######## design 1 ########
Fig. 1: design 1, the metal 3 layer
Bar = 20 um.
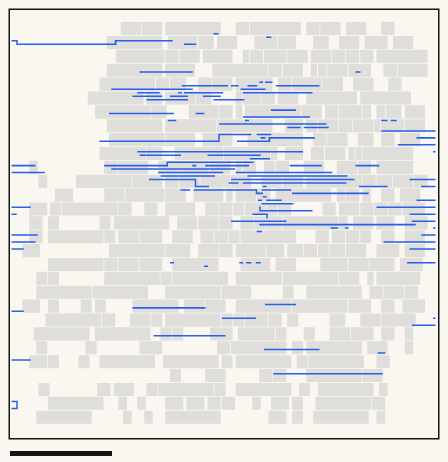
Fig. 2: design 1, track usage over the die
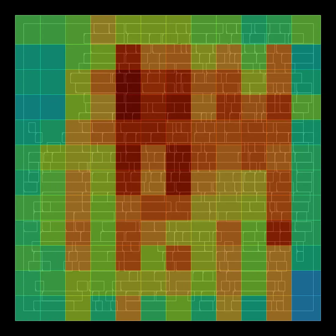
<file path="src/rtl/ghb_checkpoint_stack_pkg.sv">
// Shared types for the branch-history checkpoint store.
package ghb_checkpoint_stack_pkg;

    localparam int CKPT_GHB_W  = 8;
    localparam int CKPT_NUM_BR = 4;

    typedef logic [CKPT_NUM_BR-1:0] BMASK_t;
    typedef logic [CKPT_GHB_W-1:0]  GHBR_t;

    // One in-flight branch: liveness, fetch-time history, older live slots at allocation.
    typedef struct packed {
        logic   valid;
        GHBR_t  ghbr;
        BMASK_t dep;
    } ckpt_entry_t;

endpackage

</file>
<file path="src/rtl/psel_lowest.sv">
// One-hot picker: keeps only the lowest set bit of the request vector.
module psel_lowest #(
    parameter int WIDTH = 4
) (
    input  logic [WIDTH-1:0] i_req,
    output logic [WIDTH-1:0] o_grant
);

    // Two's-complement trick x & -x isolates the lowest set bit; all-zero in gives zero out.
    always_comb begin
        o_grant = i_req & (~i_req + WIDTH'(1));
    end

endmodule

</file>
<file path="src/rtl/ghb_checkpoint_stack.sv">
// Per-branch global-history checkpoints with one-hot slot allocation,
// execute-time checkpoint readout and mispredict recovery/squash.
module ghb_checkpoint_stack
    import ghb_checkpoint_stack_pkg::*;
#(
    parameter int GHB_SIZE   = CKPT_GHB_W,
    parameter int NUM_BRANCH = CKPT_NUM_BR
) (
    input  logic                  clock,
    input  logic                  reset,
    input  logic                  alloc_en,
    input  logic [GHB_SIZE-1:0]   alloc_ghbr,
    output logic                  alloc_ready,
    output logic [NUM_BRANCH-1:0] alloc_bmask,
    output logic [NUM_BRANCH-1:0] cur_bmask,
    input  logic                  resolve_en,
    input  logic [NUM_BRANCH-1:0] resolve_bmask,
    input  logic                  resolve_taken,
    input  logic                  resolve_mispredict,
    output logic [GHB_SIZE-1:0]   X_ghbr,
    output logic                  recover_en,
    output logic [GHB_SIZE-1:0]   recover_ghbr,
    output logic [NUM_BRANCH-1:0] squash_mask
);

    ckpt_entry_t r_slot [NUM_BRANCH];

    BMASK_t w_valid;
    BMASK_t w_free;
    BMASK_t w_grant;
    BMASK_t w_new_dep;
    BMASK_t w_squash;
    GHBR_t  w_ckpt;
    GHBR_t  w_x;
    logic   w_hit_any;
    logic   w_hit;
    logic   w_recover;
    logic   w_correct;
    logic   w_alloc_ready;
    logic   w_alloc_fire;

    // Gather slot liveness into a mask.
    always_comb begin
        w_valid = '0;
        for (int i = 0; i < NUM_BRANCH; i++) begin
            w_valid[i] = r_slot[i].valid;
        end
        w_free = ~w_valid;
    end

    psel_lowest #(.WIDTH(NUM_BRANCH)) u_psel_lowest (
        .i_req   (w_free),
        .o_grant (w_grant)
    );

    // One-hot AND-OR mux of the resolving slot's checkpoint, plus its liveness.
    always_comb begin
        w_ckpt    = '0;
        w_hit_any = 1'b0;
        for (int i = 0; i < NUM_BRANCH; i++) begin
            w_ckpt    = w_ckpt | (r_slot[i].ghbr & {GHB_SIZE{resolve_bmask[i]}});
            w_hit_any = w_hit_any | (resolve_bmask[i] & r_slot[i].valid);
        end
        w_x       = resolve_en ? w_ckpt : '0;
        w_hit     = resolve_en & w_hit_any;
        w_recover = w_hit & resolve_mispredict;
        w_correct = w_hit & ~resolve_mispredict;
    end

    // Squash live slots that depended on the mispredicted one; the resolved slot itself is excluded.
    always_comb begin
        w_squash = '0;
        for (int j = 0; j < NUM_BRANCH; j++) begin
            w_squash[j] = w_recover & r_slot[j].valid
                        & (|(r_slot[j].dep & resolve_bmask)) & ~resolve_bmask[j];
        end
    end

    // Allocation handshake; a mispredict blocks dispatch since that branch is younger and dies.
    always_comb begin
        w_alloc_ready = (|w_free) & ~(resolve_en & resolve_mispredict);
        w_alloc_fire  = alloc_en & w_alloc_ready;
        w_new_dep     = w_valid & ~(resolve_en & ~resolve_mispredict ? resolve_bmask : '0);
    end

    // Drive the outward-facing signals.
    always_comb begin
        alloc_ready  = w_alloc_ready;
        alloc_bmask  = w_grant;
        cur_bmask    = w_valid;
        X_ghbr       = w_x;
        recover_en   = w_recover;
        recover_ghbr = {w_x[GHB_SIZE-2:0], resolve_taken};
        squash_mask  = w_squash;
    end

    // Slot state: allocate into the granted free slot, retire/squash others, drop resolved dep bits.
    always_ff @(posedge clock) begin
        if (reset) begin
            for (int i = 0; i < NUM_BRANCH; i++) begin
                r_slot[i] <= '0;
            end
        end else begin
            for (int i = 0; i < NUM_BRANCH; i++) begin
                if (w_alloc_fire && w_grant[i]) begin
                    r_slot[i] <= '{valid: 1'b1, ghbr: alloc_ghbr, dep: w_new_dep};
                end else begin
                    if ((w_hit && resolve_bmask[i]) || w_squash[i]) begin
                        r_slot[i].valid <= 1'b0;
                    end
                    if (w_correct) begin
                        r_slot[i].dep <= r_slot[i].dep & ~resolve_bmask;
                    end
                end
            end
        end
    end

    // A resolving branch must name exactly one slot.
    a_resolve_onehot: assert property (@(posedge clock) disable iff (reset)
        resolve_en |-> $onehot(resolve_bmask));

endmodule

</file>
<file path="config.mk">
export PLATFORM = sky130hd
export DESIGN_NAME = ghb_checkpoint_stack
export DESIGN_NICKNAME = d
export VERILOG_FILES = /design/src/rtl/ghb_checkpoint_stack_pkg.sv /design/src/rtl/psel_lowest.sv /design/src/rtl/ghb_checkpoint_stack.sv
export SDC_FILE = /design/constraint.sdc
export NUM_CORES = 1
export LEC_CHECK = 0
export CORE_MARGIN = 2
export CORE_UTILIZATION = 42
export CTS_BUF_LIST = sky130_fd_sc_hd__clkbuf_16
export DETAILED_ROUTE_END_ITERATION = 6
export MAX_ROUTING_LAYER = met4
export PLACE_DENSITY_LB_ADDON = 0.15
export SETUP_SLACK_MARGIN = 0.3
export SKIP_CTS_REPAIR_TIMING = 1
export SKIP_LAST_GASP = 1
export SYNTH_ARGS = -nofsm -noshare
export SYNTH_HDL_FRONTEND = slang
export SYNTH_HIERARCHICAL = 1
export SYNTH_SLANG_ARGS = --single-unit
</file>
<file path="constraint.sdc">
create_clock -name clock -period 2.1 [get_ports clock]
set_input_delay 0.42 -clock clock [delete_from_list [all_inputs] [get_ports clock]]
set_output_delay 0.42 -clock clock [all_outputs]
set_load 0.02 [all_outputs]
</file>
==> out/metrics.yaml <==
status:
  run_status: "complete, but fails checks"
  violations: "setup timing"
worst_hold_path:
  min_from: "resolve_bmask[1]"
worst_setup_path:
  worstSetupPathType: "register to primary output"
  cp-start-kind: "register"
layout:
  drive_above_1_share_pct: 57.19
  clkbuf_count: 5
  ff_latch_area_sq_um: 1441
  lay_top_cells: "buf_4 (55), edfxtp_1 (48), buf_6 (35), and2_1 (32), clkdlybuf4s50_1 (10)"
logic_synthesis:
  yosys_warnings: 6
  most_common_cell: "edfxtp_1"
final_timing:
  setup_violations: 4
  finalWorstSetupSlack_ns: -0.05710
route:
  drt_iter0_markers: 314
global_routing:
  grt-ovfl-total: 0
cts:
  cts_root_buf: "clkbuf_16"
run:
  drv_cap: 0
Notes on Fig. 1 above:
The longest straight run is 32.2 um. The layer carries 794 um of wire. 82 nets have wire on it. The layer holds 8.4% of the routed length.

Notes on Fig. 2 above:
met1 usage: 29.84%
met3 Use GR: 4.451%
aggregate global-route resource usage: 22.90%


######## design 2 ########
Fig. 3: design 2, logic cells by family
Bar = 20 um.
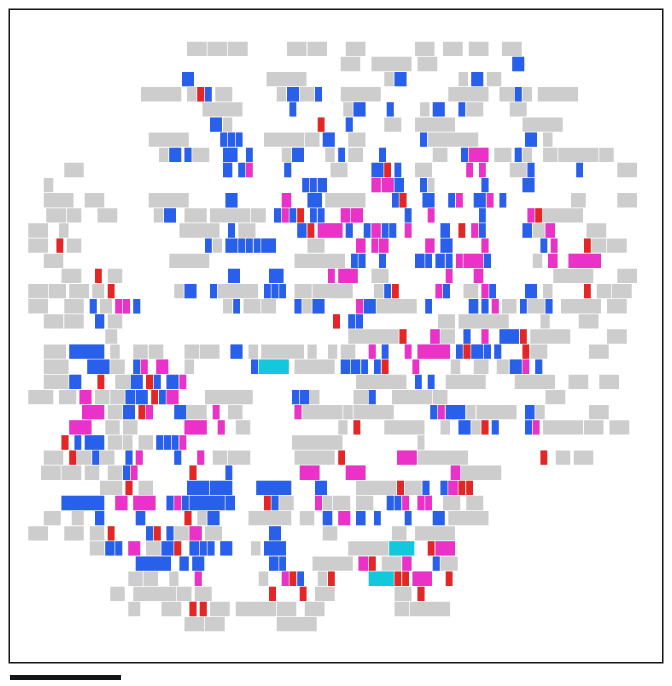
Fig. 4: design 2, signal wires on met1
Bar = 20 um. Supply wires on this layer in gray.
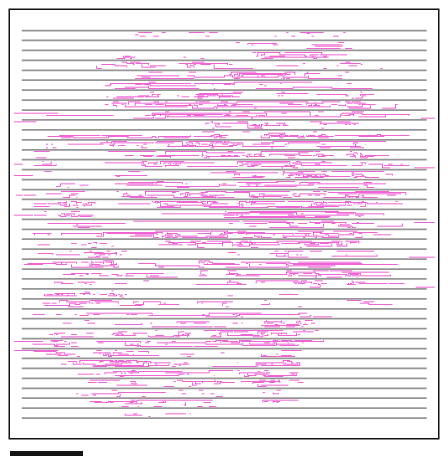
Fig. 5: design 2, the metal 3 layer
Bar = 20 um.
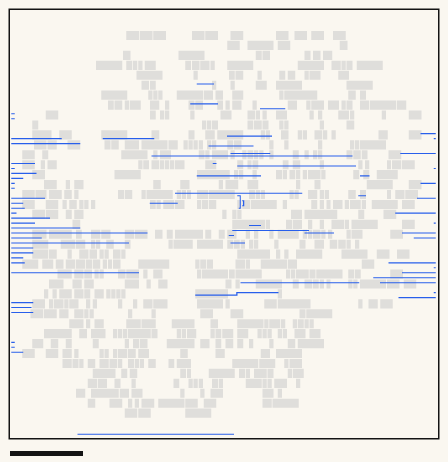
### src/rtl/multicycle_seq_pkg.sv
// Shared encodings for the multi-cycle RV32I sequencer: state codes, opcode
// and funct3 values, PC-select and trap-cause codes, and opcode class indices.
package multicycle_seq_pkg;

  typedef enum logic [2:0] {
    SEQ_FETCH  = 3'd0,
    SEQ_DECODE = 3'd1,
    SEQ_EXEC   = 3'd2,
    SEQ_MEM    = 3'd3,
    SEQ_WB     = 3'd4,
    SEQ_TRAP   = 3'd5
  } seq_state_t;

  localparam logic [6:0] OPC_LUI    = 7'b0110111;
  localparam logic [6:0] OPC_AUIPC  = 7'b0010111;
  localparam logic [6:0] OPC_JAL    = 7'b1101111;
  localparam logic [6:0] OPC_JALR   = 7'b1100111;
  localparam logic [6:0] OPC_BRANCH = 7'b1100011;
  localparam logic [6:0] OPC_LOAD   = 7'b0000011;
  localparam logic [6:0] OPC_STORE  = 7'b0100011;
  localparam logic [6:0] OPC_OPIMM  = 7'b0010011;
  localparam logic [6:0] OPC_OP     = 7'b0110011;

  localparam logic [2:0] F3_BEQ  = 3'b000;
  localparam logic [2:0] F3_BNE  = 3'b001;
  localparam logic [2:0] F3_BLT  = 3'b100;
  localparam logic [2:0] F3_BGE  = 3'b101;
  localparam logic [2:0] F3_BLTU = 3'b110;
  localparam logic [2:0] F3_BGEU = 3'b111;

  localparam logic [1:0] PCSEL_PC4  = 2'b00;
  localparam logic [1:0] PCSEL_IMM  = 2'b01;
  localparam logic [1:0] PCSEL_JALR = 2'b10;

  localparam logic [1:0] TRAP_NONE     = 2'b00;
  localparam logic [1:0] TRAP_ILLEGAL  = 2'b01;
  localparam logic [1:0] TRAP_IMEM_TMO = 2'b10;
  localparam logic [1:0] TRAP_DMEM_TMO = 2'b11;

  // One-hot opcode class vector layout
  localparam int CLS_W       = 10;
  localparam int CLS_LUI     = 9;
  localparam int CLS_AUIPC   = 8;
  localparam int CLS_JAL     = 7;
  localparam int CLS_JALR    = 6;
  localparam int CLS_BR      = 5;
  localparam int CLS_LD      = 4;
  localparam int CLS_ST      = 3;
  localparam int CLS_OPI     = 2;
  localparam int CLS_OP      = 1;
  localparam int CLS_ILLEGAL = 0;

  // Branch condition from funct3 and the ALU compare flags; unknown funct3 is not taken
  function automatic logic br_taken(input logic [2:0] f3, input logic zero,
                                    input logic lt, input logic ltu);
    case (f3)
      F3_BEQ:  return zero;
      F3_BNE:  return ~zero;
      F3_BLT:  return lt;
      F3_BGE:  return ~lt;
      F3_BLTU: return ltu;
      F3_BGEU: return ~ltu;
      default: return 1'b0;
    endcase
  endfunction

endpackage

### src/rtl/multicycle_seq_opclass.sv
// Combinational opcode classifier: maps IR[6:0] onto a one-hot class vector.
module multicycle_seq_opclass
  import multicycle_seq_pkg::*;
(
  input  logic [6:0]       opcode,
  output logic [CLS_W-1:0] cls
);

  // Exactly one class bit is set; anything unrecognised is illegal
  always_comb begin
    cls = '0;
    case (opcode)
      OPC_LUI:    cls[CLS_LUI]     = 1'b1;
      OPC_AUIPC:  cls[CLS_AUIPC]   = 1'b1;
      OPC_JAL:    cls[CLS_JAL]     = 1'b1;
      OPC_JALR:   cls[CLS_JALR]    = 1'b1;
      OPC_BRANCH: cls[CLS_BR]      = 1'b1;
      OPC_LOAD:   cls[CLS_LD]      = 1'b1;
      OPC_STORE:  cls[CLS_ST]      = 1'b1;
      OPC_OPIMM:  cls[CLS_OPI]     = 1'b1;
      OPC_OP:     cls[CLS_OP]      = 1'b1;
      default:    cls[CLS_ILLEGAL] = 1'b1;
    endcase
  end

endmodule

### src/rtl/multicycle_seq.sv
// Multi-cycle RV32I sequencer: FETCH/DECODE/EXEC/MEM/WB control FSM with
// datapath strobes, memory handshakes, retired-instruction counter, and a
// sticky trap for illegal opcodes or memory ready timeouts.
module multicycle_seq
  import multicycle_seq_pkg::*;
#(
  parameter int RFIDX_W   = 5,
  parameter int INSTRET_W = 32,
  parameter int TIMEOUT   = 255
) (
  input  logic                 clk,
  input  logic                 rst,
  input  logic [6:0]           opcode,
  input  logic [2:0]           funct3,
  input  logic [RFIDX_W-1:0]   rd,
  input  logic                 zero,
  input  logic                 lt,
  input  logic                 ltu,
  input  logic                 imem_ready,
  input  logic                 dmem_ready,
  output logic                 imem_req,
  output logic                 ir_write,
  output logic                 dmem_req,
  output logic                 dmem_we,
  output logic                 reg_write,
  output logic                 pc_write,
  output logic [1:0]           pc_sel,
  output logic [2:0]           state,
  output logic                 retire,
  output logic [INSTRET_W-1:0] instret,
  output logic                 trap,
  output logic [1:0]           trap_cause
);

  // Counter only needs to reach TIMEOUT-1 before the trap fires
  localparam int TMO_W = (TIMEOUT < 2) ? 1 : $clog2(TIMEOUT + 1);

  seq_state_t           state_q, state_nxt;
  logic [TMO_W-1:0]     tmo_cnt_q;
  logic [INSTRET_W-1:0] instret_q;
  logic                 trap_q;
  logic [1:0]           trap_cause_q, trap_cause_nxt;
  logic [CLS_W-1:0]     cls;
  logic                 stalled;
  logic                 tmo_hit;
  logic                 to_wb;

  multicycle_seq_opclass u_opclass (
    .opcode (opcode),
    .cls    (cls)
  );

  assign stalled = ((state_q == SEQ_FETCH) && !imem_ready) ||
                   ((state_q == SEQ_MEM)   && !dmem_ready);

  // Current ready-low cycle is the TIMEOUT-th consecutive one
  assign tmo_hit = (TIMEOUT != 0) && (int'(tmo_cnt_q) == TIMEOUT - 1);

  // Classes that finish through a plain writeback step
  assign to_wb = cls[CLS_LUI] | cls[CLS_AUIPC] | cls[CLS_JAL] |
                 cls[CLS_JALR] | cls[CLS_OPI] | cls[CLS_OP];

  // Next-state and per-state strobes; a ready in the last allowed cycle beats the timeout
  always_comb begin
    state_nxt      = state_q;
    trap_cause_nxt = TRAP_NONE;
    imem_req       = 1'b0;
    ir_write       = 1'b0;
    dmem_req       = 1'b0;
    dmem_we        = 1'b0;
    reg_write      = 1'b0;
    pc_write       = 1'b0;
    pc_sel         = PCSEL_PC4;
    retire         = 1'b0;
    case (state_q)
      SEQ_FETCH: begin
        imem_req = 1'b1;
        ir_write = imem_ready;
        if (imem_ready) begin
          state_nxt = SEQ_DECODE;
        end else if (tmo_hit) begin
          state_nxt      = SEQ_TRAP;
          trap_cause_nxt = TRAP_IMEM_TMO;
        end
      end
      SEQ_DECODE: begin
        if (cls[CLS_ILLEGAL]) begin
          state_nxt      = SEQ_TRAP;
          trap_cause_nxt = TRAP_ILLEGAL;
        end else begin
          state_nxt = SEQ_EXEC;
        end
      end
      SEQ_EXEC: begin
        if (cls[CLS_BR]) begin
          pc_write  = 1'b1;
          retire    = 1'b1;
          pc_sel    = br_taken(funct3, zero, lt, ltu) ? PCSEL_IMM : PCSEL_PC4;
          state_nxt = SEQ_FETCH;
        end else if (cls[CLS_LD] || cls[CLS_ST]) begin
          state_nxt = SEQ_MEM;
        end else if (to_wb) begin
          state_nxt = SEQ_WB;
        end else begin
          // IR changed under us after DECODE; halt rather than retire garbage
          state_nxt      = SEQ_TRAP;
          trap_cause_nxt = TRAP_ILLEGAL;
        end
      end
      SEQ_MEM: begin
        dmem_req = 1'b1;
        dmem_we  = cls[CLS_ST];
        if (dmem_ready) begin
          if (cls[CLS_ST]) begin
            pc_write  = 1'b1;
            retire    = 1'b1;
            state_nxt = SEQ_FETCH;
          end else begin
            state_nxt = SEQ_WB;
          end
        end else if (tmo_hit) begin
          state_nxt      = SEQ_TRAP;
          trap_cause_nxt = TRAP_DMEM_TMO;
        end
      end
      SEQ_WB: begin
        reg_write = (rd != '0);
        pc_write  = 1'b1;
        retire    = 1'b1;
        if (cls[CLS_JAL]) begin
          pc_sel = PCSEL_IMM;
        end else if (cls[CLS_JALR]) begin
          pc_sel = PCSEL_JALR;
        end
        state_nxt = SEQ_FETCH;
      end
      SEQ_TRAP: begin
        state_nxt = SEQ_TRAP;
      end
      default: begin
        state_nxt = SEQ_FETCH;
      end
    endcase
  end

  // State register
  always_ff @(posedge clk) begin
    if (rst) begin
      state_q <= SEQ_FETCH;
    end else begin
      state_q <= state_nxt;
    end
  end

  // Consecutive ready-low counter, restarted on every state change
  always_ff @(posedge clk) begin
    if (rst) begin
      tmo_cnt_q <= '0;
    end else if (state_nxt != state_q) begin
      tmo_cnt_q <= '0;
    end else if (stalled && (TIMEOUT != 0)) begin
      tmo_cnt_q <= tmo_cnt_q + TMO_W'(1);
    end
  end

  // Retired-instruction counter, wraps naturally
  always_ff @(posedge clk) begin
    if (rst) begin
      instret_q <= '0;
    end else if (retire) begin
      instret_q <= instret_q + INSTRET_W'(1);
    end
  end

  // Sticky trap flag and cause, captured on the edge entering TRAP
  always_ff @(posedge clk) begin
    if (rst) begin
      trap_q       <= 1'b0;
      trap_cause_q <= TRAP_NONE;
    end else if ((state_nxt == SEQ_TRAP) && (state_q != SEQ_TRAP)) begin
      trap_q       <= 1'b1;
      trap_cause_q <= trap_cause_nxt;
    end
  end

  assign state      = state_q;
  assign instret    = instret_q;
  assign trap       = trap_q;
  assign trap_cause = trap_cause_q;

endmodule

### config.mk
export PLATFORM = sky130hd
export DESIGN_NAME = multicycle_seq
export DESIGN_NICKNAME = d
export VERILOG_FILES = /design/src/rtl/multicycle_seq_pkg.sv /design/src/rtl/multicycle_seq_opclass.sv /design/src/rtl/multicycle_seq.sv
export SDC_FILE = /design/constraint.sdc
export NUM_CORES = 1
export LEC_CHECK = 0
export ABC_AREA = 1
export ABC_CLOCK_PERIOD_IN_PS = 1800
export CAP_MARGIN = 25
export CORE_MARGIN = 3
export CORE_UTILIZATION = 25
export CTS_BUF_LIST = sky130_fd_sc_hd__clkbuf_16
export CTS_CLUSTER_SIZE = 30
export DETAILED_ROUTE_END_ITERATION = 6
export PLACE_DENSITY_LB_ADDON = 0.1
export SYNTH_ARGS = -nofsm -noshare
export SYNTH_HDL_FRONTEND = slang
export SYNTH_SLANG_ARGS = --single-unit
### constraint.sdc
create_clock -name clk -period 1.8 [get_ports clk]
set_input_delay 0.27 -clock clk [delete_from_list [all_inputs] [get_ports clk]]
set_output_delay 0.27 -clock clk [all_outputs]
set_load 0.005 [all_outputs]
==> out/metrics.yaml <==
power:
  switching_power_mw: 0.8498
  power_leader: "sequential cells"
  peakVddDrop_uv: 279.2
  pwr-share-seq_pct: 38.9
worst_setup_path:
  required_ns: 1.53
  crit_cells: 5
  cp_slowest_cell: "clkdlybuf4s50_1"
  path_max_fanout: 5
  path_cells: "inv_2 > nand2_1 > nor2_4 > buf_4 > clkdlybuf4s50_1"
layout:
  drive_above_1_share_pct: 21.94
  ff_latch_area_sq_um: 928.4
  layout.area.comb_sq_um: 2039
  signal_buffers: 130
  nFillCells: 1247
  n_all_inverters: 52
  diodes: 0
  largest_class: "multi-input combinational cells"
placed_design:
  port_buffers: 68
  place_ws_ns: -0.4076
  dp_hpwl_mm: 7.599
  finalWeightedCongestion: 0.8604
route:
  met3_length_um: 724
  drt_first_pass_iters: 4
  wl_met1_mm: 4.988
global_routing:
  grt_util_met1_pct: 21.95
  grt_pass1_vias: 3316
  gr-usage-met2_pct: 22.47
logic_synthesis:
  syn_avg_cell_area_sq_um: 6.501
  most_common_cell: "nand2_1"
  synth.largest_area_cell: "dfxtp_1"
  synth.area.mux_share_pct: 0.6483
  top_area_share_pct: 29.82
cts:
  cts_tree: "built"
  cts-htree-levels: 2
floorplanning:
  die_area_sq_um: 13720
  core_area_sq_um: 11760
worst_hold_path:
  hold_class: "register to register"
final_timing:
  setup_violations: 0
  tightest_slew_ns: 0.4461
  setup_tns_ns: 0
run:
  warnings: 29
status:
  run_status: "finished clean"
About Fig. 3:
Key: cyan = adder and majority cells [cells 3]; magenta = NOR gates [cells 85]; blue = NAND gates [cells 196]; red = inverters [cells 52]

About Fig. 4:
The layer carries 4990 um of wire. 563 nets have wire on it.

About Fig. 5:
66 nets have wire on it. The longest straight run is 54.7 um. The layer carries 724 um of wire. The layer holds 7.1% of the routed length.


######## design 3 ########
### config.mk
export PLATFORM = sky130hd
export DESIGN_NAME = fpacc_seq
export DESIGN_NICKNAME = d
export VERILOG_FILES = /design/src/rtl/fpacc_seq.sv
export SDC_FILE = /design/constraint.sdc
export NUM_CORES = 1
export LEC_CHECK = 0
export ABC_AREA = 1
export CORE_ASPECT_RATIO = 1.25
export CORE_MARGIN = 1
export CORE_UTILIZATION = 41
export DETAILED_ROUTE_END_ITERATION = 12
export PLACE_DENSITY = 0.89
export SLEW_MARGIN = 20
export SYNTH_ARGS = -nofsm -noshare
export SYNTH_HDL_FRONTEND = slang
export SYNTH_SLANG_ARGS = --single-unit
### constraint.sdc
create_clock -name clk -period 2.8 [get_ports clk]
set_clock_uncertainty 0.15 [all_clocks]
set_input_delay 0.56 -clock clk [delete_from_list [all_inputs] [get_ports clk]]
set_output_delay 0.56 -clock clk [all_outputs]
set_load 0.02 [all_outputs]
### src/rtl/fpacc_seq.sv
// Float32 stream accumulator: drives an external combinational adder and returns one total per packet.
// Optional sticky NaN tracking is enabled by defining FPACC_NAN_STICKY_EN.
module fpacc_seq #(
  parameter int unsigned COUNT_W = 16
) (
  input  logic               clk,
  input  logic               rst_n,
  input  logic               clear,
  input  logic               in_valid,
  output logic               in_ready,
  input  logic [31:0]        in_data,
  input  logic               in_last,
  output logic [31:0]        add_a,
  output logic [31:0]        add_b,
  input  logic [31:0]        add_s,
  output logic               sum_valid,
  input  logic               sum_ready,
  output logic [31:0]        sum_data,
  output logic [COUNT_W-1:0] sum_count,
  output logic               nan_seen
);

  typedef enum logic {StAcc, StHold} state_e;

  localparam logic [COUNT_W-1:0] CntMax = '1;

  state_e               state_q, state_d;
  logic [31:0]          acc_q, acc_d;
  logic [COUNT_W-1:0]   cnt_q, cnt_d;
  logic                 first_q, first_d;
  logic                 accept;
  logic                 pkt_reset;

  assign accept    = (state_q == StAcc) && in_valid && !clear;
  assign pkt_reset = ((state_q == StAcc) && clear) || ((state_q == StHold) && sum_ready);

`ifdef FPACC_NAN_STICKY_EN
  logic nan_flag_q, nan_flag_d;

  function automatic logic is_nan(input logic [31:0] f);
    return (f[30:23] == 8'hFF) && (f[22:0] != 23'd0);
  endfunction
`endif

  // State register
  always_ff @(posedge clk or negedge rst_n) begin
    if (!rst_n) begin
      state_q <= StAcc;
      acc_q   <= 32'h0;
      cnt_q   <= '0;
      first_q <= 1'b1;
`ifdef FPACC_NAN_STICKY_EN
      nan_flag_q <= 1'b0;
`endif
    end else begin
      state_q <= state_d;
      acc_q   <= acc_d;
      cnt_q   <= cnt_d;
      first_q <= first_d;
`ifdef FPACC_NAN_STICKY_EN
      nan_flag_q <= nan_flag_d;
`endif
    end
  end

  // Next-state
  always_comb begin
    state_d = state_q;
    unique case (state_q)
      StAcc:   if (accept && in_last) state_d = StHold;
      StHold:  if (sum_ready) state_d = StAcc;
      default: state_d = StAcc;
    endcase
  end

  always_comb begin
    acc_d   = acc_q;
    cnt_d   = cnt_q;
    first_d = first_q;
`ifdef FPACC_NAN_STICKY_EN
    nan_flag_d = nan_flag_q;
`endif
    if (pkt_reset) begin
      acc_d   = 32'h0;
      cnt_d   = '0;
      first_d = 1'b1;
`ifdef FPACC_NAN_STICKY_EN
      nan_flag_d = 1'b0;
`endif
    end else if (accept) begin
      // The first element bypasses the adder so single-element packets are bit-exact.
      acc_d   = first_q ? in_data : add_s;
      first_d = 1'b0;
      if (cnt_q != CntMax) cnt_d = cnt_q + 1'b1;
`ifdef FPACC_NAN_STICKY_EN
      nan_flag_d = nan_flag_q | is_nan(in_data) | is_nan(add_s);
      if (nan_flag_d) acc_d = 32'h7F80_0001;
`endif
    end
  end

  // Outputs
  always_comb begin
    in_ready  = (state_q == StAcc) && !clear;
    sum_valid = (state_q == StHold);
    add_a     = acc_q;
    add_b     = in_data;
    sum_data  = acc_q;
    sum_count = cnt_q;
`ifdef FPACC_NAN_STICKY_EN
    nan_seen  = nan_flag_q;
`else
    nan_seen  = 1'b0;
`endif
  end

endmodule

Fig. 6: design 3, the metal 3 layer
Bar = 20 um.
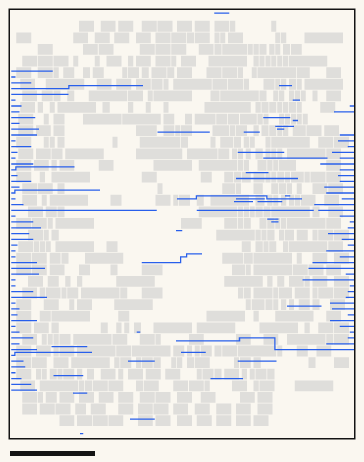
The wires run mostly horizontal. 122 nets have wire on it. The longest straight run is 33.8 um.

==> out/metrics.yaml <==
logic_synthesis:
  yosys_warnings: 0
  yosysSeqAreaShare_pct: 39.46
  yosys_area_sq_um: 3174
  syn_avg_cell_area_sq_um: 7.761
  fp_nets: 480
  ys_cells: 409
power:
  power_leader: "sequential cells"
  leakage_nw: 1.925
  p_int_mw: 1.564
  pwr-share-seq_pct: 36.9
  switching_power_mw: 0.7365
layout:
  utilization_pct: 63.88
  signal_buffers: 192
  n_all_inverters: 13
  ff_latch_area_sq_um: 1252
  largest_class: "buffers"
placed_design:
  place_ws_ns: 0.1637
  dp_hpwl_mm: 6.947
  dpl_cell_area_sq_um: 4613
  port_buffers: 183
route:
  highest_layer: "met4"
  drc: 0
  totalWireLength_mm: 8.979
  met3_length_um: 729
  vias_per_cell: 5.197
final_timing:
  tightest_slew_ns: 0.7725
  rsz0062_at_grt: "no"
  setup_violations: 0
  whs_ns: 0.1754
cts:
  ctsHoldBuffers: 0
  cts.sinks: 50
  insertion_delay_ns: 0.30
  postCtsSetupBuffers: 0
global_routing:
  gr-usage-met2_pct: 42.89
  grt-ovfl-total: 0
  grt_use_met3_pct: 5.364
worst_setup_path:
  path_max_fanout: 3
  critPathArrivalTime_ns: 1.92
  cp_slowest_cell: "clkdlybuf4s50_1"
worst_hold_path:
  hold_class: "primary input to async pin"
status:
  run_status: "finished clean"
Fig. 7: design 3, signal wires on met1
Bar = 20 um. Supply wires on this layer in gray.
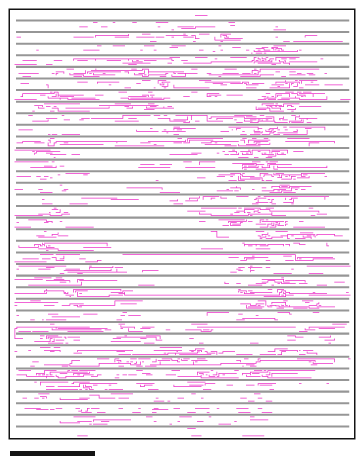
The wires run mostly horizontal. The layer holds 35% of the routed length. The layer carries 3160 um of wire. The longest straight run is 40.5 um.


######## design 4 ########
Fig. 8: design 4, PDN straps and rails
Pins as bars on the die edge.
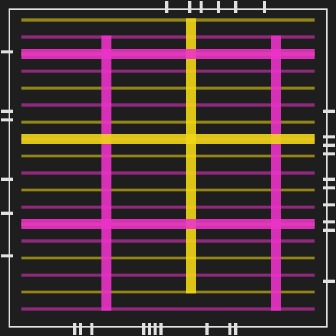
Fig. 9: design 4, track usage over the die
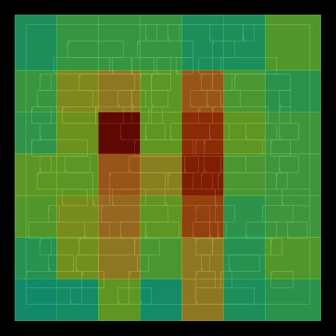
Fig. 10: design 4, signal wires on met1
Bar = 20 um. Supply wires on this layer in gray.
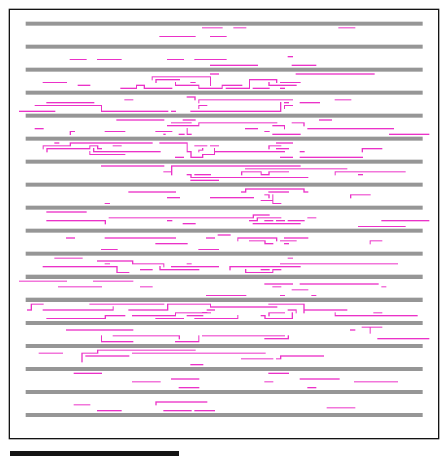
==> src/rtl/distributor_1s4.sv <==
// Registered 1-to-4 stream distributor: one input word is steered by in_sel into one of
// four single-word lane registers, each drained by its own valid/ready handshake.
module distributor_1s4 #(
  parameter int DATA_W = 2,
  parameter int CNT_W  = 8
) (
  input  logic              sys_clk,
  input  logic              sys_rst_n,
  input  logic              in_valid,
  output logic              in_ready,
  input  logic [1:0]        in_sel,
  input  logic [DATA_W-1:0] in_data,
  output logic [3:0]        out_valid,
  input  logic [3:0]        out_ready,
  output logic [DATA_W-1:0] out_data_0,
  output logic [DATA_W-1:0] out_data_1,
  output logic [DATA_W-1:0] out_data_2,
  output logic [DATA_W-1:0] out_data_3,
  output logic [CNT_W-1:0]  xfer_cnt
);

  logic [3:0]        full_reg;
  logic [3:0]        full_next;
  logic [DATA_W-1:0] data_reg  [4];
  logic [DATA_W-1:0] data_next [4];
  logic [3:0]        load;
  logic [CNT_W-1:0]  cnt_reg;
  logic [CNT_W-1:0]  cnt_next;
  logic              accept;

  // A lane can take a word when empty, or when its current word leaves this same edge.
  assign in_ready = ~full_reg[in_sel] | out_ready[in_sel];
  assign accept   = in_valid & in_ready;

  genvar gi;
  generate
    for (gi = 0; gi < 4; gi++) begin : g_lane
      assign load[gi] = accept & (in_sel == 2'(gi));

      // Refill wins over drain, so a simultaneous drain+refill keeps the lane full.
      always_comb begin
        full_next[gi] = full_reg[gi];
        data_next[gi] = data_reg[gi];
        if (load[gi]) begin
          full_next[gi] = 1'b1;
          data_next[gi] = in_data;
        end else if (out_ready[gi]) begin
          full_next[gi] = 1'b0;
        end
      end

      always_ff @(posedge sys_clk or negedge sys_rst_n) begin
        if (!sys_rst_n) begin
          full_reg[gi] <= 1'b0;
          data_reg[gi] <= '0;
        end else begin
          full_reg[gi] <= full_next[gi];
          data_reg[gi] <= data_next[gi];
        end
      end
    end
  endgenerate

  assign cnt_next = accept ? cnt_reg + 1'b1 : cnt_reg;

  always_ff @(posedge sys_clk or negedge sys_rst_n) begin
    if (!sys_rst_n) begin
      cnt_reg <= '0;
    end else begin
      cnt_reg <= cnt_next;
    end
  end

  assign out_valid  = full_reg;
  assign out_data_0 = data_reg[0];
  assign out_data_1 = data_reg[1];
  assign out_data_2 = data_reg[2];
  assign out_data_3 = data_reg[3];
  assign xfer_cnt   = cnt_reg;

endmodule
==> config.mk <==
export PLATFORM = sky130hd
export DESIGN_NAME = distributor_1s4
export DESIGN_NICKNAME = d
export VERILOG_FILES = /design/src/rtl/distributor_1s4.sv
export SDC_FILE = /design/constraint.sdc
export NUM_CORES = 1
export LEC_CHECK = 0
export CAP_MARGIN = 20
export CORE_MARGIN = 1.5
export CORE_UTILIZATION = 38
export DETAILED_ROUTE_END_ITERATION = 10
export GPL_TIMING_DRIVEN = 0
export PLACE_DENSITY_LB_ADDON = 0.1
export RECOVER_POWER = 100
export SYNTH_ARGS = -nofsm -noshare
export SYNTH_HDL_FRONTEND = slang
export SYNTH_SLANG_ARGS = --single-unit
==> constraint.sdc <==
create_clock -name sys_clk -period 1.33 [get_ports sys_clk]
set_input_delay 0.266 -clock sys_clk [delete_from_list [all_inputs] [get_ports sys_clk]]
set_output_delay 0.266 -clock sys_clk [all_outputs]
set_load 0.05 [all_outputs]
==> out/metrics.yaml <==
status:
  run_status: "complete, but fails checks"
  violations: "setup timing"
final_timing:
  setup_violations: 15
  finalWorstSetupSlack_ns: -0.3925
logic_synthesis:
  ys_async_sr_fraction_pct: 100.0
  synth.largest_area_cell: "dfrtp_1"
  syn_avg_cell_area_sq_um: 13.43
  yosys_warnings: 0
  synthAdderAreaFrac_pct: 1.456
placed_design:
  place_ws_ns: -1.184
floorplanning:
  die-height_um: 50.56
power:
  power_density_nw_per_um2: 2011
worst_setup_path:
  r2r_end: "xfer_cnt[1]"
layout:
  stdcell_count: 131
global_routing:
  grt.busiest_layer: "met2"
About Fig. 8:
Key: magenta = VSS; yellow = VDD
The core has 17 rows. 3 straps on met5. 3 straps on met4. 32 signal pins sit on the boundary.

About Fig. 9:
Final Core Density: 58.02%
met3 Use GR: 3.571%
aggregate global-route resource usage: 16.30%
met2 GRT Util: 26.54%
DR WL/cell: 13.53 um

About Fig. 10:
96 nets have wire on it. The layer carries 809 um of wire. The wires run mostly horizontal. The layer holds 46% of the routed length.


######## design 5 ########
Fig. 11: design 5, signal wires on met1
Bar = 50 um. Supply wires on this layer in gray.
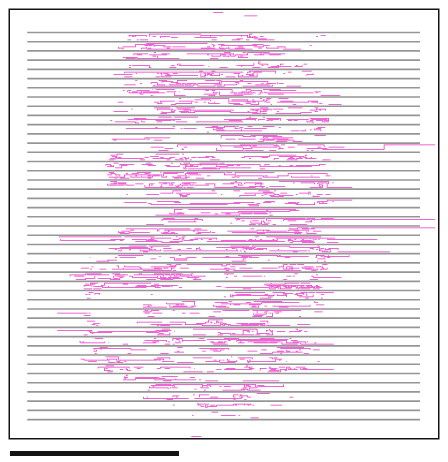
$ cat config.mk
export PLATFORM = sky130hd
export DESIGN_NAME = sprite_draw_engine
export DESIGN_NICKNAME = d
export VERILOG_FILES = /design/src/rtl/chip8_pkg.sv /design/src/rtl/sprite_draw_engine.sv
export SDC_FILE = /design/constraint.sdc
export NUM_CORES = 1
export LEC_CHECK = 0
export ABC_CLOCK_PERIOD_IN_PS = 2900
export CORE_MARGIN = 5
export CORE_UTILIZATION = 30
export CTS_CLUSTER_DIAMETER = 60
export CTS_CLUSTER_SIZE = 40
export DETAILED_ROUTE_END_ITERATION = 10
export DONT_BUFFER_PORTS = 1
export RECOVER_POWER = 100
export SETUP_SLACK_MARGIN = 0.2
export SLEW_MARGIN = 10
export SYNTH_ARGS = -nofsm -noshare
export SYNTH_HDL_FRONTEND = slang
export SYNTH_SLANG_ARGS = --single-unit
$ cat constraint.sdc
create_clock -name Clk -period 2.9 [get_ports Clk]
set_input_delay 0.58 -clock Clk [delete_from_list [all_inputs] [get_ports Clk]]
set_output_delay 0.58 -clock Clk [all_outputs]
set_load 0.05 [all_outputs]
$ cat src/rtl/chip8_pkg.sv
// Shared CHIP-8 display constants and the sprite draw FSM state type.
// 64x32 monochrome framebuffer, one bit per pixel.
package chip8_pkg;

   localparam int SCREEN_W       = 64;
   localparam int SCREEN_H       = 32;
   localparam int FB_AW          = 11;
   localparam int SPR_ROW_CYCLES = 18;

   typedef enum logic [2:0] {
      IDLE,
      FETCH,
      LATCH,
      PIXRD,
      PIXWR,
      CLR,
      DONE
   } draw_state_t;

endpackage

$ cat src/rtl/sprite_draw_engine.sv
// XOR sprite blitter and full-screen clear for a 64x32 1bpp framebuffer.
// Sprite memory and framebuffer RAM are external, both with 1-cycle read latency.
module sprite_draw_engine
   import chip8_pkg::*;
#(
   parameter int SPR_AW = 12,
   parameter int FB_AW  = 11
) (
   input  logic              Clk,
   input  logic              Reset,
   input  logic              draw,
   input  logic              clear,
   input  logic [7:0]        destx,
   input  logic [7:0]        desty,
   input  logic [3:0]        spriteh,
   input  logic [SPR_AW-1:0] spr_base,
   output logic [SPR_AW-1:0] mem_addr,
   input  logic [7:0]        mem_rdata,
   output logic [FB_AW-1:0]  fb_addr,
   input  logic              fb_rdata,
   output logic              fb_we,
   output logic              fb_wdata,
   output logic              busy,
   output logic              drawdone,
   output logic              collision
);

   draw_state_t       state, nxt;
   logic [5:0]        x0;
   logic [4:0]        y0;
   logic [3:0]        h_q;
   logic [3:0]        row;
   logic [2:0]        col;
   logic [SPR_AW-1:0] base_q;
   logic [7:0]        sr;
   logic [FB_AW-1:0]  clr_addr;
   logic [SPR_AW-1:0] mem_addr_q;
   logic [FB_AW-1:0]  fb_addr_q;
   logic [5:0]        pix_x;
   logic [4:0]        pix_y;
   logic [FB_AW-1:0]  pix_addr;
   logic              accept;
   logic              last_row;
   logic              unused_in;

   // Only the on-screen coordinate bits matter; the rest are discarded.
   assign unused_in = ^{destx[7:6], desty[7:5]};

   assign accept   = (state == IDLE) && (draw || clear);
   assign last_row = (row == h_q - 4'd1);
   assign pix_x    = x0 + {3'b000, col};
   assign pix_y    = y0 + {1'b0, row};
   assign pix_addr = FB_AW'({pix_y, pix_x});

   assign busy     = (state != IDLE);
   assign drawdone = (state == DONE);

   always_comb begin
      nxt = state;
      unique case (state)
         IDLE: begin
            if (clear)
               nxt = CLR;
            else if (draw)
               nxt = (spriteh == 4'd0) ? DONE : FETCH;
         end
         FETCH: nxt = LATCH;
         LATCH: nxt = PIXRD;
         PIXRD: nxt = PIXWR;
         PIXWR: begin
            if (col != 3'd7)
               nxt = PIXRD;
            else
               nxt = last_row ? DONE : FETCH;
         end
         CLR: begin
            if (clr_addr == {FB_AW{1'b1}})
               nxt = DONE;
         end
         DONE:    nxt = IDLE;
         default: nxt = IDLE;
      endcase
   end

   // Addresses are held in registers so they keep their value when idle.
   always_comb begin
      mem_addr = mem_addr_q;
      fb_addr  = fb_addr_q;
      fb_we    = 1'b0;
      fb_wdata = 1'b0;
      unique case (state)
         FETCH: mem_addr = base_q + SPR_AW'(row);
         PIXRD: fb_addr = pix_addr;
         PIXWR: begin
            fb_addr  = pix_addr;
            fb_we    = sr[7];
            fb_wdata = ~fb_rdata;
         end
         CLR: begin
            fb_addr = clr_addr;
            fb_we   = 1'b1;
         end
         default: ;
      endcase
   end

   always_ff @(posedge Clk) begin
      if (Reset) begin
         state      <= IDLE;
         x0         <= '0;
         y0         <= '0;
         h_q        <= '0;
         row        <= '0;
         col        <= '0;
         base_q     <= '0;
         sr         <= '0;
         clr_addr   <= '0;
         mem_addr_q <= '0;
         fb_addr_q  <= '0;
         collision  <= 1'b0;
      end else begin
         state      <= nxt;
         mem_addr_q <= mem_addr;
         fb_addr_q  <= fb_addr;
         if (accept) begin
            x0        <= destx[5:0];
            y0        <= desty[4:0];
            h_q       <= spriteh;
            base_q    <= spr_base;
            row       <= '0;
            col       <= '0;
            clr_addr  <= '0;
            collision <= 1'b0;
         end
         unique case (state)
            LATCH: begin
               sr  <= mem_rdata;
               col <= '0;
            end
            PIXWR: begin
               // A lit pixel under a set sprite bit is about to go dark.
               if (sr[7] && fb_rdata)
                  collision <= 1'b1;
               sr  <= {sr[6:0], 1'b0};
               col <= col + 3'd1;
               if (col == 3'd7)
                  row <= row + 4'd1;
            end
            CLR: clr_addr <= clr_addr + 1'b1;
            default: ;
         endcase
      end
   end

endmodule

==> out/metrics.yaml <==
status:
  run_status: "finished clean"
global_routing:
  grt_use_met3_pct: 4.960
  grt_pass1_wl_mm: 16.99
  grt_max_degree: 69
layout:
  seq_share_pct: 32.63
  sh_comb_area_pct: 48.02
  ff_latch_area_sq_um: 1618
  lay_top_cells: "nand2_1 (85), dfxtp_1 (73), a21oi_1 (57), nor2_1 (51), buf_4 (31)"
  n_all_inverters: 13
  utilization_pct: 37.44
  nonClkBufAreaFrac_pct: 8.251
  largest_class: "multi-input combinational cells"
worst_setup_path:
  path_max_fanout: 4
  crit_buf_inv: 4
  endpoint: "mem_addr[4]"
  cp_slowest_cell: "dfxtp_4"
  r2r_start: "state[1]"
  path_delay_family: "simple AND/OR/NAND/NOR gates"
cts:
  cts.clk_slew.worst_paths_ns: 0.06
  ctsHoldBuffers: 0
logic_synthesis:
  topCombFamilyByArea: "simple AND/OR/NAND/NOR gates"
  aoi_share_pct: 19.67
  synth_cell_types: 52
  fp_nets: 565
  ys_async_sr_fraction_pct: 0
  ys_cells: 501
  syn_area_sq_um: 4059
route:
  totalWireLength_mm: 10.58
  wl_met1_mm: 4.484
  vias_per_cell: 5.011
  num_vias: 3533
  highest_layer: "met4"
final_timing:
  fin_worst_skew_ns: 0.008633
  hold_viol_final: 0
  whs_ns: 0.3186
placed_design:
  dpl_cell_area_sq_um: 4438
power:
  p_clk_mw: 1.10
  leakage_nw: 1.875
worst_hold_path:
  min_path_cells: 1
  min_from: "Reset"
floorplanning:
  fp_util_pct: 30.65
Notes on Fig. 11 above:
The layer holds 42% of the routed length. The longest straight run is 36.3 um. The wires run mostly horizontal.


######## design 6 ########
Fig. 12: design 6, logic cells by family
Bar = 50 um.
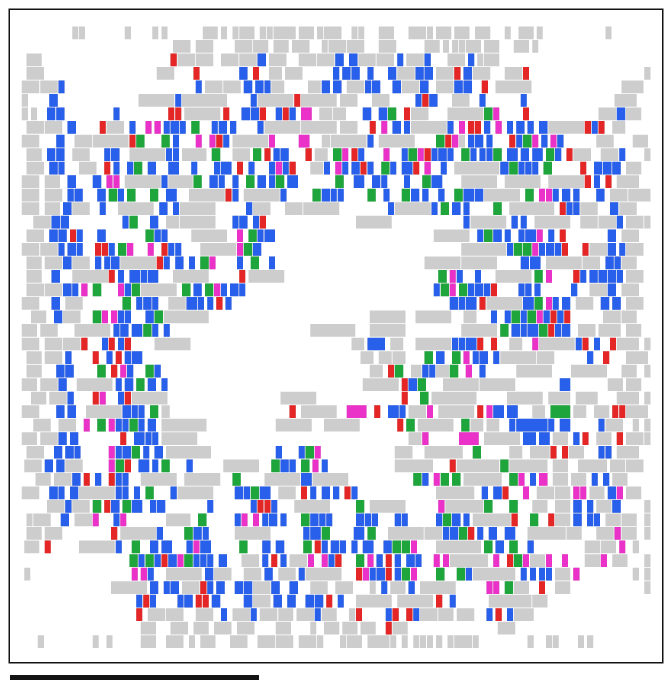
Fig. 13: design 6, the metal 3 layer
Bar = 50 um.
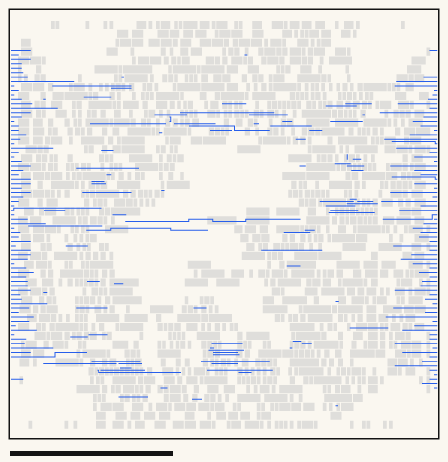
File: config.mk
export PLATFORM = sky130hd
export DESIGN_NAME = wb_queue_flat
export DESIGN_NICKNAME = d
export VERILOG_FILES = /design/src/rtl/wb_queue_if.sv /design/src/rtl/wb_queue.sv /design/src/flat_wrapper.sv
export SDC_FILE = /design/constraint.sdc
export NUM_CORES = 1
export LEC_CHECK = 0
export ABC_AREA = 1
export ABC_CLOCK_PERIOD_IN_PS = 2000
export CAP_MARGIN = 20
export CORE_MARGIN = 2
export CORE_UTILIZATION = 40
export DETAILED_ROUTE_END_ITERATION = 8
export HOLD_SLACK_MARGIN = 0.1
export PLACE_DENSITY = 0.77
export SETUP_SLACK_MARGIN = 0.02
export SYNTH_ARGS = -nofsm -noshare
export SYNTH_HDL_FRONTEND = slang
export SYNTH_SLANG_ARGS = --single-unit
File: constraint.sdc
create_clock -name clk -period 2 [get_ports clk]
set_clock_uncertainty 0.05 [all_clocks]
set_input_delay 0.4 -clock clk [delete_from_list [all_inputs] [get_ports clk]]
set_output_delay 0.4 -clock clk [all_outputs]
set_load 0.005 [all_outputs]
File: src/rtl/wb_queue_if.sv
`default_nettype none
// ============================================================================
// Module   : wb_queue_if
// Brief    : MEM-stage to write-back queue handshake and candidate-data bundle.
// Revision : 1.0 - initial release
// ============================================================================
interface wb_queue_if;
   logic        in_valid;
   logic        in_ready;
   logic [4:0]  in_wR;
   logic [2:0]  in_wsel;
   logic [31:0] in_pc4;
   logic [31:0] in_sext;
   logic [31:0] in_alu_c;

   modport master (
      output in_valid,
      output in_wR,
      output in_wsel,
      output in_pc4,
      output in_sext,
      output in_alu_c,
      input  in_ready
   );

   modport slave (
      input  in_valid,
      input  in_wR,
      input  in_wsel,
      input  in_pc4,
      input  in_sext,
      input  in_alu_c,
      output in_ready
   );
endinterface
`default_nettype wire

File: src/rtl/wb_queue.sv
`default_nettype none
// ============================================================================
// Module   : wb_queue
// Brief    : 2-entry in-order write-back queue feeding the RF write port, with
//            lookup of queued results for the RF read ports.
//            Optional feature macro: WB_QUEUE_FWD_EN (forwarding of completed
//            entries; otherwise any match raises raw_stall).
// Revision : 1.0 - initial release
// ============================================================================
module wb_queue (
   input  logic        clk,
   input  logic        rst,
   wb_queue_if.slave   mem,
   input  logic        dram_valid,
   input  logic [31:0] dram_rdo,
   input  logic        wb_hold,
   output logic        rf_we,
   output logic [4:0]  rf_wR,
   output logic [31:0] rf_wD,
   input  logic [4:0]  rR1,
   input  logic [4:0]  rR2,
   output logic        fwd1_hit,
   output logic [31:0] fwd1_data,
   output logic        fwd2_hit,
   output logic [31:0] fwd2_data,
   output logic        raw_stall,
   output logic [1:0]  count,
   output logic [31:0] debug_wb_value
);

   localparam logic [2:0] c_WB_ALU  = 3'd0;
   localparam logic [2:0] c_WB_EXT  = 3'd1;
   localparam logic [2:0] c_WB_DRAM = 3'd2;
   localparam logic [2:0] c_WB_PC4  = 3'd3;

   // Slot 0 is always the head; slot 1 is only valid when slot 0 is.
   logic [1:0]  r_valid;
   logic [1:0]  r_done;
   logic [4:0]  r_wr   [2];
   logic [31:0] r_data [2];

   logic [1:0]  w_valid_n;
   logic [1:0]  w_done_n;
   logic [4:0]  w_wr_n   [2];
   logic [31:0] w_data_n [2];

   logic        w_drain;
   logic        w_push;
   logic        w_in_ready;
   logic [31:0] w_enq_data;
   logic        w_enq_done;
   logic [4:0]  w_rr [2];
   logic [1:0]  w_match;

   assign count      = {1'b0, r_valid[0]} + {1'b0, r_valid[1]};
   assign w_drain    = r_valid[0] & r_done[0] & ~wb_hold;
   assign w_in_ready = (count != 2'd2) | w_drain;
   assign w_push     = mem.in_valid & w_in_ready;
   assign mem.in_ready = w_in_ready;

   assign rf_we          = w_drain & (r_wr[0] != 5'd0);
   assign rf_wR          = r_valid[0] ? r_wr[0]   : 5'd0;
   assign rf_wD          = r_valid[0] ? r_data[0] : 32'd0;
   assign debug_wb_value = rf_wD;

   always_comb begin
      w_enq_data = mem.in_alu_c;
      w_enq_done = 1'b1;
      case (mem.in_wsel)
         c_WB_ALU:  w_enq_data = mem.in_alu_c;
         c_WB_EXT:  w_enq_data = mem.in_sext;
         c_WB_PC4:  w_enq_data = mem.in_pc4;
         c_WB_DRAM: begin
            w_enq_data = 32'd0;
            w_enq_done = 1'b0;
         end
         default:   w_enq_data = mem.in_alu_c;
      endcase
   end

   // Order matters: load return lands on held entries, then pop, then push.
   always_comb begin
      w_valid_n = r_valid;
      w_done_n  = r_done;
      w_wr_n    = r_wr;
      w_data_n  = r_data;

      if (dram_valid) begin
         if (r_valid[0] && !r_done[0]) begin
            w_data_n[0] = dram_rdo;
            w_done_n[0] = 1'b1;
         end else if (r_valid[1] && !r_done[1]) begin
            w_data_n[1] = dram_rdo;
            w_done_n[1] = 1'b1;
         end
      end

      if (w_drain) begin
         w_valid_n[0] = w_valid_n[1];
         w_done_n[0]  = w_done_n[1];
         w_wr_n[0]    = w_wr_n[1];
         w_data_n[0]  = w_data_n[1];
         w_valid_n[1] = 1'b0;
         w_done_n[1]  = 1'b0;
         w_wr_n[1]    = 5'd0;
         w_data_n[1]  = 32'd0;
      end

      if (w_push) begin
         if (!w_valid_n[0]) begin
            w_valid_n[0] = 1'b1;
            w_done_n[0]  = w_enq_done;
            w_wr_n[0]    = mem.in_wR;
            w_data_n[0]  = w_enq_data;
         end else begin
            w_valid_n[1] = 1'b1;
            w_done_n[1]  = w_enq_done;
            w_wr_n[1]    = mem.in_wR;
            w_data_n[1]  = w_enq_data;
         end
      end
   end

   always_ff @(posedge clk) begin
      if (rst) begin
         r_valid <= 2'b00;
         r_done  <= 2'b00;
         for (int i = 0; i < 2; i++) begin
            r_wr[i]   <= 5'd0;
            r_data[i] <= 32'd0;
         end
      end else begin
         r_valid <= w_valid_n;
         r_done  <= w_done_n;
         for (int i = 0; i < 2; i++) begin
            r_wr[i]   <= w_wr_n[i];
            r_data[i] <= w_data_n[i];
         end
      end
   end

   assign w_rr[0] = rR1;
   assign w_rr[1] = rR2;

`ifdef WB_QUEUE_FWD_EN
   logic [1:0]  w_mdone;
   logic [31:0] w_mdata [2];

   // Slot 1 is younger, so it wins when both slots hold the same register.
   always_comb begin
      for (int p = 0; p < 2; p++) begin
         w_match[p] = 1'b0;
         w_mdone[p] = 1'b0;
         w_mdata[p] = 32'd0;
         if (r_valid[1] && (r_wr[1] != 5'd0) && (r_wr[1] == w_rr[p])) begin
            w_match[p] = 1'b1;
            w_mdone[p] = r_done[1];
            w_mdata[p] = r_data[1];
         end else if (r_valid[0] && (r_wr[0] != 5'd0) && (r_wr[0] == w_rr[p])) begin
            w_match[p] = 1'b1;
            w_mdone[p] = r_done[0];
            w_mdata[p] = r_data[0];
         end
      end
   end

   assign fwd1_hit  = w_match[0] & w_mdone[0];
   assign fwd1_data = fwd1_hit ? w_mdata[0] : 32'd0;
   assign fwd2_hit  = w_match[1] & w_mdone[1];
   assign fwd2_data = fwd2_hit ? w_mdata[1] : 32'd0;
   assign raw_stall = (w_match[0] & ~w_mdone[0]) | (w_match[1] & ~w_mdone[1]);
`else
   always_comb begin
      for (int p = 0; p < 2; p++) begin
         w_match[p] = (r_valid[0] && (r_wr[0] != 5'd0) && (r_wr[0] == w_rr[p])) ||
                      (r_valid[1] && (r_wr[1] != 5'd0) && (r_wr[1] == w_rr[p]));
      end
   end

   assign fwd1_hit  = 1'b0;
   assign fwd1_data = 32'd0;
   assign fwd2_hit  = 1'b0;
   assign fwd2_data = 32'd0;
   assign raw_stall = |w_match;
`endif

endmodule
`default_nettype wire

File: src/flat_wrapper.sv
// flat-port wrapper written by rule: the top's interface ports become plain ports
module wb_queue_flat 
  (clk, rst, dram_valid, dram_rdo, wb_hold, rf_we, rf_wR, rf_wD, rR1, rR2, fwd1_hit, fwd1_data, fwd2_hit, fwd2_data, raw_stall, count, debug_wb_value, mem_in_valid, mem_in_wR, mem_in_wsel, mem_in_pc4, mem_in_sext, mem_in_alu_c, mem_in_ready);
  wb_queue_if mem_i ();
  input  logic clk;
  input  logic rst;
  input  logic dram_valid;
  input  logic [31:0] dram_rdo;
  input  logic wb_hold;
  output logic rf_we;
  output logic [4:0] rf_wR;
  output logic [31:0] rf_wD;
  input  logic [4:0] rR1;
  input  logic [4:0] rR2;
  output logic fwd1_hit;
  output logic [31:0] fwd1_data;
  output logic fwd2_hit;
  output logic [31:0] fwd2_data;
  output logic raw_stall;
  output logic [1:0] count;
  output logic [31:0] debug_wb_value;
  input wire logic [$bits(mem_i.in_valid)-1:0] mem_in_valid;
  input wire logic [$bits(mem_i.in_wR)-1:0] mem_in_wR;
  input wire logic [$bits(mem_i.in_wsel)-1:0] mem_in_wsel;
  input wire logic [$bits(mem_i.in_pc4)-1:0] mem_in_pc4;
  input wire logic [$bits(mem_i.in_sext)-1:0] mem_in_sext;
  input wire logic [$bits(mem_i.in_alu_c)-1:0] mem_in_alu_c;
  output wire logic [$bits(mem_i.in_ready)-1:0] mem_in_ready;
  assign mem_i.in_valid = mem_in_valid;
  assign mem_i.in_wR = mem_in_wR;
  assign mem_i.in_wsel = mem_in_wsel;
  assign mem_i.in_pc4 = mem_in_pc4;
  assign mem_i.in_sext = mem_in_sext;
  assign mem_i.in_alu_c = mem_in_alu_c;
  assign mem_in_ready = mem_i.in_ready;
  wb_queue u_core (.clk(clk), .rst(rst), .mem(mem_i), .dram_valid(dram_valid), .dram_rdo(dram_rdo), .wb_hold(wb_hold), .rf_we(rf_we), .rf_wR(rf_wR), .rf_wD(rf_wD), .rR1(rR1), .rR2(rR2), .fwd1_hit(fwd1_hit), .fwd1_data(fwd1_data), .fwd2_hit(fwd2_hit), .fwd2_data(fwd2_data), .raw_stall(raw_stall), .count(count), .debug_wb_value(debug_wb_value));
endmodule
==> out/metrics.yaml <==
worst_setup_path:
  endpoint: "rf_wD[14]"
  ff2ff_path_depth: 8
  path_max_fanout: 8
  cp-start-kind: "register"
  crit_buf_inv: 5
  worstSetupPathType: "register to primary output"
layout:
  seq_share_pct: 17.46
  lay_top_count: "nand2_1"
  clkbuf_count: 13
  stdcell_count: 1500
  ff_latch_area_sq_um: 1584
  utilization_pct: 57.32
logic_synthesis:
  most_common_cell: "nand2_1"
  ys_async_sr_fraction_pct: 0
  edf_count: 0
  topCombFamilyByArea: "simple AND/OR/NAND/NOR gates"
  yosys_area_sq_um: 6457
  yosys_warnings: 0
final_timing:
  fmax_ghz: 0.5082
  rsz0062_at_grt: "yes"
cts:
  post_cts_resized: 83
  cts-htree-levels: 3
  clockBufferDepth: 2
  ctsHoldBuffers: 0
placed_design:
  dp_hpwl_mm: 14.57
  placed_cells: 1477
floorplanning:
  fp_util_pct: 40.80
  die_area_sq_um: 17180
route:
  drt_iter0_markers: 512
  wl_met1_mm: 8.810
power:
  power_leader: "sequential cells"
  p_seq_mw: 1.76
  leakage_nw: 4.821
  sw_frac_of_total_pct: 31.05
  comb_power_share_pct: 32.0
run:
  warnings: 29
status:
  run_status: "finished clean"
Notes on Fig. 12 above:
Key: magenta = NOR gates [cells 91, where all over the die]; blue = NAND gates [cells 499, where all over the die]; red = inverters [cells 121, where all over the die]; green = inverting AOI/OAI gates [cells 119]

Notes on Fig. 13 above:
The longest straight run is 28.5 um. The wires run mostly horizontal. The layer carries 1560 um of wire. The layer holds 7.5% of the routed length.


######## design 7 ########
Fig. 14: design 7, track usage over the die
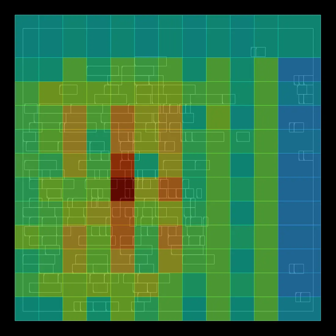
Fig. 15: design 7, layout detail
Bar = 10 um. Window x 46 to 86, y 2 to 42 um. Cells in gray, sequential cells in the stronger gray; small squares are vias.
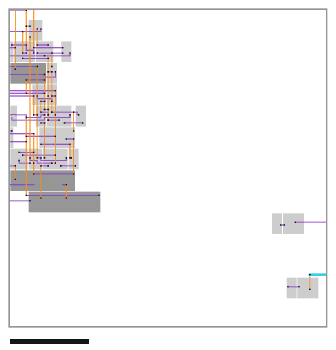
Fig. 16: design 7, the metal 3 layer
Bar = 20 um.
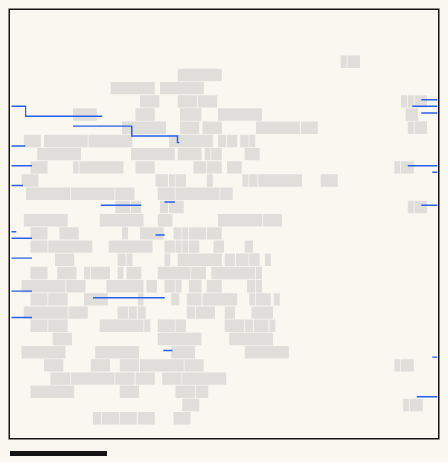
==> src/rtl/ds1620_pkg.sv <==
// DS1620 responder shared definitions.
// Command bytes, FSM state codes and the temperature word width.
package ds1620_pkg;

  localparam int TEMP_W = 9;

  localparam logic [7:0] CMD_READ_TEMP = 8'hAA;
  localparam logic [7:0] CMD_START     = 8'hEE;
  localparam logic [7:0] CMD_STOP      = 8'h22;
  localparam logic [7:0] CMD_WR_CFG    = 8'h0C;
  localparam logic [7:0] CMD_RD_CFG    = 8'hAC;

  typedef logic [2:0] state_t;

  localparam state_t ST_IDLE = 3'd0;
  localparam state_t ST_CMD  = 3'd1;
  localparam state_t ST_TX   = 3'd2;
  localparam state_t ST_RX   = 3'd3;
  localparam state_t ST_HOLD = 3'd4;

endpackage

==> src/rtl/ds1620_sync_edge.sv <==
// 3-flop synchronizer with rise/fall strobes.
// Ports: clk, rst_n (async low), d (async in), rise, fall (1-cycle).
module ds1620_sync_edge (
  input  logic clk,
  input  logic rst_n,
  input  logic d,
  output logic rise,
  output logic fall
);

  logic s1_q;
  logic s2_q;
  logic s3_q;

  always_ff @(posedge clk or negedge rst_n) begin
    if (!rst_n) begin
      s1_q <= 1'b0;
      s2_q <= 1'b0;
      s3_q <= 1'b0;
    end else begin
      s1_q <= d;
      s2_q <= s1_q;
      s3_q <= s2_q;
    end
  end

  assign rise = s2_q & ~s3_q;
  assign fall = ~s2_q & s3_q;

endmodule

==> src/rtl/ds1620_responder.sv <==
// DS1620 3-wire device-side responder: command decode, temp/config
// readout, config write, conversion flag. Ports: CLK_IN, CLR_N,
// SCLK, RST_IN, DQ_IN, TEMP_IN -> DQ_OUT, DQ_OE, CONV_ACTIVE,
// CONFIG, CMD_ERR. Macro DS1620_CONFIG_EN builds config r/w.
module ds1620_responder
  import ds1620_pkg::*;
#(
  parameter int          DIV_MIN   = 8,
  parameter logic [7:0]  CFG_RESET = 8'h02
) (
  input  logic              CLK_IN,
  input  logic              CLR_N,
  input  logic              SCLK,
  input  logic              RST_IN,
  input  logic              DQ_IN,
  input  logic [TEMP_W-1:0] TEMP_IN,
  output logic              DQ_OUT,
  output logic              DQ_OE,
  output logic              CONV_ACTIVE,
  output logic [7:0]        CONFIG,
  output logic              CMD_ERR
);

  localparam logic [7:0] PH_MIN = 8'(DIV_MIN / 2 - 2);

  logic sclk_rise;
  logic sclk_fall;

  ds1620_sync_edge u_sclk (
    .clk  (CLK_IN),
    .rst_n(CLR_N),
    .d    (SCLK),
    .rise (sclk_rise),
    .fall (sclk_fall)
  );

  logic rst_s1_q, rst_s2_q;
  logic dq_s1_q, dq_s2_q;

  always_ff @(posedge CLK_IN or negedge CLR_N) begin
    if (!CLR_N) begin
      rst_s1_q <= 1'b0;
      rst_s2_q <= 1'b0;
      dq_s1_q  <= 1'b0;
      dq_s2_q  <= 1'b0;
    end else begin
      rst_s1_q <= RST_IN;
      rst_s2_q <= rst_s1_q;
      dq_s1_q  <= DQ_IN;
      dq_s2_q  <= dq_s1_q;
    end
  end

  state_t            state_q, state_d;
  logic [3:0]        cnt_q, cnt_d;
  logic [3:0]        len_q, len_d;
  logic [7:0]        cmd_q, cmd_d;
  logic [TEMP_W-1:0] shift_q, shift_d;
  logic              dout_q, dout_d;
  logic              oe_q, oe_d;
  logic              conv_q, conv_d;
  logic              err_q, err_d;
  logic [7:0]        cmd_nx;
`ifdef DS1620_CONFIG_EN
  logic [7:0]        cfg_q, cfg_d;
  logic [7:0]        data_q, data_d;
  logic [7:0]        data_nx;
`endif

  always_comb begin
    state_d = state_q;
    cnt_d   = cnt_q;
    len_d   = len_q;
    cmd_d   = cmd_q;
    shift_d = shift_q;
    dout_d  = dout_q;
    oe_d    = oe_q;
    conv_d  = conv_q;
    err_d   = 1'b0;
    cmd_nx  = {dq_s2_q, cmd_q[7:1]};
`ifdef DS1620_CONFIG_EN
    cfg_d   = cfg_q;
    data_d  = data_q;
    data_nx = {dq_s2_q, data_q[7:1]};
`endif
    // RST_IN low overrides any same-cycle SCLK edge
    if (!rst_s2_q) begin
      state_d = ST_IDLE;
      oe_d    = 1'b0;
    end else begin
      case (state_q)
        ST_IDLE: begin
          state_d = ST_CMD;
          cnt_d   = 4'd0;
        end
        ST_CMD: begin
          if (sclk_rise) begin
            cmd_d = cmd_nx;
            cnt_d = cnt_q + 4'd1;
            if (cnt_q == 4'd7) begin
              cnt_d = 4'd0;
              unique case (1'b1)
                (cmd_nx == CMD_READ_TEMP): begin
                  shift_d = TEMP_IN;
                  len_d   = 4'(TEMP_W);
                  state_d = ST_TX;
                end
`ifdef DS1620_CONFIG_EN
                (cmd_nx == CMD_RD_CFG): begin
                  shift_d = {1'b0, cfg_q};
                  len_d   = 4'd8;
                  state_d = ST_TX;
                end
                (cmd_nx == CMD_WR_CFG): begin
                  state_d = ST_RX;
                end
`endif
                (cmd_nx == CMD_START): begin
                  conv_d  = 1'b1;
                  state_d = ST_HOLD;
                end
                (cmd_nx == CMD_STOP): begin
                  conv_d  = 1'b0;
                  state_d = ST_HOLD;
                end
                default: begin
                  err_d   = 1'b1;
                  state_d = ST_HOLD;
                end
              endcase
            end
          end
        end
        ST_TX: begin
          if (sclk_fall && cnt_q != len_q) begin
            oe_d    = 1'b1;
            dout_d  = shift_q[0];
            shift_d = shift_q >> 1;
            cnt_d   = cnt_q + 4'd1;
          end else if (sclk_rise && cnt_q == len_q) begin
            // master has sampled the last bit
            oe_d    = 1'b0;
            state_d = ST_HOLD;
          end
        end
`ifdef DS1620_CONFIG_EN
        ST_RX: begin
          if (sclk_rise) begin
            data_d = data_nx;
            cnt_d  = cnt_q + 4'd1;
            if (cnt_q == 4'd7) begin
              cfg_d   = data_nx;
              state_d = ST_HOLD;
            end
          end
        end
`endif
        default: ;
      endcase
    end
  end

  always_ff @(posedge CLK_IN or negedge CLR_N) begin
    if (!CLR_N) begin
      state_q <= ST_IDLE;
      cnt_q   <= 4'd0;
      len_q   <= 4'd0;
      cmd_q   <= 8'h00;
      shift_q <= '0;
      dout_q  <= 1'b0;
      oe_q    <= 1'b0;
      conv_q  <= 1'b0;
      err_q   <= 1'b0;
    end else begin
      state_q <= state_d;
      cnt_q   <= cnt_d;
      len_q   <= len_d;
      cmd_q   <= cmd_d;
      shift_q <= shift_d;
      dout_q  <= dout_d;
      oe_q    <= oe_d;
      conv_q  <= conv_d;
      err_q   <= err_d;
    end
  end

`ifdef DS1620_CONFIG_EN
  always_ff @(posedge CLK_IN or negedge CLR_N) begin
    if (!CLR_N) begin
      cfg_q  <= CFG_RESET;
      data_q <= 8'h00;
    end else begin
      cfg_q  <= cfg_d;
      data_q <= data_d;
    end
  end

  assign CONFIG = cfg_q;
`else
  assign CONFIG = CFG_RESET;
`endif

  assign DQ_OUT      = dout_q;
  assign DQ_OE       = oe_q;
  assign CONV_ACTIVE = conv_q;
  assign CMD_ERR     = err_q;

  // cycles since the last synced SCLK edge, for the phase check
  logic [7:0] phase_q, phase_d;

  always_comb begin
    phase_d = phase_q;
    if (sclk_rise || sclk_fall) begin
      phase_d = 8'd0;
    end else if (phase_q != 8'hFF) begin
      phase_d = phase_q + 8'd1;
    end
  end

  always_ff @(posedge CLK_IN or negedge CLR_N) begin
    if (!CLR_N) begin
      phase_q <= 8'hFF;
    end else begin
      phase_q <= phase_d;
    end
  end

  a_sclk_phase: assert property (
    @(posedge CLK_IN) disable iff (!CLR_N)
    (sclk_rise || sclk_fall) |-> (phase_q >= PH_MIN)
  );

endmodule

==> config.mk <==
export PLATFORM = sky130hd
export DESIGN_NAME = ds1620_responder
export DESIGN_NICKNAME = d
export VERILOG_FILES = /design/src/rtl/ds1620_pkg.sv /design/src/rtl/ds1620_sync_edge.sv /design/src/rtl/ds1620_responder.sv
export SDC_FILE = /design/constraint.sdc
export NUM_CORES = 1
export LEC_CHECK = 0
export ABC_CLOCK_PERIOD_IN_PS = 5400
export CORE_MARGIN = 2
export CORE_UTILIZATION = 25
export DETAILED_ROUTE_END_ITERATION = 10
export GPL_TIMING_DRIVEN = 0
export SKIP_CTS_REPAIR_TIMING = 1
export SYNTH_ARGS = -nofsm -noshare
export SYNTH_HDL_FRONTEND = slang
export SYNTH_HIERARCHICAL = 1
export SYNTH_SLANG_ARGS = --single-unit
export TNS_END_PERCENT = 50
==> constraint.sdc <==
create_clock -name CLK_IN -period 5.4 [get_ports CLK_IN]
set_input_delay 0.54 -clock CLK_IN [delete_from_list [all_inputs] [get_ports CLK_IN]]
set_output_delay 0.54 -clock CLK_IN [all_outputs]
set_load 0.02 [all_outputs]
==> out/metrics.yaml <==
logic_synthesis:
  top_area_share_pct: 49.44
  area_leaders: "dfrtp_1 (49%), mux2_2 (17%), buf_4 (4.2%)"
  ys_async_sr_fraction_pct: 100.0
  synthXorXnorAreaFrac_pct: 0.9887
  synth.largest_area_cell: "dfrtp_1"
  ff_type: "dfrtp_1"
floorplanning:
  nWellTaps: 96
  die-height_um: 88.19
  boundaryPins: 26
final_timing:
  rsz0062_at_grt: "no"
  setup_violations: 0
  maxSlewViolCount: 0
status:
  run_status: "finished clean"
route:
  final_antenna_net_count: 0
power:
  pwr.group.combinational_mw: 0.0908
  p_seq_mw: 0.300
  p_clk_mw: 0.183
  sw_frac_of_total_pct: 26.52
worst_setup_path:
  worstSetupPathType: "register to register"
  r2r_start: "cnt_q[1]"
  crit_buf_inv: 0
  cp-startpoint: "cnt_q[1]"
  required_ns: 5.57
  endpoint: "shift_q[7]"
layout:
  final-clk-cell-share_pct: 3.764
  drive_above_1_share_pct: 32.40
  seq_share_pct: 40.53
  n_all_inverters: 3
  multiInputCombCellCount: 102
  top_register: "shift_q"
worst_hold_path:
  hold_class: "primary input to async pin"
## Picture notes: Fig. 14
DR WL/cell: 10.49 um
met2 GRT Util: 13.40%
met3 Use GR: 2.545%

## Picture notes: Fig. 15
Key: orange = met2; purple = met1; cyan = met3
Sequential cells in the window: 3. Most frequent: dfrtp_1 (3). 22 logic cells have their middle in the window. Netlist names of flops here include cnt_q (3).

## Picture notes: Fig. 16
The layer carries 123 um of wire. 19 nets have wire on it. The longest straight run is 15.6 um. The layer holds 4.3% of the routed length.


######## design 8 ########
[config.mk]
export PLATFORM = sky130hd
export DESIGN_NAME = multiplier_control_unit
export DESIGN_NICKNAME = d
export VERILOG_FILES = /design/src/rtl/multiplier_control_unit.sv
export SDC_FILE = /design/constraint.sdc
export NUM_CORES = 1
export LEC_CHECK = 0
export CAP_MARGIN = 30
export CORE_AREA = 2 2 39 41
export CTS_CLUSTER_SIZE = 12
export DETAILED_ROUTE_END_ITERATION = 10
export DIE_AREA = 0 0 41 43
export SLEW_MARGIN = 20
export SYNTH_ARGS = -nofsm -noshare
export SYNTH_HDL_FRONTEND = slang
export SYNTH_SLANG_ARGS = --single-unit
[constraint.sdc]
create_clock -name Clk -period 2.2 [get_ports Clk]
set_input_delay 0.55 -clock Clk [delete_from_list [all_inputs] [get_ports Clk]]
set_output_delay 0.55 -clock Clk [all_outputs]
set_load 0.005 [all_outputs]
[src/rtl/multiplier_control_unit.sv]
// Sequencing FSM for the signed add-shift multiplier.
// Define MULT_MERGE_ADD_SHIFT_EN to merge ADD and SHIFT into one ITER state.
module multiplier_control_unit #(
  parameter int N_BITS = 8
) (
  input  logic Clk,
  input  logic Reset_n,
  input  logic Run,
  input  logic ClearA_LoadB,
  input  logic M,
  output logic Clr_Ld,
  output logic Clr_A,
  output logic Add,
  output logic Sub,
  output logic Shift,
  output logic Busy,
  output logic Done
);

  localparam int KW = (N_BITS > 1) ? $clog2(N_BITS) : 1;
  localparam logic [KW-1:0] K_LAST = KW'(N_BITS - 1);

`ifdef MULT_MERGE_ADD_SHIFT_EN
  typedef enum logic [2:0] {
    IDLE, CLR, ITER, HALT
  } state_t;
`else
  typedef enum logic [2:0] {
    IDLE, CLR, ADD, SHIFT, HALT
  } state_t;
`endif

  state_t        state;
  state_t        state_nx;
  logic [KW-1:0] k;
  logic [KW-1:0] k_nx;
  logic          last;

  // The final iteration subtracts to correct for the multiplier sign bit.
  assign last = (k == K_LAST);

  // State and iteration counter registers.
  always_ff @(posedge Clk) begin
    if (!Reset_n) begin
      state <= IDLE;
      k     <= '0;
    end else begin
      state <= state_nx;
      k     <= k_nx;
    end
  end

  // Next-state and output decode.
  always_comb begin
    state_nx = state;
    k_nx     = k;
    Clr_Ld   = 1'b0;
    Clr_A    = 1'b0;
    Add      = 1'b0;
    Sub      = 1'b0;
    Shift    = 1'b0;
    Busy     = 1'b0;
    Done     = 1'b0;
    case (state)
      IDLE: begin
        if (Run) begin
          state_nx = CLR;
          k_nx     = '0;
        end else begin
          Clr_Ld = ClearA_LoadB;
        end
      end
      CLR: begin
        Clr_A = 1'b1;
        Busy  = 1'b1;
`ifdef MULT_MERGE_ADD_SHIFT_EN
        state_nx = ITER;
`else
        state_nx = ADD;
`endif
      end
`ifdef MULT_MERGE_ADD_SHIFT_EN
      ITER: begin
        Busy  = 1'b1;
        Shift = 1'b1;
        Add   = M & ~last;
        Sub   = M & last;
        if (last) begin
          state_nx = HALT;
        end else begin
          k_nx = k + KW'(1);
        end
      end
`else
      ADD: begin
        Busy     = 1'b1;
        Add      = M & ~last;
        Sub      = M & last;
        state_nx = SHIFT;
      end
      SHIFT: begin
        Busy  = 1'b1;
        Shift = 1'b1;
        if (last) begin
          state_nx = HALT;
        end else begin
          k_nx     = k + KW'(1);
          state_nx = ADD;
        end
      end
`endif
      HALT: begin
        Done = 1'b1;
        if (!Run) begin
          state_nx = IDLE;
        end
      end
      default: begin
        state_nx = IDLE;
      end
    endcase
  end

endmodule

==> out/metrics.yaml <==
worst_setup_path:
  r2r_end: "k[1]"
  crit_buf_inv: 1
  path_delay_family: "buffers and inverters"
  cp-start-kind: "register"
floorplanning:
  fp-row-count: 14
  die_w_um: 41
  fp_util_pct: 26.13
  boundaryPins: 12
  die-height_um: 43
logic_synthesis:
  synth-seq-cells: 6
  edf_count: 0
  synthXorXnorAreaFrac_pct: 0
  yosys_area_sq_um: 361.6
  ys_top_cells_by_count: "dfxtp_1 (6), nor2_1 (5), mux2i_1 (3), nand2_1 (3)"
  simple_gate_share_pct: 38.41
power:
  power_density_nw_per_um2: 529.8
  leakage_nw: 0.2276
  pwr-share-seq_pct: 44.7
final_timing:
  maxSlewViolCount: 0
  finalWorstSetupSlack_ns: 0.1257
  hold_viol_final: 0
  fin_crit_sh_pct: 94.29
  fin_worst_skew_ns: 0.001254
  max_slew_margin_pct: 78.38
  whs_ns: 0.4708
  rsz0062_at_grt: "no"
  fmax_ghz: 0.4821
layout:
  nonClkBufAreaFrac_pct: 22.64
  final_area_sq_um: 503.0
  diodes: 0
  lay_top_cells: "clkdlybuf4s50_1 (8), nor2_1 (5), dfxtp_1 (5)"
  clkbuf_count: 3
  final-clk-cell-share_pct: 4.478
worst_hold_path:
  min_from: "k[2]"
cts:
  post_cts_resized: 4
  clockBufferDepth: 2
run:
  warnings: 26
status:
  run_status: "finished clean"
placed_design:
  place_ws_ns: -0.06128
  dp_hpwl_um: 555.1
global_routing:
  grt_util_met1_pct: 12.01
Fig. 17: design 8, logic cells by family
Bar = 10 um.
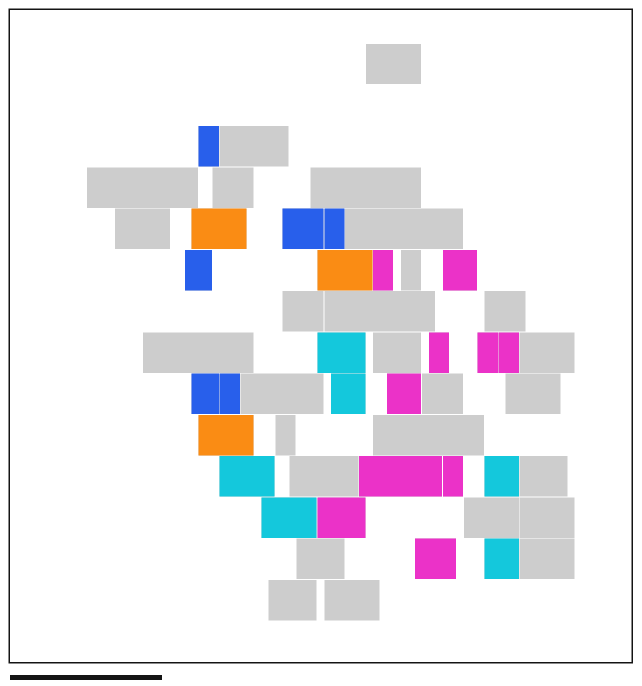
Key: orange = multiplexers [cells 3]; blue = NAND gates [cells 6]; cyan = AND and OR gates [cells 6]; magenta = NOR gates [cells 10]

Fig. 18: design 8, PDN straps and rails
Pins as bars on the die edge.
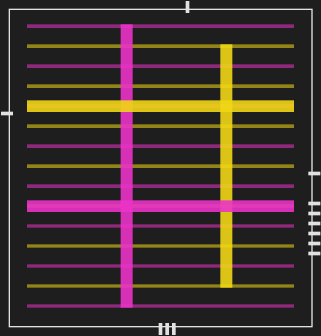
Key: yellow = VDD; magenta = VSS
15 met1 rails follow the rows. The core has 14 rows. 12 signal pins sit on the boundary.


######## design 9 ########
**src/rtl/spi_periferico_esclavo.sv**
```systemverilog
// spi_periferico_esclavo: SPI mode-0 peripheral responder with SPI pins oversampled on clk_i.
// Define SPI_ESCLAVO_ECO_EN to echo the last received word when no response word is held.
module spi_periferico_esclavo #(
  parameter int unsigned       DATA_W       = 8,
  parameter int unsigned       SYNC_STAGES  = 2,
  parameter logic [DATA_W-1:0] IDLE_PATTERN = '1
) (
  input  logic              clk_i,
  input  logic              rst_i,
  input  logic              sclk_i,
  input  logic              cs_n_i,
  input  logic              mosi_i,
  output logic              miso_o,
  output logic              miso_oe_o,
  input  logic [DATA_W-1:0] tx_dato_i,
  input  logic              tx_valid_i,
  output logic              tx_ready_o,
  output logic [DATA_W-1:0] rx_dato_o,
  output logic              rx_valid_o,
  input  logic              rx_leer_i,
  output logic              overrun_o,
  output logic              busy_o
);

  localparam int unsigned       CW       = $clog2(DATA_W + 1);
  localparam logic [CW-1:0]     CNT_LAST = CW'(DATA_W - 1);
  localparam logic [CW-1:0]     CNT_FULL = CW'(DATA_W);

  typedef enum logic [1:0] {IDLE, CARGA, TRANSFER} estado_t;

  estado_t                r_estado;
  logic [SYNC_STAGES-1:0] r_sclk_sync, r_cs_sync, r_mosi_sync;
  logic                   r_sclk_d, r_cs_d;
  logic [DATA_W-1:0]      r_tx_sh, r_rx_sh, r_hold, r_rx_dato;
  logic                   r_hold_full, r_oe, r_busy, r_fin, r_rx_valid, r_ovr;
  logic [CW-1:0]          r_cnt;
`ifdef SPI_ESCLAVO_ECO_EN
  logic                   r_have_rx;
`endif

  logic w_sclk, w_cs, w_mosi;
  logic w_sclk_rise, w_sclk_fall, w_cs_fall, w_cs_rise;
  logic w_reload, w_take, w_tx_acc;
  logic [DATA_W-1:0] w_carga_word;

  assign w_sclk      = r_sclk_sync[SYNC_STAGES-1];
  assign w_cs        = r_cs_sync[SYNC_STAGES-1];
  assign w_mosi      = r_mosi_sync[SYNC_STAGES-1];
  assign w_sclk_rise = w_sclk & ~r_sclk_d;
  assign w_sclk_fall = ~w_sclk & r_sclk_d;
  assign w_cs_fall   = ~w_cs & r_cs_d;
  assign w_cs_rise   = w_cs & ~r_cs_d;

  assign w_reload = (r_estado == TRANSFER) && !w_cs_rise && w_sclk_fall && (r_cnt == CNT_FULL);
  assign w_take   = (r_estado == CARGA) || w_reload;
  assign w_tx_acc = tx_valid_i && !r_hold_full;

  always_comb begin
    w_carga_word = IDLE_PATTERN;
    if (r_hold_full) w_carga_word = r_hold;
`ifdef SPI_ESCLAVO_ECO_EN
    else if (r_have_rx) w_carga_word = r_rx_dato;
`endif
  end

  // Synchronisers reset to the idle bus state so release never fakes a cs_n edge.
  always_ff @(posedge clk_i or negedge rst_i) begin
    if (!rst_i) begin
      r_sclk_sync <= '0;
      r_cs_sync   <= '1;
      r_mosi_sync <= '0;
      r_sclk_d    <= 1'b0;
      r_cs_d      <= 1'b1;
    end else begin
      r_sclk_sync <= {r_sclk_sync[SYNC_STAGES-2:0], sclk_i};
      r_cs_sync   <= {r_cs_sync[SYNC_STAGES-2:0], cs_n_i};
      r_mosi_sync <= {r_mosi_sync[SYNC_STAGES-2:0], mosi_i};
      r_sclk_d    <= w_sclk;
      r_cs_d      <= w_cs;
    end
  end

  // A new offer wins over a consume in the same cycle; the shift register saw the old content.
  always_ff @(posedge clk_i or negedge rst_i) begin
    if (!rst_i) begin
      r_hold      <= '0;
      r_hold_full <= 1'b0;
    end else if (w_tx_acc) begin
      r_hold      <= tx_dato_i;
      r_hold_full <= 1'b1;
    end else if (w_take) begin
      r_hold_full <= 1'b0;
    end
  end

  always_ff @(posedge clk_i or negedge rst_i) begin
    if (!rst_i) begin
      r_estado <= IDLE;
      r_tx_sh  <= '1;
      r_rx_sh  <= '0;
      r_cnt    <= '0;
      r_oe     <= 1'b0;
      r_busy   <= 1'b0;
      r_fin    <= 1'b0;
    end else begin
      r_fin <= 1'b0;
      case (r_estado)
        IDLE: begin
          r_tx_sh <= '1;
          r_oe    <= 1'b0;
          r_busy  <= 1'b0;
          if (w_cs_fall) r_estado <= CARGA;
        end
        CARGA: begin
          r_tx_sh  <= w_carga_word;
          r_cnt    <= '0;
          r_oe     <= 1'b1;
          r_busy   <= 1'b1;
          r_estado <= TRANSFER;
          if (w_cs_rise) begin
            r_estado <= IDLE;
            r_oe     <= 1'b0;
            r_busy   <= 1'b0;
          end
        end
        TRANSFER: begin
          if (w_cs_rise) begin
            r_estado <= IDLE;
            r_tx_sh  <= '1;
            r_cnt    <= '0;
            r_oe     <= 1'b0;
            r_busy   <= 1'b0;
          end else if (w_sclk_rise) begin
            r_rx_sh <= {r_rx_sh[DATA_W-2:0], w_mosi};
            r_cnt   <= r_cnt + CW'(1);
            if (r_cnt == CNT_LAST) r_fin <= 1'b1;
          end else if (w_sclk_fall) begin
            if (r_cnt == CNT_FULL) begin
              r_tx_sh <= w_carga_word;
              r_cnt   <= '0;
            end else begin
              r_tx_sh <= {r_tx_sh[DATA_W-2:0], 1'b1};
            end
          end
        end
        default: r_estado <= IDLE;
      endcase
    end
  end

  always_ff @(posedge clk_i or negedge rst_i) begin
    if (!rst_i) begin
      r_rx_dato  <= '0;
      r_rx_valid <= 1'b0;
      r_ovr      <= 1'b0;
    end else if (r_fin) begin
      r_rx_dato  <= r_rx_sh;
      r_rx_valid <= 1'b1;
      if (r_rx_valid && !rx_leer_i) r_ovr <= 1'b1;
    end else if (rx_leer_i) begin
      r_rx_valid <= 1'b0;
    end
  end

`ifdef SPI_ESCLAVO_ECO_EN
  always_ff @(posedge clk_i or negedge rst_i) begin
    if (!rst_i)     r_have_rx <= 1'b0;
    else if (r_fin) r_have_rx <= 1'b1;
  end
`endif

  assign miso_o     = r_tx_sh[DATA_W-1];
  assign miso_oe_o  = r_oe;
  assign busy_o     = r_busy;
  assign tx_ready_o = ~r_hold_full;
  assign rx_dato_o  = r_rx_dato;
  assign rx_valid_o = r_rx_valid;
  assign overrun_o  = r_ovr;

endmodule
```
**config.mk**
```make
export PLATFORM = sky130hd
export DESIGN_NAME = spi_periferico_esclavo
export DESIGN_NICKNAME = d
export VERILOG_FILES = /design/src/rtl/spi_periferico_esclavo.sv
export SDC_FILE = /design/constraint.sdc
export NUM_CORES = 1
export LEC_CHECK = 0
export ABC_AREA = 0
export CORE_MARGIN = 4
export CORE_UTILIZATION = 57
export CTS_BUF_LIST = sky130_fd_sc_hd__clkbuf_8
export CTS_CLUSTER_SIZE = 20
export DETAILED_ROUTE_END_ITERATION = 8
export GPL_ROUTABILITY_DRIVEN = 0
export GPL_TIMING_DRIVEN = 0
export PLACE_DENSITY = 0.85
export SLEW_MARGIN = 20
export SYNTH_ARGS = -nofsm -noshare
export SYNTH_HDL_FRONTEND = slang
export SYNTH_SLANG_ARGS = --single-unit
```
**constraint.sdc**
```tcl
create_clock -name clk_i -period 2 [get_ports clk_i]
set_clock_uncertainty 0.15 [all_clocks]
set_input_delay 0.4 -clock clk_i [delete_from_list [all_inputs] [get_ports clk_i]]
set_output_delay 0.4 -clock clk_i [all_outputs]
set_load 0.005 [all_outputs]
```
==> out/metrics.yaml <==
status:
  run_status: "finished clean"
cts:
  cts_buffers: 5
  cts_root_buf: "clkbuf_8"
  postCtsSetupBuffers: 0
  cts.clk_slew.worst_paths_ns: 0.08
worst_hold_path:
  hold_end: "r_mosi_sync[1]"
layout:
  multiInputCombCellCount: 112
  largest_class: "flip-flops and latches"
  final_area_sq_um: 2768
global_routing:
  grt_pass1_wl_mm: 7.624
worst_setup_path:
  cpPeakStageDelay_ns: 0.54
  crit_cells: 1
  cp-startpoint: "r_tx_sh[7]"
  cp-start-kind: "register"
floorplanning:
  nWellTaps: 48
  boundaryPins: 29
  core_area_sq_um: 3744
placed_design:
  port_buffers: 28
logic_synthesis:
  synth.area.mux_share_pct: 12.56
Fig. 19: design 9, layout detail
Bar = 10 um. Window x 31 to 71, y 0 to 40 um. Cells in gray, sequential cells in the stronger gray; small squares are vias.
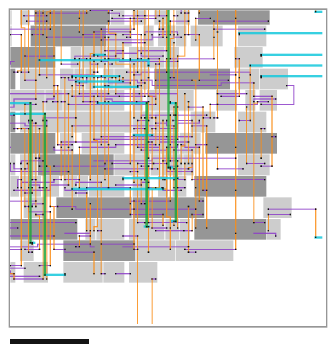
Key: green = met4; purple = met1; cyan = met3; orange = met2
Sequential cells in the window: 14. Most frequent: nor2_1 (8), dfrtp_1 (8), inv_1 (7). Netlist names of flops here include r_tx_sh (4), r_estado (2), r_hold (2). 93 logic cells have their middle in the window.

Fig. 20: design 9, track usage over the die
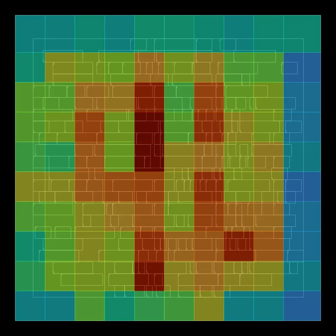
met3 Use GR: 5.114%
met2 GRT Util: 34.09%
met1 usage: 21.60%
DR WL/cell: 16.78 um
GR peak layer: met2

Fig. 21: design 9, signal wires on met1
Bar = 20 um. Supply wires on this layer in gray.
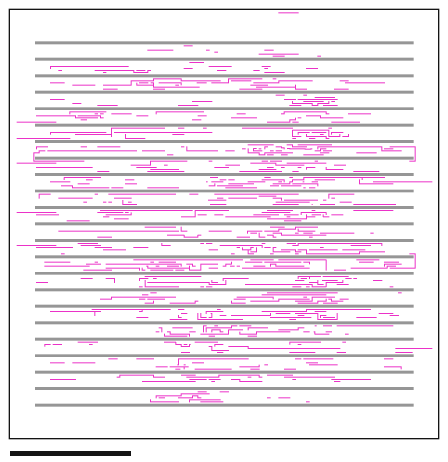
The layer carries 1790 um of wire. 213 nets have wire on it.


######## design 10 ########
==> src/rtl/rob_retire_ctrl.sv <==
// ROB retire sequencer: scans the N oldest entries and sizes the same-cycle retire count (combinational).
// Store commit waits on sq_commit_ready; flush and halt are registered states; no other backpressure.
module rob_retire_ctrl #(
  parameter int N     = 3,
  parameter int NB    = 2,
  parameter int CNT_W = 64
) (
  input  logic             clock,
  input  logic             reset,
  input  logic [NB-1:0]    head_valid,
  input  logic [N-1:0]     head_complete,
  input  logic [N-1:0]     head_is_store,
  input  logic [N-1:0]     head_mispredict,
  input  logic [N-1:0]     head_halt,
  input  logic             sq_commit_ready,
  output logic [NB-1:0]    num_retiring,
  output logic             sq_commit,
  output logic             flush,
  output logic             halted,
  output logic [CNT_W-1:0] retired_count
);

  typedef enum logic [1:0] {
    RUN    = 2'd0,
    FLUSH  = 2'd1,
    HALTED = 2'd2
  } state_t;

  state_t state, state_nxt;

  logic [NB-1:0] valid_cnt;
  logic [NB-1:0] scan_cnt;
  logic          scan_store;
  logic          scan_halt;
  logic          scan_mispredict;
  logic          stop;
  logic          retire_en;

  // In-order head scan; the first slot that cannot retire ends the group.
  always_comb begin
    valid_cnt       = (head_valid > NB'(N)) ? NB'(N) : head_valid;
    scan_cnt        = '0;
    scan_store      = 1'b0;
    scan_halt       = 1'b0;
    scan_mispredict = 1'b0;
    stop            = 1'b0;
    for (int i = 0; i < N; i++) begin
      if (!stop) begin
        if ((NB'(i) >= valid_cnt) || !head_complete[i] ||
            (head_is_store[i] && (!sq_commit_ready || scan_store))) begin
          stop = 1'b1;
        end else begin
          scan_cnt = scan_cnt + NB'(1);
          if (head_is_store[i]) scan_store = 1'b1;
          // A redirecting slot retires itself but nothing younger.
          if (head_halt[i]) begin
            scan_halt = 1'b1;
            stop      = 1'b1;
          end else if (head_mispredict[i]) begin
            scan_mispredict = 1'b1;
            stop            = 1'b1;
          end
        end
      end
    end
  end

  assign retire_en    = (state == RUN) && !reset;
  assign num_retiring = retire_en ? scan_cnt : '0;
  assign sq_commit    = retire_en && scan_store;
  assign flush        = (state == FLUSH);
  assign halted       = (state == HALTED);

  always_comb begin
    state_nxt = state;
    case (state)
      RUN: begin
        if (scan_halt)            state_nxt = HALTED;
        else if (scan_mispredict) state_nxt = FLUSH;
      end
      FLUSH:   state_nxt = RUN;
      HALTED:  state_nxt = HALTED;
      default: state_nxt = RUN;
    endcase
  end

  always_ff @(posedge clock or posedge reset) begin
    if (reset) begin
      state         <= RUN;
      retired_count <= '0;
    end else begin
      state         <= state_nxt;
      retired_count <= retired_count + CNT_W'(num_retiring);
    end
  end

endmodule

==> config.mk <==
export PLATFORM = sky130hd
export DESIGN_NAME = rob_retire_ctrl
export DESIGN_NICKNAME = d
export VERILOG_FILES = /design/src/rtl/rob_retire_ctrl.sv
export SDC_FILE = /design/constraint.sdc
export NUM_CORES = 1
export LEC_CHECK = 0
export CAP_MARGIN = 10
export CORE_ASPECT_RATIO = 1.5
export CORE_UTILIZATION = 35
export DETAILED_ROUTE_END_ITERATION = 10
export HOLD_SLACK_MARGIN = 0.1
export SYNTH_ARGS = -nofsm -noshare
export SYNTH_HDL_FRONTEND = slang
export SYNTH_SLANG_ARGS = --single-unit
==> constraint.sdc <==
create_clock -name clock -period 3.9 [get_ports clock]
set_input_delay 1.17 -clock clock [delete_from_list [all_inputs] [get_ports clock]]
set_output_delay 1.17 -clock clock [all_outputs]
set_load 0.01 [all_outputs]
Fig. 22: design 10, track usage over the die
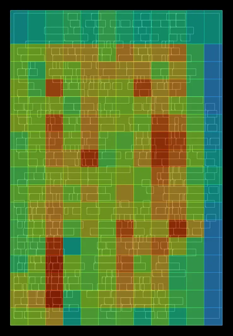
met3 Use GR: 3.338%
met2 GRT Util: 31.30%
Final Core Density: 55.88%

Fig. 23: design 10, the metal 3 layer
Bar = 20 um.
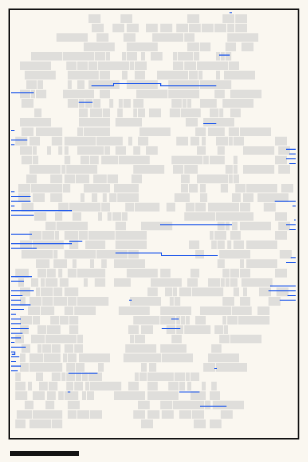
The longest straight run is 20.5 um. The layer carries 311 um of wire. The layer holds 3.6% of the routed length. 56 nets have wire on it.

==> out/metrics.yaml <==
route:
  drt_iter0_markers: 153
  totalWireLength_mm: 8.545
  routedWlPerCell_um: 14.71
final_timing:
  fin_crit_sh_pct: 99.16
  max_slew_margin_pct: 47.23
  fin_crit_ns: 3.867
global_routing:
  grt_util_met1_pct: 20.81
  grt_usage_pct: 17.77
layout:
  largest_class: "multi-input combinational cells"
  stdcell_count: 581
  area_delta_synth_final_pct: 56.25
  nonClkBufAreaFrac_pct: 23.19
  sh_comb_area_pct: 35.91
  seq_share_pct: 30.68
  multiInputCombCellCount: 229
  layout.area.comb_sq_um: 1933
placed_design:
  finalWeightedCongestion: 0.7834
  dp_hpwl_mm: 5.939
floorplanning:
  die_w_um: 83.02
  fp_util_pct: 35.77
logic_synthesis:
  synth_cell_types: 42
  ys_cells: 316
  aoi_share_pct: 2.070
  ff_type: "dfrtp_1"
  topCombFamilyByArea: "simple AND/OR/NAND/NOR gates"
  yosysSeqAreaShare_pct: 47.93
  ys_top_cells_by_count: "dfrtp_1 (66), xnor2_1 (31), xor2_1 (31)"
  synth-seq-cells: 66
power:
  power_mw: 1.699
  pwr.group.combinational_mw: 0.100
  pwr-share-seq_pct: 41.3
  sw_frac_of_total_pct: 20.27
worst_setup_path:
  cp_slowest_cell: "nor4b_4"
  cp-start-kind: "primary input"
  critPathMostFrequentCell: "buf_4"
cts:
  ctsHoldBuffers: 0
  cts_root_buf: "clkbuf_16"
  cts.clk_slew.worst_paths_ns: 0.05
worst_hold_path:
  min_from: "retired_count[63]"
status:
  run_status: "finished clean"

######## design 11 ########
[config.mk]
export PLATFORM = sky130hd
export DESIGN_NAME = fir_coef_seq_flat
export DESIGN_NICKNAME = d
export VERILOG_FILES = /design/src/rtl/fir_coef_seq_if.sv /design/src/rtl/fir_coef_seq.sv /design/src/flat_wrapper.sv
export SDC_FILE = /design/constraint.sdc
export NUM_CORES = 1
export LEC_CHECK = 0
export ABC_AREA = 1
export ABC_CLOCK_PERIOD_IN_PS = 3700
export CAP_MARGIN = 20
export CORE_ASPECT_RATIO = 0.6
export CORE_MARGIN = 2
export CORE_UTILIZATION = 30
export DETAILED_ROUTE_END_ITERATION = 8
export SLEW_MARGIN = 15
export SYNTH_ARGS = -nofsm -noshare
export SYNTH_HDL_FRONTEND = slang
export SYNTH_SLANG_ARGS = --single-unit
[constraint.sdc]
create_clock -name ph1 -period 3.7 [get_ports ph1]
set_clock_uncertainty 0.2 [all_clocks]
set_input_delay 0.925 -clock ph1 [delete_from_list [all_inputs] [get_ports ph1]]
set_output_delay 0.925 -clock ph1 [all_outputs]
set_load 0.005 [all_outputs]
[src/rtl/fir_coef_seq_if.sv]
// fir_coef_seq_if: coefficient, sample and filter-control signals of the FIR sequencer
// master: host/source side (drives cfg_*, sample_valid, a_in)
// slave:  controller side (drives ready flags, a_out, strobes, coefficient chain, status)
interface fir_coef_seq_if #(
  parameter int COEF_W = 8,
  parameter int NTAPS  = 4,
  parameter int DATA_W = 8
);
  logic                      cfg_valid;
  logic                      cfg_ready;
  logic [NTAPS*COEF_W-1:0]   cfg_coefs;
  logic                      sample_valid;
  logic                      sample_ready;
  logic [DATA_W-1:0]         a_in;
  logic [DATA_W-1:0]         a_out;
  logic                      data_strobe;
  logic                      shiftIn;
  logic                      shiftClk1;
  logic                      busy;
  logic                      coef_valid;
  logic                      load_done;
  modport master (
    output cfg_valid, cfg_coefs, sample_valid, a_in,
    input  cfg_ready, sample_ready, a_out, data_strobe, shiftIn, shiftClk1, busy, coef_valid, load_done
  );
  modport slave (
    input  cfg_valid, cfg_coefs, sample_valid, a_in,
    output cfg_ready, sample_ready, a_out, data_strobe, shiftIn, shiftClk1, busy, coef_valid, load_done
  );
endinterface

[src/rtl/fir_coef_seq.sv]
// fir_coef_seq: serializes a coefficient set onto the FIR shift chain and strobes samples into the filter
// ph1: clock, reset_n: async active-low reset
// bus.cfg_*: coefficient handshake, bus.sample_*/a_in/a_out/data_strobe: sample path
// bus.shiftIn/shiftClk1: coefficient chain, bus.busy/coef_valid/load_done: load status
module fir_coef_seq #(
  parameter int COEF_W    = 8,
  parameter int NTAPS     = 4,
  parameter int SHIFT_DIV = 2,
  parameter int DATA_W    = 8
) (
  input logic           ph1,
  input logic           reset_n,
  fir_coef_seq_if.slave bus
);
  localparam int W  = NTAPS * COEF_W;
  localparam int CW = $clog2(W);
  typedef enum logic [1:0] {IDLE, SETUP, CLOCK, DONE} state_t;
  state_t state, next;
  logic [W-1:0] sreg;
  logic [CW-1:0] cnt;
  logic [7:0] div;
  logic run;
  logic phase_end, accept, take;
  assign phase_end = div == 8'(SHIFT_DIV - 1);
  assign accept    = bus.cfg_valid & bus.cfg_ready;
  assign take      = bus.sample_valid & bus.sample_ready;
  always_ff @(posedge ph1 or negedge reset_n)
    if (!reset_n) state <= IDLE;
    else state <= next;
  always_comb begin
    next = state == IDLE  ? (accept ? SETUP : IDLE) :
           state == SETUP ? (phase_end ? CLOCK : SETUP) :
           state == CLOCK ? (phase_end ? (cnt == '0 ? DONE : SETUP) : CLOCK) :
           IDLE;
  end
  // run holds ready low during reset and the first cycle after it
  always_comb begin
    bus.cfg_ready    = run & (state == IDLE);
    bus.sample_ready = run & (state == IDLE) & bus.coef_valid & ~bus.cfg_valid;
    bus.busy         = state != IDLE;
    bus.load_done    = state == DONE;
  end
  // shiftClk1/shiftIn are registered from next-state so the chain never sees decode glitches
  always_ff @(posedge ph1 or negedge reset_n)
    if (!reset_n) begin
      run             <= 1'b0;
      div             <= '0;
      sreg            <= '0;
      cnt             <= '0;
      bus.shiftIn     <= 1'b0;
      bus.shiftClk1   <= 1'b0;
      bus.coef_valid  <= 1'b0;
      bus.a_out       <= '0;
      bus.data_strobe <= 1'b0;
    end else begin
      run             <= 1'b1;
      div             <= next != state ? 8'd0 : div + 8'd1;
      bus.shiftClk1   <= next == CLOCK;
      bus.data_strobe <= take;
      if (take) bus.a_out <= bus.a_in;
      if (accept) begin
        sreg           <= bus.cfg_coefs;
        cnt            <= CW'(W - 1);
        bus.shiftIn    <= bus.cfg_coefs[W-1];
        bus.coef_valid <= 1'b0;
      end else if (state == CLOCK && next == SETUP) begin
        sreg        <= sreg << 1;
        cnt         <= cnt - 1'b1;
        bus.shiftIn <= sreg[W-2];
      end
      if (state == DONE) bus.coef_valid <= 1'b1;
    end
endmodule

[src/flat_wrapper.sv]
// flat-port wrapper written by rule: the top's interface ports become plain ports
module fir_coef_seq_flat 
#(
  parameter int COEF_W    = 8,
  parameter int NTAPS     = 4,
  parameter int SHIFT_DIV = 2,
  parameter int DATA_W    = 8
)
  (ph1, reset_n, bus_cfg_valid, bus_cfg_coefs, bus_sample_valid, bus_a_in, bus_cfg_ready, bus_sample_ready, bus_a_out, bus_data_strobe, bus_shiftIn, bus_shiftClk1, bus_busy, bus_coef_valid, bus_load_done);
  fir_coef_seq_if #(.COEF_W(COEF_W), .NTAPS(NTAPS), .DATA_W(DATA_W)) bus_i ();
  input logic ph1;
  input logic reset_n;
  input wire logic [$bits(bus_i.cfg_valid)-1:0] bus_cfg_valid;
  input wire logic [$bits(bus_i.cfg_coefs)-1:0] bus_cfg_coefs;
  input wire logic [$bits(bus_i.sample_valid)-1:0] bus_sample_valid;
  input wire logic [$bits(bus_i.a_in)-1:0] bus_a_in;
  output wire logic [$bits(bus_i.cfg_ready)-1:0] bus_cfg_ready;
  output wire logic [$bits(bus_i.sample_ready)-1:0] bus_sample_ready;
  output wire logic [$bits(bus_i.a_out)-1:0] bus_a_out;
  output wire logic [$bits(bus_i.data_strobe)-1:0] bus_data_strobe;
  output wire logic [$bits(bus_i.shiftIn)-1:0] bus_shiftIn;
  output wire logic [$bits(bus_i.shiftClk1)-1:0] bus_shiftClk1;
  output wire logic [$bits(bus_i.busy)-1:0] bus_busy;
  output wire logic [$bits(bus_i.coef_valid)-1:0] bus_coef_valid;
  output wire logic [$bits(bus_i.load_done)-1:0] bus_load_done;
  assign bus_i.cfg_valid = bus_cfg_valid;
  assign bus_i.cfg_coefs = bus_cfg_coefs;
  assign bus_i.sample_valid = bus_sample_valid;
  assign bus_i.a_in = bus_a_in;
  assign bus_cfg_ready = bus_i.cfg_ready;
  assign bus_sample_ready = bus_i.sample_ready;
  assign bus_a_out = bus_i.a_out;
  assign bus_data_strobe = bus_i.data_strobe;
  assign bus_shiftIn = bus_i.shiftIn;
  assign bus_shiftClk1 = bus_i.shiftClk1;
  assign bus_busy = bus_i.busy;
  assign bus_coef_valid = bus_i.coef_valid;
  assign bus_load_done = bus_i.load_done;
  fir_coef_seq #(.COEF_W(COEF_W), .NTAPS(NTAPS), .SHIFT_DIV(SHIFT_DIV), .DATA_W(DATA_W)) u_core (.ph1(ph1), .reset_n(reset_n), .bus(bus_i));
endmodule
Fig. 24: design 11, layout detail
Bar = 10 um. Window x 83 to 123, y 1 to 41 um. Cells in gray, sequential cells in the stronger gray; small squares are vias.
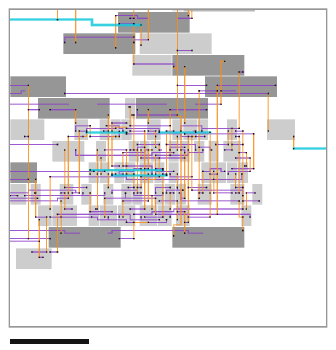
Key: cyan = met3; purple = met1; orange = met2
Netlist names of flops here include u_core.div (6), u_core.sreg (2). 64 logic cells have their middle in the window. Most frequent: nand2_1 (18), inv_1 (10), dfrtp_1 (9). Sequential cells in the window: 9.

==> out/metrics.yaml <==
status:
  run_status: "finished clean"
route:
  drc: 0
  routedWlPerCell_um: 11.66
  wl_met1_mm: 3.633
  met2_length_mm: 3.076
layout:
  multiInputCombCellCount: 310
  ff_latch_area_sq_um: 1476
  largest_reg_flops: 31
  signal_buffers: 65
  largestRegisters: "u_core.sreg: 31 flops, u_core.bus.a_out: 8 flops, u_core.div: 8 flops"
  lay_top_count: "nand2_1"
floorplanning:
  die_w_um: 137.1
  boundaryPins: 60
  fp_util_pct: 30.53
final_timing:
  whs_ns: 0.2769
  fin_crit_ns: 3.280
  tightest_slew_ns: 0.6982
  max_slew_margin_pct: 53.29
  setup_tns_ns: 0
  finalWorstSetupSlack_ns: 0.4197
  fmax_ghz: 0.3049
global_routing:
  grt_use_met3_pct: 5.525
  grt_max_degree: 39
  grt_pass1_wl_mm: 12.07
worst_hold_path:
  min_path_cells: 2
run:
  drv_cap: 0
power:
  pwr-share-seq_pct: 38.1
  p_seq_mw: 1.11
cts:
  ctsHoldBuffers: 0
  cts_root_buf: "clkbuf_16"
logic_synthesis:
  synthXorXnorAreaFrac_pct: 0.8235
  fp_nets: 458
  synth-seq-cells: 59
  ys_cells: 410
  ys_async_sr_fraction_pct: 100.0
worst_setup_path:
  worstSetupPathType: "primary input to primary output"
  r2r_end: "u_core.sreg[29]"
  ff2ff_path_depth: 8
  cp-start-kind: "primary input"
Fig. 25: design 11, logic cells by family
Bar = 50 um.
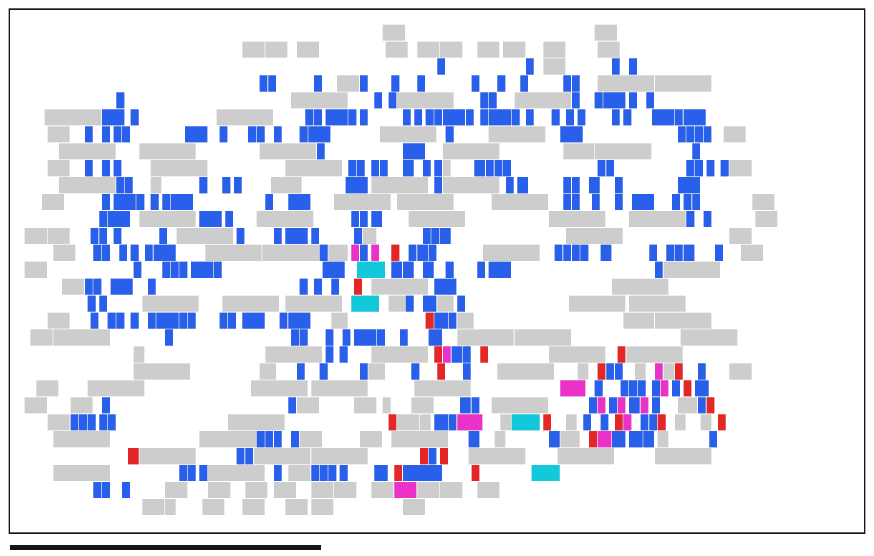
Key: cyan = adder and majority cells [cells 4]; red = inverters [cells 22, where bottom center]; blue = NAND gates [cells 278]; magenta = NOR gates [cells 13]


######## design 12 ########
Fig. 26: design 12, signal wires on met1
Bar = 50 um. Supply wires on this layer in gray.
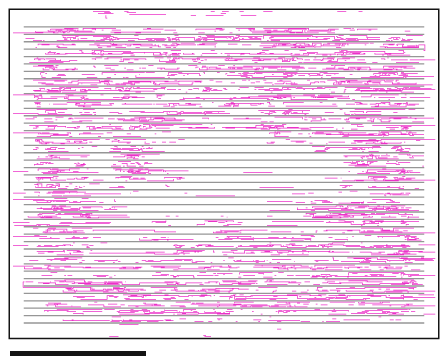
Fig. 27: design 12, layout detail
Bar = 10 um. Window x 98 to 138, y 10 to 50 um. Cells in gray, sequential cells in the stronger gray; small squares are vias.
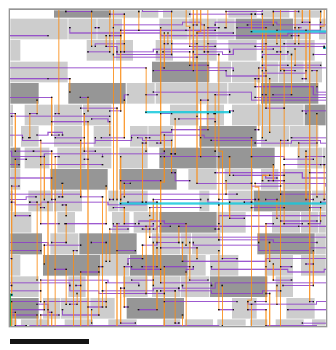
Fig. 28: design 12, track usage over the die
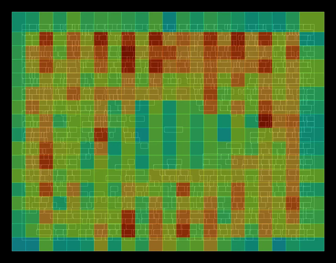
==> src/rtl/apb_arb_pkg.sv <==
// Shared types for the two-port APB requester arbiter.
// Holds the FSM state encoding, the timeout counter width and the round-robin pick helper.
package apb_arb_pkg;

  typedef enum logic [1:0] {
    ARB_IDLE,
    ARB_SETUP,
    ARB_ACCESS,
    ARB_DONE
  } arb_state_t;

  localparam int unsigned ARB_TIMEOUT_WIDTH = 16;

  // Returns 1 when port B should win.
  // On a tie, the port that did not own the bus last wins.
  function automatic logic rr_pick_b(input logic req_a, input logic req_b, input logic last_b);
    if (req_a && req_b) begin
      return !last_b;
    end
    return req_b;
  endfunction

endpackage

==> src/rtl/apb_requester_arbiter.sv <==
// Round-robin arbiter sharing one APB requester port between two upstream requesters.
// Optional ACCESS-phase abort is enabled by defining APB_ARB_TIMEOUT_EN.
module apb_requester_arbiter
  import apb_arb_pkg::*;
#(
  parameter int unsigned DATA_WIDTH     = 32,
  parameter int unsigned ADDR_WIDTH     = 32,
  parameter int unsigned TIMEOUT_CYCLES = 1024
) (
  input  logic                    clk,
  input  logic                    rst,
  // upstream port A
  input  logic                    up_a_psel,
  input  logic                    up_a_penable,
  input  logic                    up_a_pwrite,
  input  logic [ADDR_WIDTH-1:0]   up_a_paddr,
  input  logic [DATA_WIDTH-1:0]   up_a_pwdata,
  input  logic [DATA_WIDTH/8-1:0] up_a_pstrb,
  input  logic [2:0]              up_a_pprot,
  output logic [DATA_WIDTH-1:0]   up_a_prdata,
  output logic                    up_a_pready,
  output logic                    up_a_pslverr,
  // upstream port B
  input  logic                    up_b_psel,
  input  logic                    up_b_penable,
  input  logic                    up_b_pwrite,
  input  logic [ADDR_WIDTH-1:0]   up_b_paddr,
  input  logic [DATA_WIDTH-1:0]   up_b_pwdata,
  input  logic [DATA_WIDTH/8-1:0] up_b_pstrb,
  input  logic [2:0]              up_b_pprot,
  output logic [DATA_WIDTH-1:0]   up_b_prdata,
  output logic                    up_b_pready,
  output logic                    up_b_pslverr,
  // downstream requester
  output logic                    down_psel,
  output logic                    down_penable,
  output logic                    down_pwrite,
  output logic [ADDR_WIDTH-1:0]   down_paddr,
  output logic [DATA_WIDTH-1:0]   down_pwdata,
  output logic [DATA_WIDTH/8-1:0] down_pstrb,
  output logic [2:0]              down_pprot,
  input  logic [DATA_WIDTH-1:0]   down_prdata,
  input  logic                    down_pready,
  input  logic                    down_pslverr,
  output logic                    grant_b
);

  localparam int unsigned StrbWidth = DATA_WIDTH / 8;

  arb_state_t              state_q;
  logic                    grant_b_q;
  logic                    psel_q, penable_q, pwrite_q;
  logic [ADDR_WIDTH-1:0]   paddr_q;
  logic [DATA_WIDTH-1:0]   pwdata_q;
  logic [StrbWidth-1:0]    pstrb_q;
  logic [2:0]              pprot_q;
  logic                    a_pready_q, b_pready_q;
  logic                    a_pslverr_q, b_pslverr_q;
  logic [DATA_WIDTH-1:0]   a_prdata_q, b_prdata_q;

  logic                    any_req;
  logic                    pick_b;
  logic                    access_end;
  logic [DATA_WIDTH-1:0]   rsp_prdata;
  logic                    rsp_pslverr;

  // penable is deliberately ignored: a request is psel alone.
  logic unused_inputs;
  assign unused_inputs = ^{up_a_penable, up_b_penable};

  assign any_req = up_a_psel | up_b_psel;
  assign pick_b  = rr_pick_b(up_a_psel, up_b_psel, grant_b_q);

`ifdef APB_ARB_TIMEOUT_EN
  localparam logic [ARB_TIMEOUT_WIDTH-1:0] TimeoutLast = ARB_TIMEOUT_WIDTH'(TIMEOUT_CYCLES - 1);

  logic [ARB_TIMEOUT_WIDTH-1:0] to_cnt_q;
  logic                         timed_out;

  assign timed_out = (state_q == ARB_ACCESS) && !down_pready && (to_cnt_q == TimeoutLast);

  always_ff @(posedge clk) begin
    if (rst) begin
      to_cnt_q <= '0;
    end else if (state_q == ARB_ACCESS) begin
      to_cnt_q <= to_cnt_q + 1'b1;
    end else begin
      to_cnt_q <= '0;
    end
  end
`else
  localparam int unsigned unused_timeout = TIMEOUT_CYCLES;

  logic timed_out;
  assign timed_out = 1'b0;
`endif

  // Response selection: a timeout abort reports an error with zero data.
  always_comb begin
    access_end  = 1'b0;
    rsp_prdata  = down_prdata;
    rsp_pslverr = down_pslverr;
    if (state_q == ARB_ACCESS) begin
      if (down_pready) begin
        access_end = 1'b1;
      end else if (timed_out) begin
        access_end  = 1'b1;
        rsp_prdata  = '0;
        rsp_pslverr = 1'b1;
      end
    end
  end

  always_ff @(posedge clk) begin
    if (rst) begin
      state_q     <= ARB_IDLE;
      grant_b_q   <= 1'b1;
      psel_q      <= 1'b0;
      penable_q   <= 1'b0;
      pwrite_q    <= 1'b0;
      paddr_q     <= '0;
      pwdata_q    <= '0;
      pstrb_q     <= '0;
      pprot_q     <= '0;
      a_pready_q  <= 1'b0;
      b_pready_q  <= 1'b0;
      a_pslverr_q <= 1'b0;
      b_pslverr_q <= 1'b0;
      a_prdata_q  <= '0;
      b_prdata_q  <= '0;
    end else begin
      unique case (state_q)
        ARB_IDLE: begin
          if (any_req) begin
            grant_b_q <= pick_b;
            pwrite_q  <= pick_b ? up_b_pwrite : up_a_pwrite;
            paddr_q   <= pick_b ? up_b_paddr  : up_a_paddr;
            pwdata_q  <= pick_b ? up_b_pwdata : up_a_pwdata;
            pstrb_q   <= pick_b ? up_b_pstrb  : up_a_pstrb;
            pprot_q   <= pick_b ? up_b_pprot  : up_a_pprot;
            psel_q    <= 1'b1;
            penable_q <= 1'b0;
            state_q   <= ARB_SETUP;
          end
        end
        ARB_SETUP: begin
          penable_q <= 1'b1;
          state_q   <= ARB_ACCESS;
        end
        ARB_ACCESS: begin
          if (access_end) begin
            psel_q    <= 1'b0;
            penable_q <= 1'b0;
            if (grant_b_q) begin
              b_pready_q  <= 1'b1;
              b_prdata_q  <= rsp_prdata;
              b_pslverr_q <= rsp_pslverr;
            end else begin
              a_pready_q  <= 1'b1;
              a_prdata_q  <= rsp_prdata;
              a_pslverr_q <= rsp_pslverr;
            end
            state_q <= ARB_DONE;
          end
        end
        ARB_DONE: begin
          // Completion is a single-cycle pulse; response data returns to 0 with it.
          a_pready_q  <= 1'b0;
          b_pready_q  <= 1'b0;
          a_prdata_q  <= '0;
          b_prdata_q  <= '0;
          a_pslverr_q <= 1'b0;
          b_pslverr_q <= 1'b0;
          state_q     <= ARB_IDLE;
        end
        default: state_q <= ARB_IDLE;
      endcase
    end
  end

  assign down_psel    = psel_q;
  assign down_penable = penable_q;
  assign down_pwrite  = pwrite_q;
  assign down_paddr   = paddr_q;
  assign down_pwdata  = pwdata_q;
  assign down_pstrb   = pstrb_q;
  assign down_pprot   = pprot_q;

  assign up_a_pready  = a_pready_q;
  assign up_a_prdata  = a_prdata_q;
  assign up_a_pslverr = a_pslverr_q;
  assign up_b_pready  = b_pready_q;
  assign up_b_prdata  = b_prdata_q;
  assign up_b_pslverr = b_pslverr_q;

  assign grant_b = grant_b_q;

endmodule

==> config.mk <==
export PLATFORM = sky130hd
export DESIGN_NAME = apb_requester_arbiter
export DESIGN_NICKNAME = d
export VERILOG_FILES = /design/src/rtl/apb_arb_pkg.sv /design/src/rtl/apb_requester_arbiter.sv
export SDC_FILE = /design/constraint.sdc
export NUM_CORES = 1
export LEC_CHECK = 0
export CORE_ASPECT_RATIO = 0.75
export CORE_MARGIN = 5
export CORE_UTILIZATION = 41
export CTS_CLUSTER_SIZE = 30
export DETAILED_ROUTE_END_ITERATION = 16
export PLACE_DENSITY = 0.83
export RECOVER_POWER = 100
export SLEW_MARGIN = 20
export SYNTH_ARGS = -nofsm -noshare
export SYNTH_HDL_FRONTEND = slang
export SYNTH_SLANG_ARGS = --single-unit
==> constraint.sdc <==
create_clock -name clk -period 2.15 [get_ports clk]
set_input_delay 0.43 -clock clk [delete_from_list [all_inputs] [get_ports clk]]
set_output_delay 0.43 -clock clk [all_outputs]
set_load 0.05 [all_outputs]
==> out/metrics.yaml <==
route:
  wl_met1_mm: 8.767
  highest_layer: "met4"
  met3_length_mm: 1.676
cts:
  post_cts_resized: 0
worst_setup_path:
  worstSetupPathType: "register to primary output"
  ff2ff_path_depth: 6
  r2r_end: "up_b_prdata[30]"
  cp_slowest_cell: "dlygate4sd3_1"
  endpoint: "down_pwdata[10]"
final_timing:
  whs_ns: 0.4692
  setup_tns_ns: 0
global_routing:
  grt_use_met3_pct: 7.048
  antenna_found_initial: 0
  gr-usage-met2_pct: 35.49
worst_hold_path:
  min_path_cells: 2
  hold_class: "register to register"
power:
  power_mw: 14.61
  pwr-share-seq_pct: 27.2
layout:
  area_delta_synth_final_pct: 57.61
  signal_buffers: 341
  drive_above_1_share_pct: 11.26
  stdcell_count: 1222
logic_synthesis:
  yosys_area_sq_um: 6670
  synth_cells: 702
  synthAdderAreaFrac_pct: 1.313
  top_area_share_pct: 43.52
  area_leaders: "dfxtp_1 (44%), mux2i_1 (11%), a311oi_2 (9.0%)"
  ys_async_sr_fraction_pct: 0
floorplanning:
  fp_util_pct: 41.65
  fp-row-count: 40
status:
  run_status: "finished clean"
run:
  warnings: 36
## Picture notes: Fig. 26
The layer holds 42% of the routed length. 1045 nets have wire on it. The wires run mostly horizontal. The longest straight run is 32.7 um. The layer carries 8770 um of wire.

## Picture notes: Fig. 27
Key: cyan = met3; purple = met1; green = met4; orange = met2
Most frequent: nand2b_1 (19), clkdlybuf4s50_1 (19), dfxtp_1 (18). 97 logic cells have their middle in the window. Netlist names of flops here include up_b_prdata (9), up_a_prdata (8). Sequential cells in the window: 18.

## Picture notes: Fig. 28
met1 usage: 25.88%
GR peak layer: met2
Final Core Density: 65.64%


######## design 13 ########
Fig. 29: design 13, the metal 3 layer
Bar = 10 um.
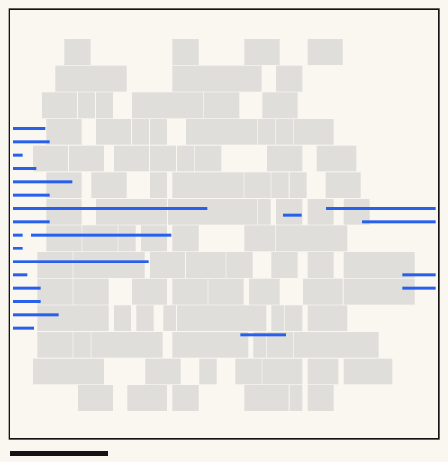
Fig. 30: design 13, track usage over the die
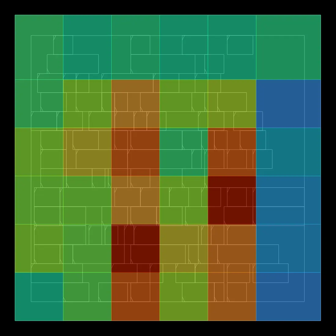
`src/rtl/stream_arb_pkg.sv`:
```
// Shared types and constants for the 2:1 stream arbiter.
package stream_arb_pkg;
  localparam int   DW_DEF = 8;
  localparam logic SEL_I0 = 1'b0;
  localparam logic SEL_I1 = 1'b1;

  typedef enum logic [1:0] {
    ARB   = 2'd0,
    LOCK0 = 2'd1,
    LOCK1 = 2'd2
  } lock_e;
endpackage

```
`src/rtl/mux2_gate.sv`:
```
// Single-bit 2:1 mux built from AND/OR gates; sel=0 passes a, sel=1 passes b.
module mux2_gate (
  input  logic a,
  input  logic b,
  input  logic sel,
  output logic y
);
  logic sel_n, t0, t1;

  assign sel_n = ~sel;
  assign t0    = a & sel_n;
  assign t1    = b & sel;
  assign y     = t0 | t1;
endmodule

```
`src/rtl/rr_pick_2.sv`:
```
// Combinational round-robin pick between two requesters, with an optional lock override.
module rr_pick_2
  import stream_arb_pkg::*;
(
  input  logic  v0,
  input  logic  v1,
  input  logic  prio,
  input  lock_e lock_st,
  output logic  s
);
  always_comb begin
    s = prio;
    case (lock_st)
      LOCK0:   s = SEL_I0;
      LOCK1:   s = SEL_I1;
      default: begin
        // Idle or tie both fall back to prio, so ready is predictable with no valid.
        if (v0 && !v1)      s = SEL_I0;
        else if (v1 && !v0) s = SEL_I1;
        else                s = prio;
      end
    endcase
  end
endmodule

```
`src/rtl/stream_arb_2x1.sv`:
```
// Round-robin 2:1 valid/ready arbiter with registered output stage.
// Define ARB_PKT_LOCK_EN to add last flags and hold the grant for a whole packet.
module stream_arb_2x1
  import stream_arb_pkg::*;
#(
  parameter int DW = DW_DEF
) (
  input  logic          clk,
  input  logic          rst,
  input  logic [DW-1:0] i0_data,
  input  logic          i0_valid,
  output logic          i0_ready,
  input  logic [DW-1:0] i1_data,
  input  logic          i1_valid,
  output logic          i1_ready,
`ifdef ARB_PKT_LOCK_EN
  input  logic          i0_last,
  input  logic          i1_last,
  output logic          y_last,
`endif
  output logic          s,
  output logic [DW-1:0] y_data,
  output logic          y_valid,
  input  logic          y_ready
);
  logic          load, sel_valid, sel_last, accept;
  logic [DW-1:0] mux_y;
  logic [DW-1:0] y_data_q, y_data_d;
  logic          y_valid_q, y_valid_d;
  logic          prio_q, prio_d;
  lock_e         lock_st;

  assign load = ~y_valid_q | y_ready;

  rr_pick_2 u_pick (
    .v0      (i0_valid),
    .v1      (i1_valid),
    .prio    (prio_q),
    .lock_st (lock_st),
    .s       (s)
  );

  // Ready is held low during reset so nothing is consumed while the stage clears.
  assign sel_valid = (s == SEL_I1) ? i1_valid : i0_valid;
  assign i0_ready  = load & ~rst & (s == SEL_I0);
  assign i1_ready  = load & ~rst & (s == SEL_I1);
  assign accept    = load & ~rst & sel_valid;

  for (genvar b = 0; b < DW; b++) begin : g_mux
    mux2_gate u_mux (
      .a   (i0_data[b]),
      .b   (i1_data[b]),
      .sel (s),
      .y   (mux_y[b])
    );
  end

`ifdef ARB_PKT_LOCK_EN
  lock_e lock_q, lock_d;
  logic  y_last_q, y_last_d;

  assign sel_last = (s == SEL_I1) ? i1_last : i0_last;

  always_ff @(posedge clk) begin
    if (rst) lock_q <= ARB;
    else     lock_q <= lock_d;
  end

  always_comb begin
    lock_d = lock_q;
    case (lock_q)
      ARB:     if (accept && !sel_last) lock_d = (s == SEL_I1) ? LOCK1 : LOCK0;
      LOCK0,
      LOCK1:   if (accept && sel_last)  lock_d = ARB;
      default: lock_d = ARB;
    endcase
  end

  always_comb begin
    lock_st = lock_q;
  end

  always_comb begin
    y_last_d = y_last_q;
    if (accept) y_last_d = sel_last;
  end

  always_ff @(posedge clk) begin
    if (rst) y_last_q <= 1'b0;
    else     y_last_q <= y_last_d;
  end

  assign y_last = y_last_q;
`else
  assign sel_last = 1'b1;
  assign lock_st  = ARB;
`endif

  // prio flips only at packet boundaries; every beat is a boundary without lock.
  always_comb begin
    y_data_d  = y_data_q;
    y_valid_d = y_valid_q;
    prio_d    = prio_q;
    if (accept) begin
      y_data_d  = mux_y;
      y_valid_d = 1'b1;
      if (sel_last) prio_d = ~s;
    end else if (y_ready) begin
      y_valid_d = 1'b0;
    end
  end

  always_ff @(posedge clk) begin
    if (rst) begin
      y_data_q  <= '0;
      y_valid_q <= 1'b0;
      prio_q    <= 1'b0;
    end else begin
      y_data_q  <= y_data_d;
      y_valid_q <= y_valid_d;
      prio_q    <= prio_d;
    end
  end

  assign y_data  = y_data_q;
  assign y_valid = y_valid_q;
endmodule
```
`config.mk`:
```
export PLATFORM = sky130hd
export DESIGN_NAME = stream_arb_2x1
export DESIGN_NICKNAME = d
export VERILOG_FILES = /design/src/rtl/stream_arb_pkg.sv /design/src/rtl/mux2_gate.sv /design/src/rtl/rr_pick_2.sv /design/src/rtl/stream_arb_2x1.sv
export SDC_FILE = /design/constraint.sdc
export NUM_CORES = 1
export LEC_CHECK = 0
export ABC_CLOCK_PERIOD_IN_PS = 1300
export CORE_MARGIN = 2
export CORE_UTILIZATION = 29
export CTS_BUF_LIST = sky130_fd_sc_hd__clkbuf_16
export CTS_CLUSTER_SIZE = 20
export DETAILED_ROUTE_END_ITERATION = 12
export HOLD_SLACK_MARGIN = 0.15
export PLACE_DENSITY = 0.72
export RECOVER_POWER = 100
export SYNTH_ARGS = -nofsm -noshare
export SYNTH_HDL_FRONTEND = slang
export SYNTH_SLANG_ARGS = --single-unit
```
`constraint.sdc`:
```
create_clock -name clk -period 1.3 [get_ports clk]
set_clock_uncertainty 0.2 [all_clocks]
set_input_delay 0.26 -clock clk [delete_from_list [all_inputs] [get_ports clk]]
set_output_delay 0.26 -clock clk [all_outputs]
set_load 0.05 [all_outputs]
```
==> out/metrics.yaml <==
status:
  run_status: "complete, but fails checks"
  violations: "setup timing"
power:
  p_int_mw: 0.9399
  p_seq_mw: 0.361
  leakage_nw: 0.4536
  peakVddDrop_uv: 1049
  power_mw: 1.323
  clockPowerShare_pct: 40.8
layout:
  lay_top_count: "clkdlybuf4s50_1"
  area_delta_synth_final_pct: 121.9
  nonClkBufAreaFrac_pct: 44.21
  fin_nets: 117
final_timing:
  finalWorstSetupSlack_ns: -0.4085
  setup_violations: 11
placed_design:
  finalWeightedCongestion: 0.6341
logic_synthesis:
  synth-seq-cells: 10
  most_common_cell: "dfxtp_1"
  ff_type: "dfxtp_1"
  syn_area_sq_um: 457.9
  synth_cell_types: 17
  simple_gate_share_pct: 14.21
worst_hold_path:
  min_from: "rst"
route:
  drt_first_pass_iters: 2
  drc: 0
  final_antenna_net_count: 0
worst_setup_path:
  worstSetupPathType: "register to primary output"
  cp-end-kind: "primary output"
global_routing:
  grt_pass1_vias: 507
  grt-ovfl-total: 0
## Picture notes: Fig. 29
The longest straight run is 19.6 um. The wires run mostly horizontal. 21 nets have wire on it.

## Picture notes: Fig. 30
Final Core Density: 68.24%
met1 usage: 19.59%
met2 GRT Util: 27.06%
GR peak layer: met2
aggregate global-route resource usage: 17.31%



## Gallery

Track usage over the die.
picture 1
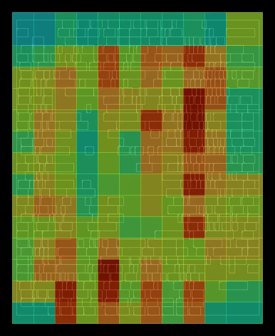
picture 2
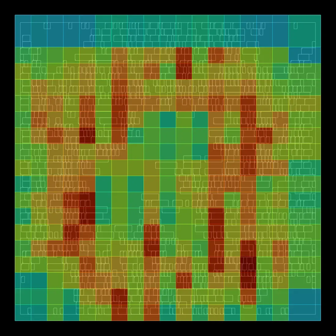
picture 3
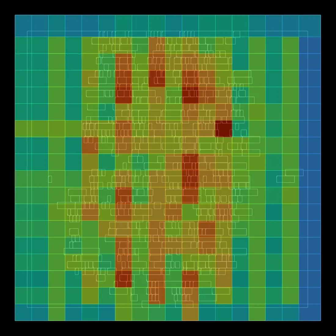
picture 4
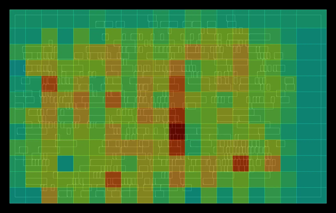
picture 5
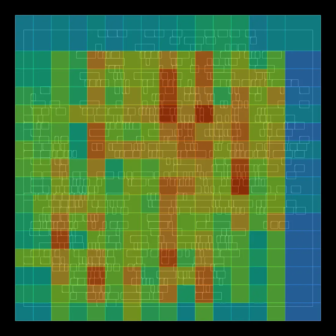
picture 6
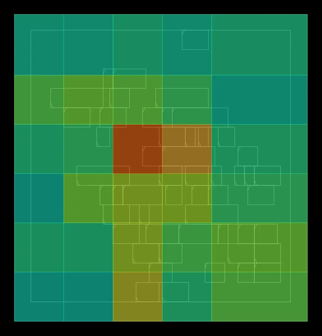
The one with the lowest track usage is picture 6.
| picture | from |
|---|---|
| picture 2 | design 6 |
| picture 6 | design 8 |
| picture 4 | design 11 |
| picture 1 | design 3 |
| picture 5 | design 2 |
| picture 3 | design 5 |


==> screenshots <==
Signal wires on met1.
Plate I
Bar = 10 um. Supply wires on this layer in gray.
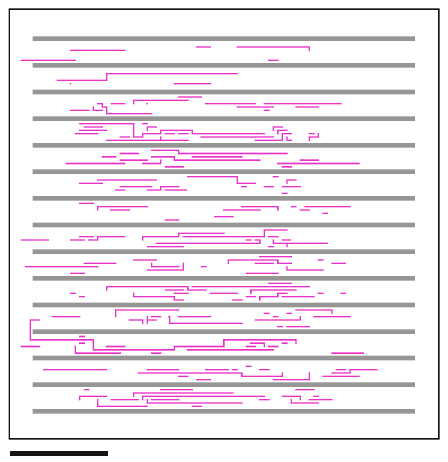
Plate II
Bar = 20 um. Supply wires on this layer in gray.
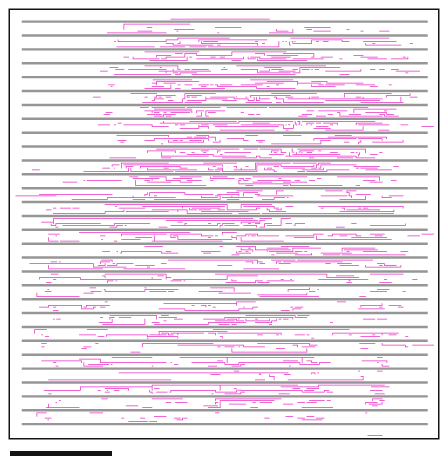
Plate III
Bar = 20 um. Supply wires on this layer in gray.
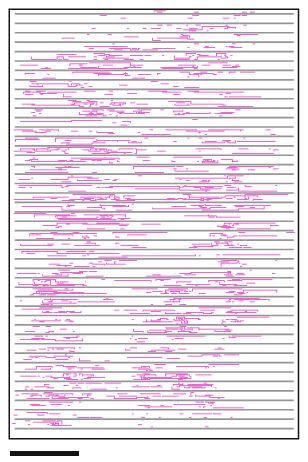
Plate IV
Bar = 50 um. Supply wires on this layer in gray.
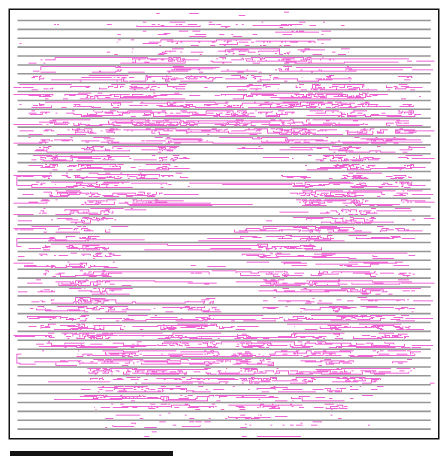
Plate V
Bar = 50 um. Supply wires on this layer in gray.
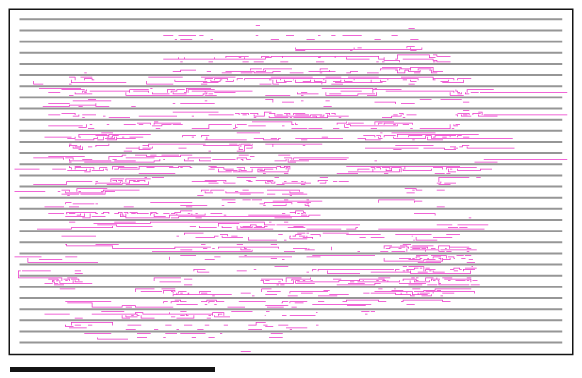
Plate VI
Bar = 20 um. Supply wires on this layer in gray.
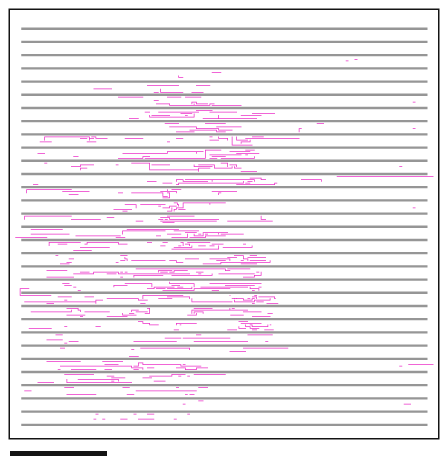
Plate II is design 1.
Plate IV is design 6.
Plate V is design 11.
Plate III is design 10.
Plate I is design 13.
Plate VI is design 7.

Power figures rest on the tool's default switching activity, not on a simulated workload.
